=== design 1 ===
**config.mk**
```make
export PLATFORM = sky130hd
export DESIGN_NAME = ib_lut_port_arbiter
export DESIGN_NICKNAME = d
export VERILOG_FILES = /design/src/rtl/ib_lut_port_arbiter_pkg.sv /design/src/rtl/ib_lut_port_arbiter_rr_arbiter.sv /design/src/rtl/ib_lut_port_arbiter.sv
export SDC_FILE = /design/constraint.sdc
export NUM_CORES = 1
export LEC_CHECK = 0
export CORE_UTILIZATION = 38
export CTS_CLUSTER_SIZE = 24
export DETAILED_ROUTE_END_ITERATION = 6
export PLACE_DENSITY_LB_ADDON = 0.12
export SLEW_MARGIN = 20
export SYNTH_ARGS = -nofsm -noshare
export SYNTH_HDL_FRONTEND = slang
export SYNTH_SLANG_ARGS = --single-unit
```
**constraint.sdc**
```tcl
create_clock -name sys_clk -period 3.8 [get_ports sys_clk]
set_input_delay 0.38 -clock sys_clk [delete_from_list [all_inputs] [get_ports sys_clk]]
set_output_delay 0.38 -clock sys_clk [all_outputs]
set_load 0.005 [all_outputs]
```
**src/rtl/ib_lut_port_arbiter_pkg.sv**
```systemverilog
// Shared types, default parameters and width helpers for the IB LUT port arbiter.
// Latency: n/a (package only).
// Backpressure: n/a (package only).
package ib_lut_arb_pkg;

  // Which kind of access owns the SRAM port this cycle
  typedef enum logic [1:0] {
    ARB_IDLE  = 2'd0,
    ARB_WRITE = 2'd1,
    ARB_READ  = 2'd2
  } arb_state_e;

  localparam int DEF_ADDR_BITWIDTH = 6;
  localparam int DEF_PAGE_SIZE     = 4;
  localparam int DEF_REQ_NUM       = 4;
  localparam int DEF_SYNC_RD       = 1;
  localparam int DEF_WR_BURST_MAX  = 8;

  // Round-robin pointer width; never below 1 bit
  function automatic int ptr_width(input int n);
    return (n > 1) ? $clog2(n) : 1;
  endfunction

  // Write burst counter must hold WR_BURST_MAX itself; kept at 4 bits minimum
  function automatic int burst_cnt_width(input int m);
    int w;
    w = $clog2(m + 1);
    return (w < 4) ? 4 : w;
  endfunction

endpackage

```
**src/rtl/ib_lut_port_arbiter_rr_arbiter.sv**
```systemverilog
// Round-robin picker: first requester at or after i_ptr, wrapping modulo REQ_NUM.
// Latency: purely combinational.
// Backpressure: none; caller decides whether the grant is used.
module rr_arbiter #(
  parameter int REQ_NUM = 4,
  parameter int PTR_W   = 2
) (
  input  logic [REQ_NUM-1:0] i_req,
  input  logic [PTR_W-1:0]   i_ptr,
  output logic [REQ_NUM-1:0] o_gnt,
  output logic [PTR_W-1:0]   o_idx
);

  logic w_found;

  // Scan lanes starting at the pointer; modulo handles non-power-of-2 lane counts
  always_comb begin
    o_gnt   = '0;
    o_idx   = '0;
    w_found = 1'b0;
    for (int i = 0; i < REQ_NUM; i++) begin
      if (!w_found && i_req[(int'(i_ptr) + i) % REQ_NUM]) begin
        w_found = 1'b1;
        o_gnt[(int'(i_ptr) + i) % REQ_NUM] = 1'b1;
        o_idx = PTR_W'((int'(i_ptr) + i) % REQ_NUM);
      end
    end
  end

endmodule

```
**src/rtl/ib_lut_port_arbiter.sv**
```systemverilog
// Shares one single-port IB LUT SRAM between a loader (writes) and REQ_NUM read lanes.
// Latency: grants combinational; read response exactly 1 cycle after grant in both SRAM modes.
// Backpressure: wr_ready_o / rd_gnt_o stall requesters; responses cannot be stalled.
module ib_lut_port_arbiter
  import ib_lut_arb_pkg::*;
#(
  parameter int ADDR_BITWIDTH = DEF_ADDR_BITWIDTH,
  parameter int PAGE_SIZE     = DEF_PAGE_SIZE,
  parameter int REQ_NUM       = DEF_REQ_NUM,
  parameter int SYNC_RD       = DEF_SYNC_RD,
  parameter int WR_BURST_MAX  = DEF_WR_BURST_MAX
) (
  input  logic                             sys_clk,
  input  logic                             sys_rst,
  input  logic                             wr_valid_i,
  output logic                             wr_ready_o,
  input  logic [ADDR_BITWIDTH-1:0]         wr_addr_i,
  input  logic [PAGE_SIZE-1:0]             wr_data_i,
  input  logic [REQ_NUM-1:0]               rd_req_i,
  input  logic [REQ_NUM*ADDR_BITWIDTH-1:0] rd_addr_i,
  output logic [REQ_NUM-1:0]               rd_gnt_o,
  output logic [REQ_NUM-1:0]               rd_valid_o,
  output logic [PAGE_SIZE-1:0]             rd_data_o,
  output logic [ADDR_BITWIDTH-1:0]         sram_addr_o,
  output logic [PAGE_SIZE-1:0]             sram_wdata_o,
  output logic                             sram_wen_n_o,
  input  logic [PAGE_SIZE-1:0]             sram_rdata_i
);

  localparam int PTR_W = ptr_width(REQ_NUM);
  localparam int CNT_W = burst_cnt_width(WR_BURST_MAX);
  localparam logic [CNT_W-1:0] BURST_MAX = CNT_W'(WR_BURST_MAX);
  localparam logic [PTR_W-1:0] LAST_LANE = PTR_W'(REQ_NUM - 1);

  logic [PTR_W-1:0]         r_rr_ptr;
  logic [CNT_W-1:0]         r_wr_burst_cnt;
  logic [REQ_NUM-1:0]       r_resp_tag;

  arb_state_e               w_state;
  logic                     w_any_rd;
  logic [REQ_NUM-1:0]       w_rr_gnt;
  logic [PTR_W-1:0]         w_rr_idx;
  logic [ADDR_BITWIDTH-1:0] w_rd_addr;

  assign w_any_rd  = |rd_req_i;
  assign w_rd_addr = rd_addr_i[int'(w_rr_idx)*ADDR_BITWIDTH +: ADDR_BITWIDTH];

  rr_arbiter #(
    .REQ_NUM (REQ_NUM),
    .PTR_W   (PTR_W)
  ) u_rr_arbiter (
    .i_req (rd_req_i),
    .i_ptr (r_rr_ptr),
    .o_gnt (w_rr_gnt),
    .o_idx (w_rr_idx)
  );

  // Pick the port owner: writes win until the burst cap is hit with a read waiting
  always_comb begin
    w_state = ARB_IDLE;
    if (!sys_rst) begin
      if (wr_valid_i && (!w_any_rd || (r_wr_burst_cnt < BURST_MAX))) begin
        w_state = ARB_WRITE;
      end else if (w_any_rd) begin
        w_state = ARB_READ;
      end
    end
  end

  // Drive the SRAM port and handshakes from the chosen owner
  always_comb begin
    wr_ready_o   = (w_state == ARB_WRITE);
    sram_wen_n_o = (w_state != ARB_WRITE);
    rd_gnt_o     = (w_state == ARB_READ) ? w_rr_gnt : '0;
    sram_wdata_o = wr_data_i;
    case (w_state)
      ARB_WRITE: sram_addr_o = wr_addr_i;
      ARB_READ:  sram_addr_o = w_rd_addr;
      default:   sram_addr_o = '0;
    endcase
  end

  // Pointer, burst counter and response tag; the tag marks which lane gets next cycle's data
  always_ff @(posedge sys_clk) begin
    if (sys_rst) begin
      r_rr_ptr       <= '0;
      r_wr_burst_cnt <= '0;
      r_resp_tag     <= '0;
    end else begin
      r_resp_tag <= rd_gnt_o;
      case (w_state)
        ARB_WRITE: begin
          if (!w_any_rd) begin
            r_wr_burst_cnt <= '0;
          end else if (r_wr_burst_cnt != BURST_MAX) begin
            r_wr_burst_cnt <= r_wr_burst_cnt + CNT_W'(1);
          end
        end
        ARB_READ: begin
          r_wr_burst_cnt <= '0;
          r_rr_ptr       <= (w_rr_idx == LAST_LANE) ? '0 : w_rr_idx + PTR_W'(1);
        end
        default: begin
          r_wr_burst_cnt <= '0;
        end
      endcase
    end
  end

  assign rd_valid_o = r_resp_tag;

  // Equalise read latency: registered macros pass through, combinational macros get a flop here
  generate
    if (SYNC_RD != 0) begin : g_sync_rd
      assign rd_data_o = (|r_resp_tag) ? sram_rdata_i : '0;
    end else begin : g_async_rd
      logic [PAGE_SIZE-1:0] r_rd_data;
      // Capture combinational read data in the grant cycle
      always_ff @(posedge sys_clk) begin
        if (sys_rst) begin
          r_rd_data <= '0;
        end else if (w_state == ARB_READ) begin
          r_rd_data <= sram_rdata_i;
        end
      end
      assign rd_data_o = r_rd_data;
    end
  endgenerate

  a_gnt_onehot0: assert property (@(posedge sys_clk) $onehot0(rd_gnt_o));
  a_wr_rd_excl:  assert property (@(posedge sys_clk) !(wr_ready_o && (|rd_gnt_o)));
  a_wen_matches: assert property (@(posedge sys_clk) (!sram_wen_n_o) == wr_ready_o);

endmodule
```
=== design 2 ===
File: config.mk
export PLATFORM = sky130hd
export DESIGN_NAME = gray_rx
export DESIGN_NICKNAME = d
export VERILOG_FILES = /design/src/rtl/gray_rx.sv
export SDC_FILE = /design/constraint.sdc
export NUM_CORES = 1
export LEC_CHECK = 0
export ABC_AREA = 1
export CORE_MARGIN = 1.5
export CORE_UTILIZATION = 40
export CTS_CLUSTER_SIZE = 30
export DETAILED_ROUTE_END_ITERATION = 7
export GPL_TIMING_DRIVEN = 0
export PLACE_DENSITY_LB_ADDON = 0.25
export SYNTH_ARGS = -nofsm -noshare
export SYNTH_HDL_FRONTEND = slang
export SYNTH_SLANG_ARGS = --single-unit
File: constraint.sdc
create_clock -name clk -period 4.75 [get_ports clk]
set_input_delay 0.95 -clock clk [delete_from_list [all_inputs] [get_ports clk]]
set_output_delay 0.95 -clock clk [all_outputs]
set_load 0.03 [all_outputs]
File: src/rtl/gray_rx.sv
// Gray-code counter receiver: synchronises a 4-bit reflected Gray count, decodes it,
// classifies each transition and keeps a wrapping net-position count with fault recovery.
module gray_rx #(
   parameter int unsigned WIDTH       = 4,
   parameter int unsigned SYNC_STAGES = 2,
   parameter int unsigned POS_WIDTH   = 8
) (
   input  logic                 clk,
   input  logic                 rst,
   input  logic [WIDTH-1:0]     gray_in,
   input  logic                 clr_err,
   output logic [WIDTH-1:0]     bin_out,
   output logic                 step_up,
   output logic                 step_dn,
   output logic                 err,
   output logic                 err_sticky,
   output logic [POS_WIDTH-1:0] pos,
   output logic                 tracking
);

   localparam int unsigned CNT_W  = (SYNC_STAGES > 1) ? $clog2(SYNC_STAGES) : 1;
   localparam int unsigned FLIP_W = $clog2(WIDTH + 1);

   typedef enum logic [1:0] {
      INIT  = 2'd0,
      TRACK = 2'd1,
      FAULT = 2'd2
   } state_t;

   state_t             state;
   logic [CNT_W-1:0]   fill_cnt;
   logic [WIDTH-1:0]   sync_q [SYNC_STAGES];
   logic [WIDTH-1:0]   g_prev;

   logic [WIDTH-1:0]   g_cur;
   logic [WIDTH-1:0]   cur_bin;
   logic [WIDTH-1:0]   prev_bin;
   logic [FLIP_W-1:0]  flips;
   logic               is_step;
   logic               is_illegal;
   logic               is_up;

   function automatic logic [WIDTH-1:0] gray2bin(input logic [WIDTH-1:0] g);
      logic [WIDTH-1:0] b;
      b = '0;
      b[WIDTH-1] = g[WIDTH-1];
      for (int i = int'(WIDTH) - 2; i >= 0; i--) begin
         b[i] = b[i+1] ^ g[i];
      end
      return b;
   endfunction

   // Transition classification between the newest synchronised value and the last accepted one
   assign g_cur      = sync_q[SYNC_STAGES-1];
   assign cur_bin    = gray2bin(g_cur);
   assign prev_bin   = gray2bin(g_prev);
   assign flips      = FLIP_W'($countones(g_cur ^ g_prev));
   assign is_step    = (flips == FLIP_W'(1));
   assign is_illegal = (flips > FLIP_W'(1));
   assign is_up      = (cur_bin == prev_bin + WIDTH'(1));

   always_ff @(posedge clk) begin
      if (rst) begin
         for (int i = 0; i < int'(SYNC_STAGES); i++) begin
            sync_q[i] <= '0;
         end
         state      <= INIT;
         fill_cnt   <= '0;
         g_prev     <= '0;
         bin_out    <= '0;
         step_up    <= 1'b0;
         step_dn    <= 1'b0;
         err        <= 1'b0;
         err_sticky <= 1'b0;
         pos        <= '0;
         tracking   <= 1'b0;
      end else begin
         sync_q[0] <= gray_in;
         for (int i = 1; i < int'(SYNC_STAGES); i++) begin
            sync_q[i] <= sync_q[i-1];
         end
         step_up <= 1'b0;
         step_dn <= 1'b0;
         err     <= 1'b0;

         case (state)
            INIT: begin
               if (clr_err) err_sticky <= 1'b0;
               // Wait until the synchroniser holds real samples before accepting a reference
               if (fill_cnt == CNT_W'(SYNC_STAGES - 1)) begin
                  g_prev   <= g_cur;
                  bin_out  <= cur_bin;
                  state    <= TRACK;
                  tracking <= 1'b1;
               end else begin
                  fill_cnt <= fill_cnt + CNT_W'(1);
               end
            end

            TRACK: begin
               g_prev  <= g_cur;
               bin_out <= cur_bin;
               if (is_illegal) begin
                  err        <= 1'b1;
                  err_sticky <= 1'b1;
                  state      <= FAULT;
                  tracking   <= 1'b0;
               end else begin
                  if (clr_err) err_sticky <= 1'b0;
                  if (is_step && is_up) begin
                     step_up <= 1'b1;
                     pos     <= pos + POS_WIDTH'(1);
                  end else if (is_step) begin
                     step_dn <= 1'b1;
                     pos     <= pos - POS_WIDTH'(1);
                  end
               end
            end

            FAULT: begin
               bin_out <= cur_bin;
               if (clr_err) begin
                  err_sticky <= 1'b0;
                  g_prev     <= g_cur;
                  state      <= TRACK;
                  tracking   <= 1'b1;
               end
            end

            default: begin
               state    <= INIT;
               tracking <= 1'b0;
            end
         endcase
      end
   end

endmodule

=== design 3 ===
`src/rtl/htif_pkg.sv`:
```
// htif_pkg: shared widths and FSM encodings for the host/target mailbox bridge
package htif_pkg;
  localparam int DEF_DATA_WIDTH = 32;
  localparam int DEF_LINK_WIDTH = 8;
  localparam int BEATS = DEF_DATA_WIDTH / DEF_LINK_WIDTH;
  typedef enum logic [1:0] {TX_IDLE, TX_SEND, TX_CLEAR} tx_state_e;
  typedef enum logic {RX_COLLECT, RX_PEND} rx_state_e;
endpackage

```
`src/rtl/htif_word_shifter.sv`:
```
// htif_word_shifter: word-wide right shift register with a wrapping beat counter
module htif_word_shifter
  import htif_pkg::*;
#(
  parameter int DATA_WIDTH = DEF_DATA_WIDTH,
  parameter int LINK_WIDTH = DEF_LINK_WIDTH
) (
  input  logic                  clk,
  input  logic                  reset,
  input  logic                  load_i,
  input  logic [DATA_WIDTH-1:0] load_data_i,
  input  logic                  shift_i,
  input  logic [LINK_WIDTH-1:0] shift_in_i,
  output logic [DATA_WIDTH-1:0] word_o,
  output logic                  last_beat_o
);
  localparam int NBEATS = DATA_WIDTH / LINK_WIDTH;
  localparam int BEAT_W = NBEATS > 1 ? $clog2(NBEATS) : 1;
  logic [DATA_WIDTH-1:0] word_q, word_d;
  logic [BEAT_W-1:0] beat_q, beat_d;
  assign word_o = word_q;
  assign last_beat_o = beat_q == BEAT_W'(NBEATS - 1);
  // New beats enter at the top so the first beat ends up in the low byte
  always_comb begin
    word_d = load_i ? load_data_i : shift_i ? {shift_in_i, word_q[DATA_WIDTH-1:LINK_WIDTH]} : word_q;
    beat_d = load_i ? '0 : shift_i ? (last_beat_o ? '0 : beat_q + BEAT_W'(1)) : beat_q;
  end
  // Register the word and beat count
  always_ff @(posedge clk) begin
    word_q <= reset ? '0 : word_d;
    beat_q <= reset ? '0 : beat_d;
  end
endmodule

```
`src/rtl/host_target_bridge.sv`:
```
// host_target_bridge: moves tohost words out to the host link and host words into fromhost
module host_target_bridge
  import htif_pkg::*;
#(
  parameter int DATA_WIDTH = DEF_DATA_WIDTH,
  parameter int LINK_WIDTH = DEF_LINK_WIDTH
) (
  input  logic                  clk,
  input  logic                  reset,
  input  logic [DATA_WIDTH-1:0] tohost_value,
  input  logic                  tohost_busy,
  output logic                  tohost_clear,
  input  logic [DATA_WIDTH-1:0] fromhost_value,
  input  logic                  fromhost_busy,
  output logic                  fromhost_we,
  output logic [DATA_WIDTH-1:0] fromhost_wdata,
  output logic                  h_tx_valid,
  input  logic                  h_tx_ready,
  output logic [LINK_WIDTH-1:0] h_tx_data,
  input  logic                  h_rx_valid,
  output logic                  h_rx_ready,
  input  logic [LINK_WIDTH-1:0] h_rx_data,
  output logic                  rx_drop
);
  tx_state_e tx_q, tx_d;
  rx_state_e rx_q, rx_d;
  logic [DATA_WIDTH-1:0] tx_word_q, tx_word_d, tx_shift, rx_word, rx_next;
  logic tx_load, tx_last, rx_last, rx_fire;
  assign tx_load = tx_q == TX_IDLE && tohost_value != '0;
  assign h_tx_data = tx_shift[LINK_WIDTH-1:0];
  assign tx_word_d = tx_load ? tohost_value : tx_word_q;
  assign rx_fire = h_rx_valid && h_rx_ready;
  assign rx_next = {h_rx_data, rx_word[DATA_WIDTH-1:LINK_WIDTH]};
  htif_word_shifter #(.DATA_WIDTH(DATA_WIDTH), .LINK_WIDTH(LINK_WIDTH)) u_tx (
    .clk(clk), .reset(reset), .load_i(tx_load), .load_data_i(tohost_value),
    .shift_i(h_tx_valid && h_tx_ready), .shift_in_i('0), .word_o(tx_shift), .last_beat_o(tx_last)
  );
  htif_word_shifter #(.DATA_WIDTH(DATA_WIDTH), .LINK_WIDTH(LINK_WIDTH)) u_rx (
    .clk(clk), .reset(reset), .load_i(1'b0), .load_data_i('0),
    .shift_i(rx_fire), .shift_in_i(h_rx_data), .word_o(rx_word), .last_beat_o(rx_last)
  );
  // TX: capture a non-zero tohost, send it, then clear only if the target has not replaced it
  always_comb begin
    tx_d = tx_q;
    h_tx_valid = 1'b0;
    tohost_clear = 1'b0;
    case (tx_q)
      TX_IDLE: tx_d = tx_load ? TX_SEND : TX_IDLE;
      TX_SEND: begin
        h_tx_valid = 1'b1;
        tx_d = h_tx_ready && tx_last ? TX_CLEAR : TX_SEND;
      end
      TX_CLEAR: begin
        tohost_clear = !tohost_busy && tohost_value == tx_word_q;
        tx_d = tohost_busy ? TX_CLEAR : TX_IDLE;
      end
      default: tx_d = TX_IDLE;
    endcase
  end
  // RX: assemble host bytes, drop zero words, hand off once fromhost is free
  always_comb begin
    h_rx_ready = rx_q == RX_COLLECT && !reset;
    rx_drop = rx_fire && rx_last && rx_next == '0;
    fromhost_we = rx_q == RX_PEND && fromhost_value == '0 && !fromhost_busy;
    fromhost_wdata = rx_q == RX_PEND ? rx_word : '0;
    rx_d = rx_q == RX_PEND ? (fromhost_we ? RX_COLLECT : RX_PEND)
                           : (rx_fire && rx_last && rx_next != '0 ? RX_PEND : RX_COLLECT);
  end
  // State and captured tohost word
  always_ff @(posedge clk) begin
    tx_q <= reset ? TX_IDLE : tx_d;
    rx_q <= reset ? RX_COLLECT : rx_d;
    tx_word_q <= reset ? '0 : tx_word_d;
  end
endmodule

```
`config.mk`:
```
export PLATFORM = sky130hd
export DESIGN_NAME = host_target_bridge
export DESIGN_NICKNAME = d
export VERILOG_FILES = /design/src/rtl/htif_pkg.sv /design/src/rtl/htif_word_shifter.sv /design/src/rtl/host_target_bridge.sv
export SDC_FILE = /design/constraint.sdc
export NUM_CORES = 1
export LEC_CHECK = 0
export ABC_AREA = 1
export CELL_PAD_IN_SITES_DETAIL_PLACEMENT = 0
export CELL_PAD_IN_SITES_GLOBAL_PLACEMENT = 1
export CORE_AREA = 2 2 143 145
export CTS_CLUSTER_DIAMETER = 100
export DETAILED_ROUTE_END_ITERATION = 16
export DIE_AREA = 0 0 145 147
export PLACE_DENSITY = 0.74
export SYNTH_ARGS = -nofsm -noshare
export SYNTH_HDL_FRONTEND = slang
export SYNTH_HIERARCHICAL = 1
export SYNTH_SLANG_ARGS = --single-unit
```
`constraint.sdc`:
```
create_clock -name clk -period 1.6 [get_ports clk]
set_input_delay 0.24 -clock clk [delete_from_list [all_inputs] [get_ports clk]]
set_output_delay 0.24 -clock clk [all_outputs]
set_load 0.05 [all_outputs]
```
==> design_2/met1.png <==
Scale: 8 px per um. Supply wires on this layer in grey.
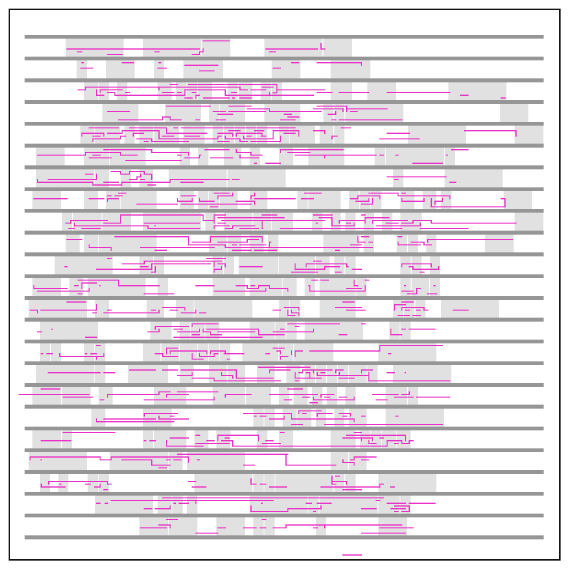
main direction: horizontal
nets with wire on the layer: 255

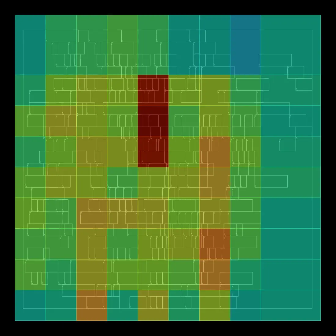
(design_2/final_congestion.png)
met2 Use GR: 27.64%
met3 GRT Util: 5.195%
GRT Util Overall: 16.77%

==> results.txt, design 2 <==
flow finished, numbers: status=complete, no violations, root buffer cell=clkbuf_8, reg2reg setup slack=840 ps, met1 GRT Util=20.50%, post-CTS sizing=0, Power Combinational=923 uW, NonClk Buf Share=around 12%, layout cell share with drive strength beyond 1=12.88%, Vias/cell=4.637, Worst-Margin Slew=612.7 ps, Sw Share=47.95%, CTS tree=done, fp_density=42.46%, DIE WIDTH=68.63 um, Post-Synth XOR/XNOR Area=4.067%, Finish-stage setup viols=0, layout buffer count excluding clock buffers=27, CP Capture Type=flip-flop, Tap Count=approximately 50, RSZ-0062 raised after global routing=false
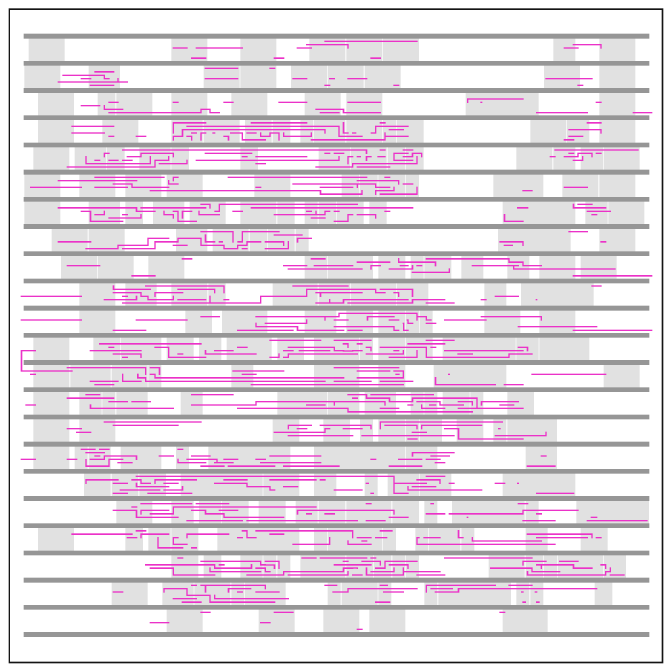
(design_1/met1.png)
Scale: 10 px per um. Supply wires on this layer in grey.
longest straight run: 25.8 um
share of all routed wire: 48%
wire length on this layer: 1870 um

==> results.txt, design 1 <==
flow finished, numbers: status=complete, no violations, PD cells=approximately 220 nW/um^2, Flop pwr share=a little under a quarter, crit path capture=sram_addr_o[4], setup slack at placement=169.3 ps, Max-area cell share=13.20%, total global routing overflow=0, NonClk Buf Share=between 30% and 40%, Die Ht=65.17 um, kind of critical path=input port to output port, RR Startpoint=r_rr_ptr[0], reg2reg end=rd_valid_o[3], HP Start=r_wr_burst_cnt[2], cycle use final=96.75%, Multi-input gate area=1174 um^2, DRC viols=0, 1st-iter DRT viols=65, TritonCTS Buffers=3, DP Cell Count=290, worst setup margin=123.7 ps, post-synthesis cell count=194, Max Cap Viol=0, Synth top cell by count=nor2_1, die area=between 4000 and 5000 um^2, Hold Buf Count CTS=0, Syn. warnings=0, Max Clock Freq=272.0 MHz, Std-Cell Core Area=3744 um^2, Pwr top=combinational cells, Arrival @ worst endpoint=3300 ps, met2 Use GR=a little under a third, Commonest flop=dfxtp_1, area delta synth->final=44.80%, Buffers & Inverters on Critical Path=2, Max FO, Critical Path=11, uppermost layer routed=met4, first-pass GRT wire length=6320 um, met1 GRT Util=roughly a quarter, CTS clk-pin slew, worst paths=40 ps, routability cong.=0.9048, Total Wirelength=3928 um, Sw Share=34.40%, Late-Pin Clk Latency=230 ps, Post-Route Setup TNS=0 ps
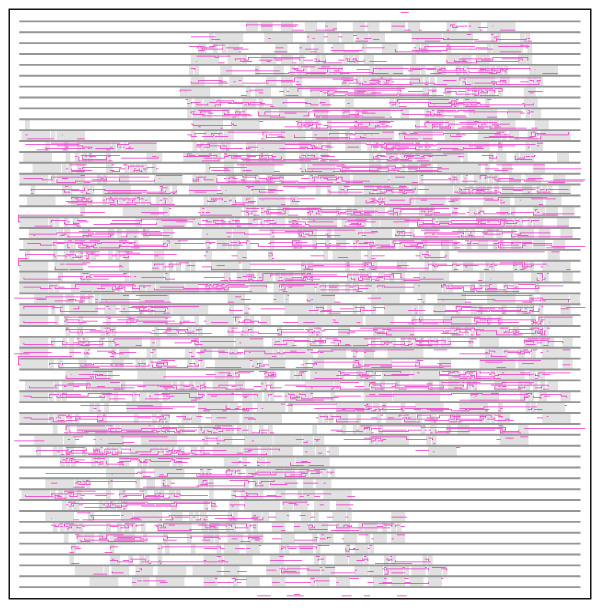
(design_3/met1.png)
Scale: 4 px per um. Supply wires on this layer in grey.
main direction: horizontal
wire length on this layer: 9200 um

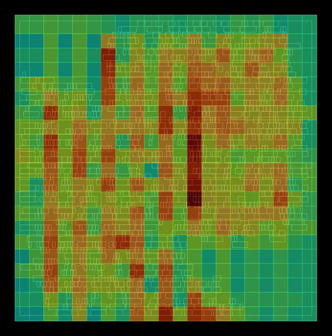
(design_3/final_congestion.png)
GRT Util Overall: 18.72%
met2 Use GR: 33.00%

==> results.txt, design 3 <==
flow finished, numbers: Post-Route M1 WL=9197 um, Hold Crit Depth=5, list of most frequent post-synthesis cells=nand2_1 (385), nor2_1 (133), inv_1 (131), crit-path max cell delay=between 400 and 500 ps, VDD IR max=between 0.0004 and 0.0005 V, Std-Cell Core Area=~20000 um^2, Worst-Margin Slew=573.6 ps, fp_density=32.21%, status=complete, but fails checks, DP Cell Count=1500, Finish-stage setup viols=3, n_diodes=0, met3 GRT Util=4.348%, power in sequential cells=2.89 mW, failing checks=setup timing, 1st-iter DRT viols=329, Post-Synth XOR/XNOR Area=2.055%, worst setup margin=-237.5 ps, Slew Limit Fails=0, Antenna Violating Nets Remaining=0, Max FO, Critical Path=2, CP max stage cell=clkdlybuf4s50_1, hold_ws=around 260 ps, Synth Register Bits=103, TritonCTS Buffers=9, Yosys Instances=1022, switching pwr=around 2.1 mW, CP Launch Point=tohost_busy, logic share of the area=38.10%, die area=21320 um^2, leading area contributor after synthesis=dfxtp_1, Synth top cell by count=nand2_1, fin nets=roughly 1400, Max H-tree Level=3, most numerous logic cells after layout=nand2_1 (368), nor2_1 (116), buf_4 (107), inv_1 (96), dfxtp_1 (80), R2R cell count=10, Clock-cell share=2.981%, mux frac, synth=0%

==> screenshots <==
M3 wires.
image #1
Scale: 2 px per um.
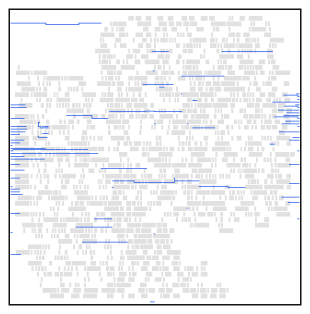
image #2
Scale: 6 px per um.
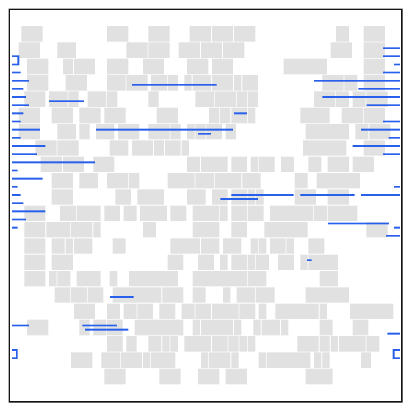
image #3
Scale: 6 px per um.
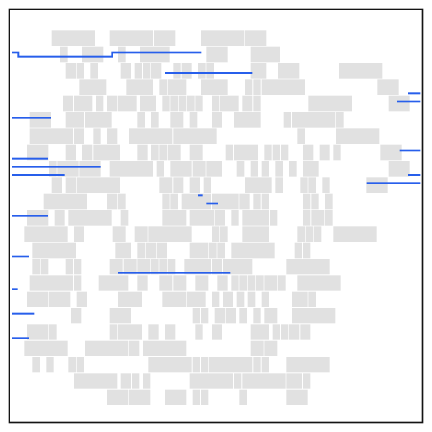
The one with the largest die is image #1.
Image #3 is design 2.
Image #1 is design 3.
Image #2 is design 1.


=== design 4 ===
==> design_4/final_congestion.png <==
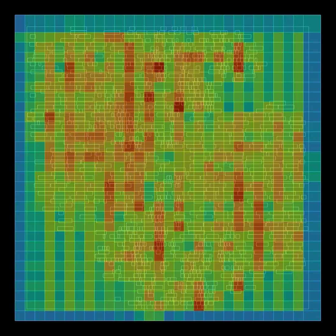

[src/rtl/uart_pkg.sv]
// rtl/uart_pkg.sv - shared parity codes, FSM encodings and parity helper for the UART
package uart_pkg;

  localparam int PAR_NONE = 0;
  localparam int PAR_ODD  = 1;
  localparam int PAR_EVEN = 2;

  localparam logic [2:0] ST_IDLE   = 3'd0;
  localparam logic [2:0] ST_START  = 3'd1;
  localparam logic [2:0] ST_DATA   = 3'd2;
  localparam logic [2:0] ST_PARITY = 3'd3;
  localparam logic [2:0] ST_STOP   = 3'd4;

  // Callers zero-extend narrower words; padding zeros do not change the XOR.
  function automatic logic parity_bit(input logic [8:0] word, input int ptype);
    logic p;
    p = 1'b0;
    if (ptype == PAR_ODD) p = ~^word;
    else if (ptype == PAR_EVEN) p = ^word;
    return p;
  endfunction

endpackage

[src/rtl/uart_sync_fifo.sv]
// rtl/uart_sync_fifo.sv - first-word fall-through synchronous FIFO with occupancy output
module uart_sync_fifo #(
  parameter int WIDTH = 8,
  parameter int DEPTH = 16
) (
  input  logic                     clk_i,
  input  logic                     n_rst_i,
  input  logic                     wr_en_i,
  input  logic [WIDTH-1:0]         wr_data_i,
  input  logic                     rd_en_i,
  output logic [WIDTH-1:0]         rd_data_o,
  output logic                     full_o,
  output logic                     empty_o,
  output logic [$clog2(DEPTH):0]   level_o
);

  localparam int AW = $clog2(DEPTH);
  localparam int LW = AW + 1;

  logic [WIDTH-1:0] mem_q [DEPTH];
  logic [AW-1:0]    wr_ptr_q, rd_ptr_q;
  logic [LW-1:0]    level_q;
  logic             do_push, do_pop;

  assign full_o    = (level_q == LW'(DEPTH));
  assign empty_o   = (level_q == '0);
  assign level_o   = level_q;
  assign rd_data_o = mem_q[rd_ptr_q];

  // A pop frees the slot the concurrent push writes into, so full+pop still accepts.
  assign do_pop  = rd_en_i && !empty_o;
  assign do_push = wr_en_i && (!full_o || do_pop);

  always_ff @(posedge clk_i) begin
    if (!n_rst_i) begin
      wr_ptr_q <= '0;
      rd_ptr_q <= '0;
      level_q  <= '0;
    end else begin
      if (do_push) wr_ptr_q <= wr_ptr_q + 1'b1;
      if (do_pop)  rd_ptr_q <= rd_ptr_q + 1'b1;
      case ({do_push, do_pop})
        2'b10:   level_q <= level_q + 1'b1;
        2'b01:   level_q <= level_q - 1'b1;
        default: level_q <= level_q;
      endcase
    end
  end

  always_ff @(posedge clk_i) begin
    if (do_push) mem_q[wr_ptr_q] <= wr_data_i;
  end

endmodule

[src/rtl/uart_fifo_module.sv]
// rtl/uart_fifo_module.sv - full-duplex UART with TX/RX FIFOs, cts/rts flow control, sticky errors
module uart_fifo_module #(
  parameter int CLK_FREQ    = 50_000_000,
  parameter int BAUD_RATE   = 9600,
  parameter int BIT_LENGHT  = 8,
  parameter int PARITY_TYPE = 0,
  parameter int STOP_BITS   = 1,
  parameter int FIFO_DEPTH  = 16
) (
  input  logic                          clk,
  input  logic                          n_rst,
  input  logic [BIT_LENGHT-1:0]         tx_data,
  input  logic                          tx_wr,
  output logic                          tx_full,
  output logic [$clog2(FIFO_DEPTH):0]   tx_level,
  output logic [BIT_LENGHT-1:0]         rx_data,
  input  logic                          rx_rd,
  output logic                          rx_empty,
  output logic [$clog2(FIFO_DEPTH):0]   rx_level,
  input  logic                          err_clr,
  output logic                          parity_error,
  output logic                          frame_error,
  output logic                          overrun,
  output logic                          busy_bit,
  input  logic                          cts_n,
  output logic                          rts_n,
  input  logic                          rx,
  output logic                          tx
);

  import uart_pkg::*;

  localparam int CPB  = CLK_FREQ / BAUD_RATE;
  localparam int CW   = $clog2(CPB);
  localparam int LW   = $clog2(FIFO_DEPTH) + 1;
  localparam logic [CW-1:0] CNT_LAST  = CW'(CPB - 1);
  localparam logic [CW-1:0] HALF_LAST = CW'(CPB / 2 - 1);
  localparam logic [3:0]    DATA_LAST = 4'(BIT_LENGHT - 1);
  localparam logic [3:0]    STOP_LAST = 4'(STOP_BITS - 1);
  localparam logic [LW-1:0] RTS_LEVEL = LW'(FIFO_DEPTH - 2);
  localparam logic          HAS_PAR   = (PARITY_TYPE != PAR_NONE);

  logic [BIT_LENGHT-1:0] txf_data;
  logic                  txf_empty, tx_pop;
  logic                  rxf_full, rx_push;

  uart_sync_fifo #(.WIDTH(BIT_LENGHT), .DEPTH(FIFO_DEPTH)) u_tx_fifo (
    .clk_i(clk), .n_rst_i(n_rst),
    .wr_en_i(tx_wr), .wr_data_i(tx_data),
    .rd_en_i(tx_pop), .rd_data_o(txf_data),
    .full_o(tx_full), .empty_o(txf_empty), .level_o(tx_level)
  );

  logic [2:0]            tx_state_q, tx_state_d;
  logic [CW-1:0]         tx_cnt_q, tx_cnt_d;
  logic [3:0]            tx_bit_q, tx_bit_d;
  logic [BIT_LENGHT-1:0] tx_sh_q, tx_sh_d;
  logic                  tx_par_q, tx_par_d;
  logic                  tx_q, tx_d;

  // tx is registered alongside the state so each bit holds for exactly CPB cycles.
  always_comb begin
    tx_state_d = tx_state_q;
    tx_cnt_d   = tx_cnt_q;
    tx_bit_d   = tx_bit_q;
    tx_sh_d    = tx_sh_q;
    tx_par_d   = tx_par_q;
    tx_d       = tx_q;
    tx_pop     = 1'b0;
    case (tx_state_q)
      ST_IDLE: begin
        tx_d = 1'b1;
        if (!txf_empty && !cts_n) begin
          tx_pop     = 1'b1;
          tx_sh_d    = txf_data;
          tx_par_d   = parity_bit(9'(txf_data), PARITY_TYPE);
          tx_cnt_d   = '0;
          tx_d       = 1'b0;
          tx_state_d = ST_START;
        end
      end
      ST_START: begin
        if (tx_cnt_q == CNT_LAST) begin
          tx_cnt_d   = '0;
          tx_bit_d   = '0;
          tx_d       = tx_sh_q[0];
          tx_state_d = ST_DATA;
        end else tx_cnt_d = tx_cnt_q + 1'b1;
      end
      ST_DATA: begin
        if (tx_cnt_q == CNT_LAST) begin
          tx_cnt_d = '0;
          if (tx_bit_q == DATA_LAST) begin
            tx_bit_d   = '0;
            tx_d       = HAS_PAR ? tx_par_q : 1'b1;
            tx_state_d = HAS_PAR ? ST_PARITY : ST_STOP;
          end else begin
            tx_bit_d = tx_bit_q + 1'b1;
            tx_sh_d  = tx_sh_q >> 1;
            tx_d     = tx_sh_q[1];
          end
        end else tx_cnt_d = tx_cnt_q + 1'b1;
      end
      ST_PARITY: begin
        if (tx_cnt_q == CNT_LAST) begin
          tx_cnt_d   = '0;
          tx_bit_d   = '0;
          tx_d       = 1'b1;
          tx_state_d = ST_STOP;
        end else tx_cnt_d = tx_cnt_q + 1'b1;
      end
      ST_STOP: begin
        if (tx_cnt_q == CNT_LAST) begin
          tx_cnt_d = '0;
          if (tx_bit_q == STOP_LAST) tx_state_d = ST_IDLE;
          else tx_bit_d = tx_bit_q + 1'b1;
        end else tx_cnt_d = tx_cnt_q + 1'b1;
      end
      default: begin
        tx_d       = 1'b1;
        tx_state_d = ST_IDLE;
      end
    endcase
  end

  always_ff @(posedge clk) begin
    if (!n_rst) begin
      tx_state_q <= ST_IDLE;
      tx_cnt_q   <= '0;
      tx_bit_q   <= '0;
      tx_sh_q    <= '0;
      tx_par_q   <= 1'b0;
      tx_q       <= 1'b1;
    end else begin
      tx_state_q <= tx_state_d;
      tx_cnt_q   <= tx_cnt_d;
      tx_bit_q   <= tx_bit_d;
      tx_sh_q    <= tx_sh_d;
      tx_par_q   <= tx_par_d;
      tx_q       <= tx_d;
    end
  end

  assign tx       = tx_q;
  assign busy_bit = (tx_state_q != ST_IDLE);

  logic                  rx_meta_q, rx_sync_q;
  logic [2:0]            rx_state_q, rx_state_d;
  logic [CW-1:0]         rx_cnt_q, rx_cnt_d;
  logic [3:0]            rx_bit_q, rx_bit_d;
  logic [BIT_LENGHT-1:0] rx_sh_q, rx_sh_d;
  logic                  rx_par_q, rx_par_d;
  logic                  stop_sample, par_bad, good_frame;
  logic                  frame_evt, par_evt, ovr_evt;
  logic                  perr_q, ferr_q, ovr_q, rts_q;

  always_comb begin
    rx_state_d = rx_state_q;
    rx_cnt_d   = rx_cnt_q;
    rx_bit_d   = rx_bit_q;
    rx_sh_d    = rx_sh_q;
    rx_par_d   = rx_par_q;
    case (rx_state_q)
      ST_IDLE: begin
        rx_cnt_d = '0;
        if (!rx_sync_q) rx_state_d = ST_START;
      end
      ST_START: begin
        if (rx_cnt_q == HALF_LAST) begin
          rx_cnt_d   = '0;
          rx_bit_d   = '0;
          rx_state_d = rx_sync_q ? ST_IDLE : ST_DATA;
        end else rx_cnt_d = rx_cnt_q + 1'b1;
      end
      ST_DATA: begin
        if (rx_cnt_q == CNT_LAST) begin
          rx_cnt_d = '0;
          rx_sh_d  = {rx_sync_q, rx_sh_q[BIT_LENGHT-1:1]};
          if (rx_bit_q == DATA_LAST) rx_state_d = HAS_PAR ? ST_PARITY : ST_STOP;
          else rx_bit_d = rx_bit_q + 1'b1;
        end else rx_cnt_d = rx_cnt_q + 1'b1;
      end
      ST_PARITY: begin
        if (rx_cnt_q == CNT_LAST) begin
          rx_cnt_d   = '0;
          rx_par_d   = rx_sync_q;
          rx_state_d = ST_STOP;
        end else rx_cnt_d = rx_cnt_q + 1'b1;
      end
      ST_STOP: begin
        if (rx_cnt_q == CNT_LAST) begin
          rx_cnt_d   = '0;
          rx_state_d = ST_IDLE;
        end else rx_cnt_d = rx_cnt_q + 1'b1;
      end
      default: rx_state_d = ST_IDLE;
    endcase
  end

  // A pop in the same cycle makes room, so a full FIFO being read is not an overrun.
  assign stop_sample = (rx_state_q == ST_STOP) && (rx_cnt_q == CNT_LAST);
  assign par_bad     = HAS_PAR && (rx_par_q != parity_bit(9'(rx_sh_q), PARITY_TYPE));
  assign frame_evt   = stop_sample && !rx_sync_q;
  assign par_evt     = stop_sample && rx_sync_q && par_bad;
  assign good_frame  = stop_sample && rx_sync_q && !par_bad;
  assign ovr_evt     = good_frame && rxf_full && !rx_rd;
  assign rx_push     = good_frame && !ovr_evt;

  uart_sync_fifo #(.WIDTH(BIT_LENGHT), .DEPTH(FIFO_DEPTH)) u_rx_fifo (
    .clk_i(clk), .n_rst_i(n_rst),
    .wr_en_i(rx_push), .wr_data_i(rx_sh_q),
    .rd_en_i(rx_rd), .rd_data_o(rx_data),
    .full_o(rxf_full), .empty_o(rx_empty), .level_o(rx_level)
  );

  always_ff @(posedge clk) begin
    if (!n_rst) begin
      rx_meta_q  <= 1'b1;
      rx_sync_q  <= 1'b1;
      rx_state_q <= ST_IDLE;
      rx_cnt_q   <= '0;
      rx_bit_q   <= '0;
      rx_sh_q    <= '0;
      rx_par_q   <= 1'b0;
      perr_q     <= 1'b0;
      ferr_q     <= 1'b0;
      ovr_q      <= 1'b0;
      rts_q      <= 1'b0;
    end else begin
      rx_meta_q  <= rx;
      rx_sync_q  <= rx_meta_q;
      rx_state_q <= rx_state_d;
      rx_cnt_q   <= rx_cnt_d;
      rx_bit_q   <= rx_bit_d;
      rx_sh_q    <= rx_sh_d;
      rx_par_q   <= rx_par_d;
      perr_q     <= par_evt   || (perr_q && !err_clr);
      ferr_q     <= frame_evt || (ferr_q && !err_clr);
      ovr_q      <= ovr_evt   || (ovr_q && !err_clr);
      rts_q      <= (rx_level >= RTS_LEVEL);
    end
  end

  assign parity_error = perr_q;
  assign frame_error  = ferr_q;
  assign overrun      = ovr_q;
  assign rts_n        = rts_q;

endmodule

[config.mk]
export PLATFORM = sky130hd
export DESIGN_NAME = uart_fifo_module
export DESIGN_NICKNAME = d
export VERILOG_FILES = /design/src/rtl/uart_pkg.sv /design/src/rtl/uart_sync_fifo.sv /design/src/rtl/uart_fifo_module.sv
export SDC_FILE = /design/constraint.sdc
export NUM_CORES = 1
export LEC_CHECK = 0
export CAP_MARGIN = 20
export CORE_MARGIN = 8
export CORE_UTILIZATION = 38
export DETAILED_ROUTE_END_ITERATION = 16
export PLACE_DENSITY = 0.53
export SETUP_SLACK_MARGIN = 0.05
export SKIP_LAST_GASP = 1
export SYNTH_ARGS = -nofsm -noshare
export SYNTH_HDL_FRONTEND = slang
export SYNTH_SLANG_ARGS = --single-unit
[constraint.sdc]
create_clock -name clk -period 3.5 [get_ports clk]
set_input_delay 0.7 -clock clk [delete_from_list [all_inputs] [get_ports clk]]
set_output_delay 0.7 -clock clk [all_outputs]
set_load 0.03 [all_outputs]
=== design 5 ===
$ cat config.mk
export PLATFORM = sky130hd
export DESIGN_NAME = apb_master_flat
export DESIGN_NICKNAME = d
export VERILOG_FILES = /design/src/rtl/apb_master_if.sv /design/src/rtl/apb_master.sv /design/src/flat_wrapper.sv
export SDC_FILE = /design/constraint.sdc
export NUM_CORES = 1
export LEC_CHECK = 0
export CAP_MARGIN = 0
export CORE_MARGIN = 4
export CORE_UTILIZATION = 45
export CTS_CLUSTER_SIZE = 12
export DETAILED_ROUTE_END_ITERATION = 7
export MAX_ROUTING_LAYER = met4
export PLACE_DENSITY = 0.79
export SLEW_MARGIN = 5
export SYNTH_ARGS = -nofsm -noshare
export SYNTH_HDL_FRONTEND = slang
export SYNTH_SLANG_ARGS = --single-unit
$ cat constraint.sdc
create_clock -name PCLK -period 2.7 [get_ports PCLK]
set_input_delay 0.675 -clock PCLK [delete_from_list [all_inputs] [get_ports PCLK]]
set_output_delay 0.675 -clock PCLK [all_outputs]
set_load 0.05 [all_outputs]
$ cat src/rtl/apb_master_if.sv
// Command/response handshake plus APB completer bus for apb_master.
// Latency: none (wires only).
// Backpressure: CMD_VALID/CMD_READY on commands, RSP_VALID/RSP_READY on responses.
interface apb_master_if #(
    parameter int ADDR_WIDTH = 8,
    parameter int DATA_WIDTH = 8
);
    logic                  CMD_VALID;
    logic                  CMD_READY;
    logic                  CMD_WRITE;
    logic [ADDR_WIDTH-1:0] CMD_ADDR;
    logic [DATA_WIDTH-1:0] CMD_WDATA;

    logic                  RSP_VALID;
    logic                  RSP_READY;
    logic [DATA_WIDTH-1:0] RSP_RDATA;
    logic                  RSP_ERR;

    logic                  PSEL;
    logic                  PENABLE;
    logic                  PWRITE;
    logic [ADDR_WIDTH-1:0] PADDR;
    logic [DATA_WIDTH-1:0] PWDATA;
    logic [DATA_WIDTH-1:0] PRDATA;
    logic                  PREADY;
    logic                  PSLVERR;

    modport master (
        input  CMD_VALID, CMD_WRITE, CMD_ADDR, CMD_WDATA, RSP_READY,
               PRDATA, PREADY, PSLVERR,
        output CMD_READY, RSP_VALID, RSP_RDATA, RSP_ERR,
               PSEL, PENABLE, PWRITE, PADDR, PWDATA
    );

    modport slave (
        output CMD_VALID, CMD_WRITE, CMD_ADDR, CMD_WDATA, RSP_READY,
               PRDATA, PREADY, PSLVERR,
        input  CMD_READY, RSP_VALID, RSP_RDATA, RSP_ERR,
               PSEL, PENABLE, PWRITE, PADDR, PWDATA
    );
endinterface

$ cat src/rtl/apb_master.sv
// APB master: turns one accepted command into one APB transfer and one response.
// Latency: accept at edge n -> PSEL n+1, PENABLE n+2, RSP_VALID n+3 with zero wait states.
// Backpressure: CMD_READY only in IDLE; response held until RSP_READY; ACCESS times out after WAIT_MAX cycles.
module apb_master #(
    parameter int ADDR_WIDTH = 8,
    parameter int DATA_WIDTH = 8,
    parameter int WAIT_MAX   = 15
) (
    input  logic         PCLK,
    input  logic         PRESETn,
    apb_master_if.master bus
);
    typedef enum logic [1:0] {IDLE, SETUP, ACCESS, RESP} state_t;

    state_t     state;
    state_t     state_nxt;
    logic [7:0] wait_cnt;
    logic       timeout;

    // PREADY on the final allowed cycle still completes normally.
    assign timeout       = !bus.PREADY && (wait_cnt == 8'(WAIT_MAX - 1));
    assign bus.CMD_READY = (state == IDLE);

    always_comb begin
        state_nxt = state;
        case (state)
            IDLE:    if (bus.CMD_VALID) state_nxt = SETUP;
            SETUP:   state_nxt = ACCESS;
            ACCESS:  if (bus.PREADY || timeout) state_nxt = RESP;
            RESP:    if (bus.RSP_READY) state_nxt = IDLE;
            default: state_nxt = IDLE;
        endcase
    end

    always_ff @(posedge PCLK or negedge PRESETn) begin
        if (!PRESETn) begin
            state         <= IDLE;
            wait_cnt      <= 8'd0;
            bus.PSEL      <= 1'b0;
            bus.PENABLE   <= 1'b0;
            bus.PWRITE    <= 1'b0;
            bus.PADDR     <= {ADDR_WIDTH{1'b0}};
            bus.PWDATA    <= {DATA_WIDTH{1'b0}};
            bus.RSP_VALID <= 1'b0;
            bus.RSP_ERR   <= 1'b0;
            bus.RSP_RDATA <= {DATA_WIDTH{1'b0}};
        end else begin
            state         <= state_nxt;
            bus.PSEL      <= (state_nxt == SETUP) || (state_nxt == ACCESS);
            bus.PENABLE   <= (state_nxt == ACCESS);
            bus.RSP_VALID <= (state_nxt == RESP);

            // The APB address/data registers double as the command latch.
            if (state == IDLE && bus.CMD_VALID) begin
                bus.PWRITE <= bus.CMD_WRITE;
                bus.PADDR  <= bus.CMD_ADDR;
                bus.PWDATA <= bus.CMD_WDATA;
            end

            if (state == SETUP) begin
                wait_cnt <= 8'd0;
            end else if (state == ACCESS && !bus.PREADY) begin
                wait_cnt <= wait_cnt + 8'd1;
            end

            if (state == ACCESS && state_nxt == RESP) begin
                bus.RSP_ERR   <= bus.PREADY ? bus.PSLVERR : 1'b1;
                bus.RSP_RDATA <= (bus.PREADY && !bus.PWRITE) ? bus.PRDATA : {DATA_WIDTH{1'b0}};
            end
        end
    end
endmodule

$ cat src/flat_wrapper.sv
// flat-port wrapper written by rule: the top's interface ports become plain ports
module apb_master_flat 
#(
    parameter int ADDR_WIDTH = 8,
    parameter int DATA_WIDTH = 8,
    parameter int WAIT_MAX   = 15
)
  (PCLK, PRESETn, bus_CMD_VALID, bus_CMD_WRITE, bus_CMD_ADDR, bus_CMD_WDATA, bus_RSP_READY, bus_PRDATA, bus_PREADY, bus_PSLVERR, bus_CMD_READY, bus_RSP_VALID, bus_RSP_RDATA, bus_RSP_ERR, bus_PSEL, bus_PENABLE, bus_PWRITE, bus_PADDR, bus_PWDATA);
  apb_master_if #(.ADDR_WIDTH(ADDR_WIDTH), .DATA_WIDTH(DATA_WIDTH)) bus_i ();
  input  logic PCLK;
  input  logic PRESETn;
  input wire logic [$bits(bus_i.CMD_VALID)-1:0] bus_CMD_VALID;
  input wire logic [$bits(bus_i.CMD_WRITE)-1:0] bus_CMD_WRITE;
  input wire logic [$bits(bus_i.CMD_ADDR)-1:0] bus_CMD_ADDR;
  input wire logic [$bits(bus_i.CMD_WDATA)-1:0] bus_CMD_WDATA;
  input wire logic [$bits(bus_i.RSP_READY)-1:0] bus_RSP_READY;
  input wire logic [$bits(bus_i.PRDATA)-1:0] bus_PRDATA;
  input wire logic [$bits(bus_i.PREADY)-1:0] bus_PREADY;
  input wire logic [$bits(bus_i.PSLVERR)-1:0] bus_PSLVERR;
  output wire logic [$bits(bus_i.CMD_READY)-1:0] bus_CMD_READY;
  output wire logic [$bits(bus_i.RSP_VALID)-1:0] bus_RSP_VALID;
  output wire logic [$bits(bus_i.RSP_RDATA)-1:0] bus_RSP_RDATA;
  output wire logic [$bits(bus_i.RSP_ERR)-1:0] bus_RSP_ERR;
  output wire logic [$bits(bus_i.PSEL)-1:0] bus_PSEL;
  output wire logic [$bits(bus_i.PENABLE)-1:0] bus_PENABLE;
  output wire logic [$bits(bus_i.PWRITE)-1:0] bus_PWRITE;
  output wire logic [$bits(bus_i.PADDR)-1:0] bus_PADDR;
  output wire logic [$bits(bus_i.PWDATA)-1:0] bus_PWDATA;
  assign bus_i.CMD_VALID = bus_CMD_VALID;
  assign bus_i.CMD_WRITE = bus_CMD_WRITE;
  assign bus_i.CMD_ADDR = bus_CMD_ADDR;
  assign bus_i.CMD_WDATA = bus_CMD_WDATA;
  assign bus_i.RSP_READY = bus_RSP_READY;
  assign bus_i.PRDATA = bus_PRDATA;
  assign bus_i.PREADY = bus_PREADY;
  assign bus_i.PSLVERR = bus_PSLVERR;
  assign bus_CMD_READY = bus_i.CMD_READY;
  assign bus_RSP_VALID = bus_i.RSP_VALID;
  assign bus_RSP_RDATA = bus_i.RSP_RDATA;
  assign bus_RSP_ERR = bus_i.RSP_ERR;
  assign bus_PSEL = bus_i.PSEL;
  assign bus_PENABLE = bus_i.PENABLE;
  assign bus_PWRITE = bus_i.PWRITE;
  assign bus_PADDR = bus_i.PADDR;
  assign bus_PWDATA = bus_i.PWDATA;
  apb_master #(.ADDR_WIDTH(ADDR_WIDTH), .DATA_WIDTH(DATA_WIDTH), .WAIT_MAX(WAIT_MAX)) u_core (.PCLK(PCLK), .PRESETn(PRESETn), .bus(bus_i));
endmodule
=== design 6 ===
$ cat src/rtl/rst_sequencer.sv
// rst_sequencer: brings per-subsystem resets out one stage at a time.
// A stage is released only after a programmable delay. The next stage is not
// started until the current stage acknowledges init-done.
// A missing ack, or ack loss after full bring-up, raises a sticky fault.
module rst_sequencer #(
  parameter int NUM_STAGES  = 4,
  parameter int STAGE_DELAY = 1024,
  parameter int ACK_TIMEOUT = 65535,
  parameter int CNT_W       = 16
) (
  input  logic                  sys_clk_i,
  input  logic                  sys_rst_n_i,
  input  logic                  pll_locked_i,
  input  logic                  soft_rst_req_i,
  input  logic [NUM_STAGES-1:0] stage_ack_i,
  output logic [NUM_STAGES-1:0] stage_rst_n_o,
  output logic                  all_ready_o,
  output logic                  seq_busy_o,
  output logic                  fault_o,
  output logic [2:0]            fault_stage_o
);

  typedef enum logic [2:0] {S_HOLD, S_DELAY, S_WAIT_ACK, S_READY, S_FAULT} state_e;

  localparam logic [CNT_W-1:0] DLY_LAST = CNT_W'(STAGE_DELAY - 1);
  localparam logic [CNT_W-1:0] TMO_LAST = CNT_W'(ACK_TIMEOUT - 1);
  localparam logic [2:0]       IDX_LAST = 3'(NUM_STAGES - 1);

  state_e                state_q, state_d;
  logic [2:0]            idx_q, idx_d;
  logic [CNT_W-1:0]      cnt_q, cnt_d;
  logic                  sync1_q, locked_s_q;
  logic [NUM_STAGES-1:0] rst_n_q, rst_n_d;
  logic                  ready_q, ready_d;
  logic                  busy_q, busy_d;
  logic                  fault_q, fault_d;
  logic [2:0]            fstage_q, fstage_d;

  // Ack vector widened to 8 bits so the 3-bit stage index can select it directly.
  logic [7:0] ack_pad;
  logic [2:0] low_idx;
  assign ack_pad = 8'(stage_ack_i);

  // Lowest deasserted ack, used when a stage drops its ack after full bring-up.
  always_comb begin
    low_idx = 3'd0;
    for (int i = NUM_STAGES - 1; i >= 0; i--)
      if (!stage_ack_i[i]) low_idx = 3'(i);
  end

  // State register, two-flop lock synchroniser and registered outputs.
  always_ff @(posedge sys_clk_i) begin
    if (!sys_rst_n_i) begin
      state_q    <= S_HOLD;
      idx_q      <= 3'd0;
      cnt_q      <= '0;
      sync1_q    <= 1'b0;
      locked_s_q <= 1'b0;
      rst_n_q    <= '0;
      ready_q    <= 1'b0;
      busy_q     <= 1'b0;
      fault_q    <= 1'b0;
      fstage_q   <= 3'd0;
    end else begin
      state_q    <= state_d;
      idx_q      <= idx_d;
      cnt_q      <= cnt_d;
      sync1_q    <= pll_locked_i;
      locked_s_q <= sync1_q;
      rst_n_q    <= rst_n_d;
      ready_q    <= ready_d;
      busy_q     <= busy_d;
      fault_q    <= fault_d;
      fstage_q   <= fstage_d;
    end
  end

  // Next state. Lock loss beats a soft request, which beats normal sequencing.
  // Status outputs are derived from the next state so they line up with it.
  always_comb begin
    state_d  = state_q;
    idx_d    = idx_q;
    cnt_d    = cnt_q;
    rst_n_d  = rst_n_q;
    fault_d  = fault_q;
    fstage_d = fstage_q;

    if (!locked_s_q && state_q != S_HOLD) begin
      state_d = S_HOLD;
      idx_d   = 3'd0;
      cnt_d   = '0;
    end else if (soft_rst_req_i) begin
      state_d  = S_HOLD;
      idx_d    = 3'd0;
      cnt_d    = '0;
      fault_d  = 1'b0;
      fstage_d = 3'd0;
    end else begin
      case (state_q)
        S_HOLD: begin
          if (locked_s_q) begin
            state_d = S_DELAY;
            idx_d   = 3'd0;
            cnt_d   = '0;
          end
        end
        S_DELAY: begin
          if (cnt_q == DLY_LAST) begin
            for (int i = 0; i < NUM_STAGES; i++)
              if (idx_q == 3'(i)) rst_n_d[i] = 1'b1;
            cnt_d   = '0;
            state_d = S_WAIT_ACK;
          end else begin
            cnt_d = cnt_q + CNT_W'(1);
          end
        end
        S_WAIT_ACK: begin
          // An ack on the timeout cycle still counts as success.
          if (ack_pad[idx_q]) begin
            cnt_d = '0;
            if (idx_q == IDX_LAST) begin
              state_d = S_READY;
            end else begin
              idx_d   = idx_q + 3'd1;
              state_d = S_DELAY;
            end
          end else if (cnt_q == TMO_LAST) begin
            state_d  = S_FAULT;
            fault_d  = 1'b1;
            fstage_d = idx_q;
          end else begin
            cnt_d = cnt_q + CNT_W'(1);
          end
        end
        S_READY: begin
          if (!(&stage_ack_i)) begin
            state_d  = S_FAULT;
            fault_d  = 1'b1;
            fstage_d = low_idx;
          end
        end
        S_FAULT: ;
        default: state_d = S_HOLD;
      endcase
    end

    if (state_d == S_HOLD || state_d == S_FAULT) rst_n_d = '0;
    ready_d = (state_d == S_READY);
    busy_d  = (state_d == S_HOLD) || (state_d == S_DELAY) || (state_d == S_WAIT_ACK);
  end

  assign stage_rst_n_o = rst_n_q;
  assign all_ready_o   = ready_q;
  assign seq_busy_o    = busy_q;
  assign fault_o       = fault_q;
  assign fault_stage_o = fstage_q;

endmodule

$ cat config.mk
export PLATFORM = sky130hd
export DESIGN_NAME = rst_sequencer
export DESIGN_NICKNAME = d
export VERILOG_FILES = /design/src/rtl/rst_sequencer.sv
export SDC_FILE = /design/constraint.sdc
export NUM_CORES = 1
export LEC_CHECK = 0
export ABC_AREA = 0
export CAP_MARGIN = 20
export CORE_MARGIN = 5
export CORE_UTILIZATION = 51
export DETAILED_ROUTE_END_ITERATION = 10
export PLACE_DENSITY = 0.75
export REMOVE_ABC_BUFFERS = 1
export SETUP_SLACK_MARGIN = 0.02
export SYNTH_ARGS = -nofsm -noshare
export SYNTH_HDL_FRONTEND = slang
export SYNTH_SLANG_ARGS = --single-unit
export TNS_END_PERCENT = 1
$ cat constraint.sdc
create_clock -name sys_clk_i -period 2 [get_ports sys_clk_i]
set_input_delay 0.6 -clock sys_clk_i [delete_from_list [all_inputs] [get_ports sys_clk_i]]
set_output_delay 0.6 -clock sys_clk_i [all_outputs]
set_load 0.02 [all_outputs]
=== design 7 ===
===== config.mk =====
export PLATFORM = sky130hd
export DESIGN_NAME = alu_seq
export DESIGN_NICKNAME = d
export VERILOG_FILES = /design/src/rtl/alu_seq.sv
export SDC_FILE = /design/constraint.sdc
export NUM_CORES = 1
export LEC_CHECK = 0
export ABC_AREA = 1
export CORE_MARGIN = 8
export CORE_UTILIZATION = 45
export CTS_CLUSTER_DIAMETER = 100
export CTS_CLUSTER_SIZE = 14
export DETAILED_ROUTE_END_ITERATION = 6
export PLACE_DENSITY = 0.67
export SYNTH_ARGS = -nofsm -noshare
export SYNTH_HDL_FRONTEND = slang
export SYNTH_SLANG_ARGS = --single-unit

===== constraint.sdc =====
create_clock -name clk -period 4.7 [get_ports clk]
set_clock_uncertainty 0.05 [all_clocks]
set_input_delay 0.94 -clock clk [delete_from_list [all_inputs] [get_ports clk]]
set_output_delay 0.94 -clock clk [all_outputs]
set_load 0.005 [all_outputs]

===== src/rtl/alu_seq.sv =====
// alu_seq: sequential ALU with valid/ready handshakes.
// Single-cycle ADD/SUB/AND/ORR/PASS and an optional shift-add MUL.
//
// Ports:
//   clk, rst        rising-edge clock, synchronous active-high reset
//   in_valid        request strobe; accepted when in_valid && in_ready
//   in_ready        high only in IDLE while rst is low
//   a_in, b_in      operands (WIDTH bits), captured at acceptance
//   alu_control     4-bit opcode (`ALU_ADD ... `ALU_MUL)
//   out_valid       result held while high, until out_ready
//   out_ready       consumer takes the result
//   alu_result      registered result
//   zero, negative, carry, overflow  registered Z/N/C/V flags
//
// Build option: define ALU_SEQ_MUL_EN to include the MUL_RUN state
// and the shift-add multiplier. Without it `ALU_MUL is treated as an
// unrecognised opcode (result 0, Z=1).

`ifndef WORD
`define WORD 64
`endif

`ifndef ALU_ADD
`define ALU_ADD 4'h0
`endif
`ifndef ALU_SUB
`define ALU_SUB 4'h1
`endif
`ifndef ALU_AND
`define ALU_AND 4'h2
`endif
`ifndef ALU_ORR
`define ALU_ORR 4'h3
`endif
`ifndef ALU_PASS
`define ALU_PASS 4'h4
`endif
`ifndef ALU_MUL
`define ALU_MUL 4'h5
`endif

module alu_seq #(
    parameter int WIDTH = `WORD
) (
    input  logic             clk,
    input  logic             rst,
    input  logic             in_valid,
    output logic             in_ready,
    input  logic [WIDTH-1:0] a_in,
    input  logic [WIDTH-1:0] b_in,
    input  logic [3:0]       alu_control,
    output logic             out_valid,
    input  logic             out_ready,
    output logic [WIDTH-1:0] alu_result,
    output logic             zero,
    output logic             negative,
    output logic             carry,
    output logic             overflow
);

    localparam int MSB = WIDTH - 1;

`ifdef ALU_SEQ_MUL_EN
    typedef enum logic [1:0] {
        IDLE    = 2'd0,
        MUL_RUN = 2'd1,
        HOLD    = 2'd2
    } state_t;
`else
    typedef enum logic [1:0] {
        IDLE = 2'd0,
        HOLD = 2'd2
    } state_t;
`endif

    state_t state_q;
    state_t state_d;

    logic accept;
    logic load_alu;

    logic [WIDTH-1:0] alu_r;
    logic             alu_c;
    logic             alu_v;
    logic [WIDTH:0]   add_w;
    logic [WIDTH:0]   sub_w;

    assign in_ready  = (state_q == IDLE) && !rst;
    assign out_valid = (state_q == HOLD);
    assign accept    = in_valid && in_ready;

    // Single-cycle datapath, evaluated on the live inputs;
    // its value is only registered on the acceptance edge.
    assign add_w = {1'b0, a_in} + {1'b0, b_in};
    assign sub_w = {1'b0, a_in} - {1'b0, b_in};

    always_comb begin
        alu_r = '0;
        alu_c = 1'b0;
        alu_v = 1'b0;
        case (alu_control)
            `ALU_ADD: begin
                alu_r = add_w[MSB:0];
                alu_c = add_w[WIDTH];
                alu_v = (a_in[MSB] == b_in[MSB]) &&
                        (add_w[MSB] != a_in[MSB]);
            end
            `ALU_SUB: begin
                alu_r = sub_w[MSB:0];
                // borrow out of the extended subtract is the top bit
                alu_c = ~sub_w[WIDTH];
                alu_v = (a_in[MSB] != b_in[MSB]) &&
                        (sub_w[MSB] != a_in[MSB]);
            end
            `ALU_AND:  alu_r = a_in & b_in;
            `ALU_ORR:  alu_r = a_in | b_in;
            `ALU_PASS: alu_r = b_in;
            default:   alu_r = '0;
        endcase
    end

`ifdef ALU_SEQ_MUL_EN
    localparam int CW = $clog2(WIDTH);

    logic             is_mul;
    logic             load_mul;
    logic             mul_step;
    logic             mul_done;
    logic             mul_last;
    logic [WIDTH-1:0] mcand_q;
    logic [WIDTH-1:0] mplier_q;
    logic [WIDTH-1:0] acc_q;
    logic [WIDTH-1:0] acc_step;
    logic [CW-1:0]    cnt_q;

    assign is_mul   = (alu_control == `ALU_MUL);
    assign acc_step = mplier_q[0] ? acc_q + mcand_q : acc_q;
    assign mul_last = (cnt_q == CW'(WIDTH - 1));

    // One multiplier bit per cycle: the multiplicand moves left,
    // the multiplier moves right, its LSB gates the add.
    always_ff @(posedge clk) begin
        if (rst) begin
            mcand_q  <= '0;
            mplier_q <= '0;
            acc_q    <= '0;
            cnt_q    <= '0;
        end else if (load_mul) begin
            mcand_q  <= a_in;
            mplier_q <= b_in;
            acc_q    <= '0;
            cnt_q    <= '0;
        end else if (mul_step) begin
            mcand_q  <= mcand_q << 1;
            mplier_q <= mplier_q >> 1;
            acc_q    <= acc_step;
            cnt_q    <= cnt_q + 1'b1;
        end
    end
`endif

    always_ff @(posedge clk) begin
        if (rst) begin
            state_q <= IDLE;
        end else begin
            state_q <= state_d;
        end
    end

    always_comb begin
        state_d  = state_q;
        load_alu = 1'b0;
`ifdef ALU_SEQ_MUL_EN
        load_mul = 1'b0;
        mul_step = 1'b0;
        mul_done = 1'b0;
`endif
        case (state_q)
            IDLE: begin
                if (accept) begin
`ifdef ALU_SEQ_MUL_EN
                    if (is_mul) begin
                        state_d  = MUL_RUN;
                        load_mul = 1'b1;
                    end else begin
                        state_d  = HOLD;
                        load_alu = 1'b1;
                    end
`else
                    state_d  = HOLD;
                    load_alu = 1'b1;
`endif
                end
            end
`ifdef ALU_SEQ_MUL_EN
            MUL_RUN: begin
                mul_step = 1'b1;
                if (mul_last) begin
                    state_d  = HOLD;
                    mul_done = 1'b1;
                end
            end
`endif
            HOLD: begin
                if (out_ready) begin
                    state_d = IDLE;
                end
            end
            default: state_d = IDLE;
        endcase
    end

    // Result and flags only change on a load; HOLD keeps them
    // stable. Reset discards any operation in flight.
    always_ff @(posedge clk) begin
        if (rst) begin
            alu_result <= '0;
            zero       <= 1'b0;
            negative   <= 1'b0;
            carry      <= 1'b0;
            overflow   <= 1'b0;
        end else if (load_alu) begin
            alu_result <= alu_r;
            zero       <= (alu_r == '0);
            negative   <= alu_r[MSB];
            carry      <= alu_c;
            overflow   <= alu_v;
`ifdef ALU_SEQ_MUL_EN
        end else if (mul_done) begin
            alu_result <= acc_step;
            zero       <= (acc_step == '0);
            negative   <= acc_step[MSB];
            carry      <= 1'b0;
            overflow   <= 1'b0;
`endif
        end
    end

endmodule


==> design_6/final_congestion.png <==
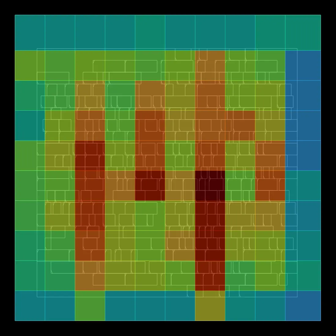
GRT Util Overall: 19.29%
met2 Use GR: 33.37%
GRT Max-Usage Layer: met2
utilization after layout: 70.55%
wire per inst: 14.72 um

==> results.txt, design 6 <==
flow finished, numbers: mux frac, synth=2.297%, CTS clk-pin slew, worst paths=110 ps, kind of critical path=flip-flop to flip-flop, leading area contributor after synthesis=dfxtp_1, switching pwr=290.2 uW, Seq area share=28.45%, met1 GRT Util=23.58%, Post-Route Setup TNS=0 ps, Post-Synth XOR/XNOR Area=5.203%, CP Capture Type=flip-flop, Std-Cell Core Area=3416 um^2, Max Clock Freq=about 500 MHz, Buffers & Inverters on Critical Path=1, status=complete, no violations, Synth Register Bits=34, Hold Buf Count CTS=0, Syn. warnings=0, fp_density=a little over half, Dominant comb cell=simple AND/OR/NAND/NOR gates
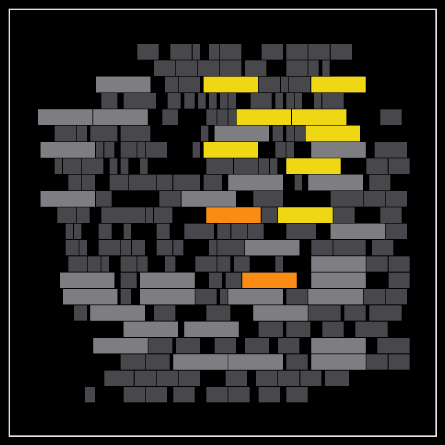
(design_5/registers.png)
Scale: 6 px per um. Other sequential cells in the stronger grey, the rest of the logic in the fainter grey.
| signal | colour | flops |
|---|---|---|
| `u_core.state` | orange | 2 |
| `u_core.bus.RSP_RDATA` | yellow | 8 |
not coloured: 29

==> results.txt, design 5 <==
flow finished, numbers: Arrival @ worst endpoint=around 1700 ps, uppermost layer routed=met4, CTS tree=done, Max H-tree Level=2, routability cong.=approximately 0.86, RSZ-0062 raised after global routing=false, Synth Net Count=between 150 and 200, yosys stat chip area=1780 um^2, Yosys Instances=150, combinational share of power=57.3%, most numerous logic cells after layout=clkdlybuf4s50_1 (59), dfrtp_1 (39), nand2_1 (25), o21ai_0 (13), mux2_2 (9), status=complete, no violations, Post-Route Setup TNS=0 ps, Boundary Pins=61, dpl hpwl=approximately 3000 um, Worst-Margin Slew=824.4 ps, R2R cell count=10, DIE WIDTH=70.90 um, utilization after layout=around 67%, Pwr top=combinational cells, post-synthesis cell count=about 150, adder share=2.811%, crit-path max cell delay=830 ps, DRC viols=0, reg2reg setup slack=between 400 and 500 ps, kind of critical path=flip-flop to output port, Flop pwr share=~31%
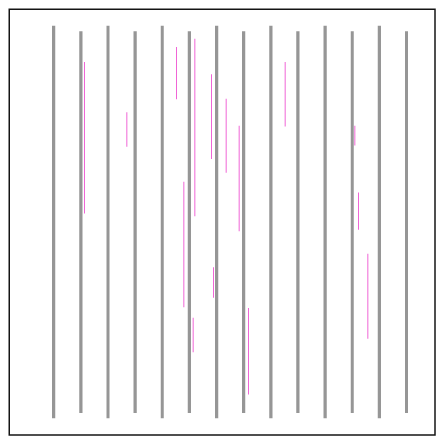
(design_4/met4.png)
Scale: 2 px per um. Supply wires on this layer in grey.
share of all routed wire: 1.9%
main direction: vertical
nets with wire on the layer: 7

## Picture notes: design_4/final_congestion.png
GRT Util Overall: 13.59%
met2 Use GR: 23.30%
met3 GRT Util: 2.594%

==> results.txt, design 4 <==
flow finished, numbers: status=complete, no violations, crit-path cells=buf_6 -> mux4_2 -> mux4_2 -> dlygate4sd2_1, Clock-cell share=just under 7%, list of most frequent post-synthesis cells=edfxtp_1 (256), dfxtp_1 (97), nor2_1 (82), Synth Register Bits=353, RSZ-0062 raised after global routing=false, number of logic gates=550, Post-Synth XOR/XNOR Area=2.277%, Internal=7.360 mW, worst setup margin=233.2 ps, min cycle time layout=3267 ps, Boundary Pins=41, RR Startpoint=u_rx_fifo.level_o[1], fin nets=1106, Max FO, Critical Path=14, LEAKAGE=5.632 nW, Max-area cell share=52.60%, Worst-Margin Slew=718.7 ps, Logic inverters=27, port buffer count=40, via count=8161, root buffer cell=clkbuf_16, CP max stage cell=mux4_2, Slew Limit Fails=0, Finish-stage setup viols=0, Commonest flop=edfxtp_1, number of enable flip-flop cells=~260, Pre-antenna DRT Iters=5, mux frac, synth=between 10 and 15%, CP top delay family=multiplexers, Rel. slew slack=51.91%, Max Clock Freq=306.1 MHz, Overall Power=9.880 mW, fp_density=38.17%, WL met2=14720 um
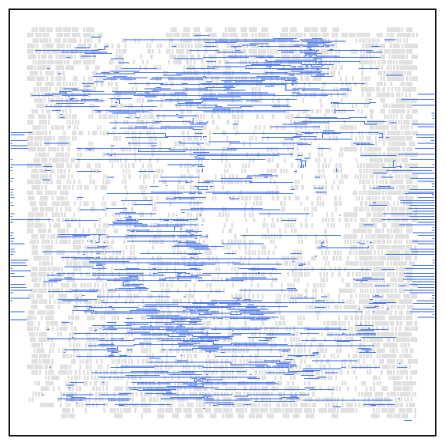
(design_7/met3.png)
Scale: 2 px per um.
share of all routed wire: 12%
wire length on this layer: 10700 um
nets with wire on the layer: 586
longest straight run: 121 um
main direction: horizontal

==> results.txt, design 7 <==
flow finished, numbers: Max-area cell share=24.21%, Antenna Violating Nets Remaining=0, post-synthesis cell count=3404, clock share of power=18.3%, Pre-antenna DRT Iters=7, via count=23430, sequential cell area=about 1400 um^2, flip-flops=roughly 70, Synth Net Count=3750, CTS clk-pin slew, worst paths=~60 ps, R2R cell count=16, CP max stage cell=clkdlybuf4s50_1, number of clock buffers in the layout=9, kind of critical path=input port to flip-flop, area delta synth->final=22.93%, Most Frequent Cell on Critical Path=nand3_1, Worst Hold End=alu_result[0], number of setup buffers added after CTS=0, Logic inverters=~700, status=complete, no violations, post-CTS sizing=1, crit-path max cell delay=540 ps, Synth top cell by count=nand2_1, most frequent logic cell in the layout=nand2_1, routability cong.=~1.1, CP Launch Type=input port

## Gallery

Wiring by layer.
Plate I
Scale: 6 px per um. Only two layers are drawn.
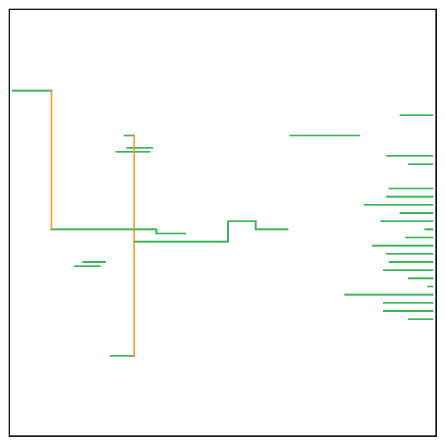
Plate II
Scale: 6 px per um. Only two layers are drawn.
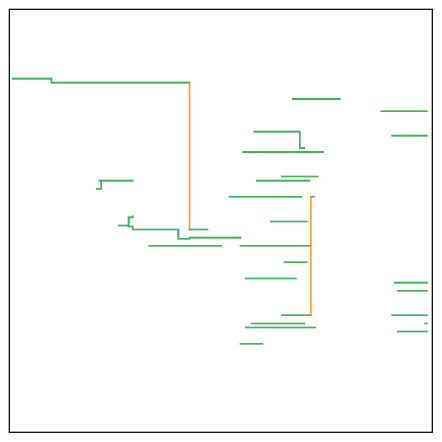
Plate III
Scale: 2 px per um. Only two layers are drawn.
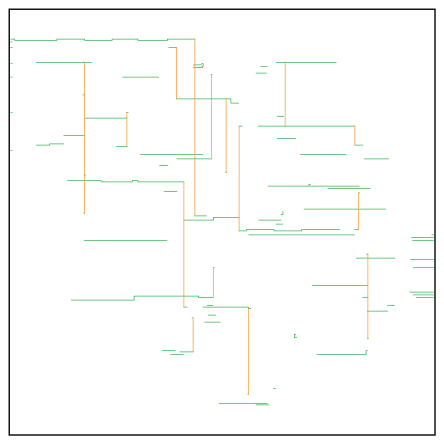
Plate IV
Scale: 2 px per um. Only two layers are drawn.
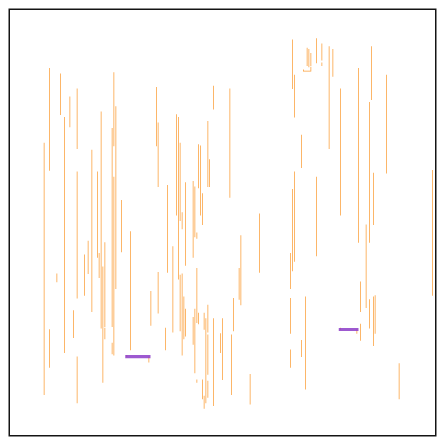
- Plate III = design 4
- Plate II = design 6
- Plate I = design 5
- Plate IV = design 7
Of these, most wire: Plate IV
Of these, least wire: Plate I



==> gallery <==
The metal 1 layer.
picture 1
Scale: 8 px per um. Supply wires on this layer in grey.
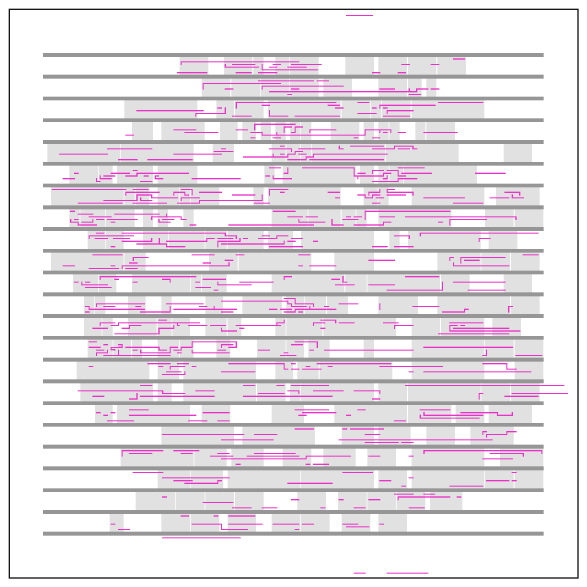
picture 2
Scale: 8 px per um. Supply wires on this layer in grey.
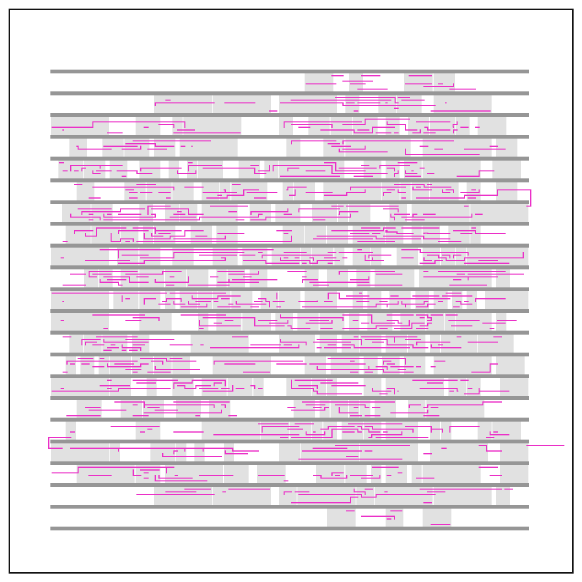
picture 3
Scale: 3 px per um. Supply wires on this layer in grey.
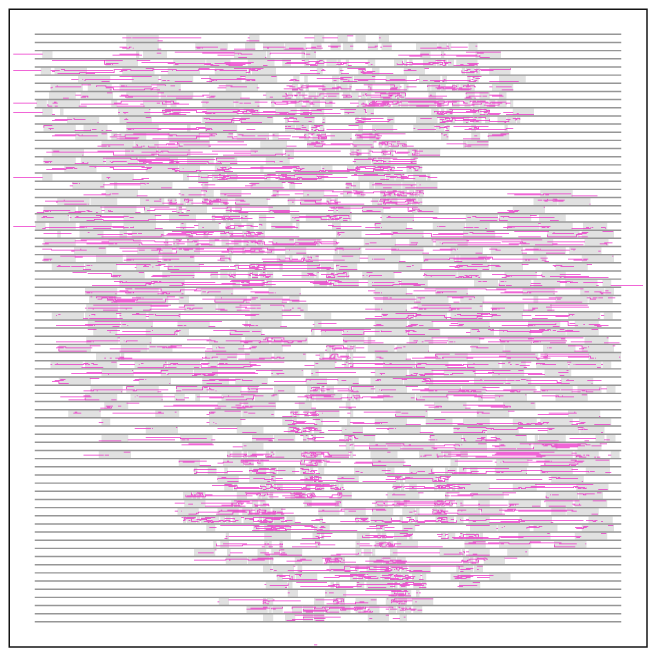
picture 4
Scale: 3 px per um. Supply wires on this layer in grey.
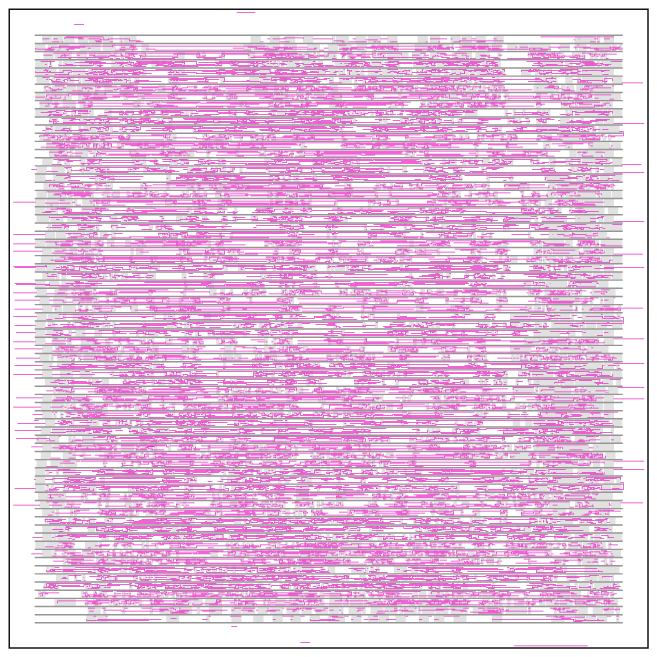
design 6 -> picture 2
design 4 -> picture 3
design 5 -> picture 1
design 7 -> picture 4

Key to picture 1:
longest straight run: 19.8 um
nets with wire on the layer: 220
wire length on this layer: 1480 um


## Gallery

Congestion heat map.
(a)
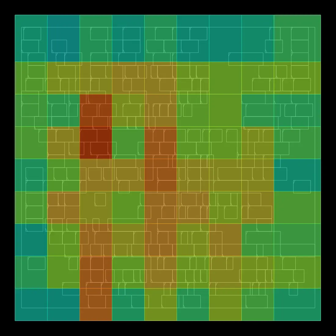
(b)
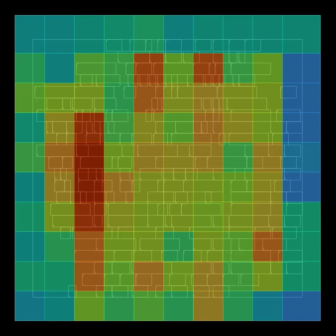
(c)
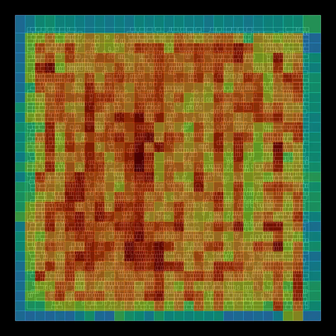
(a) -> design 1
(c) -> design 7
(b) -> design 5

No activity file was given, so power comes from the tool's default toggle rates.
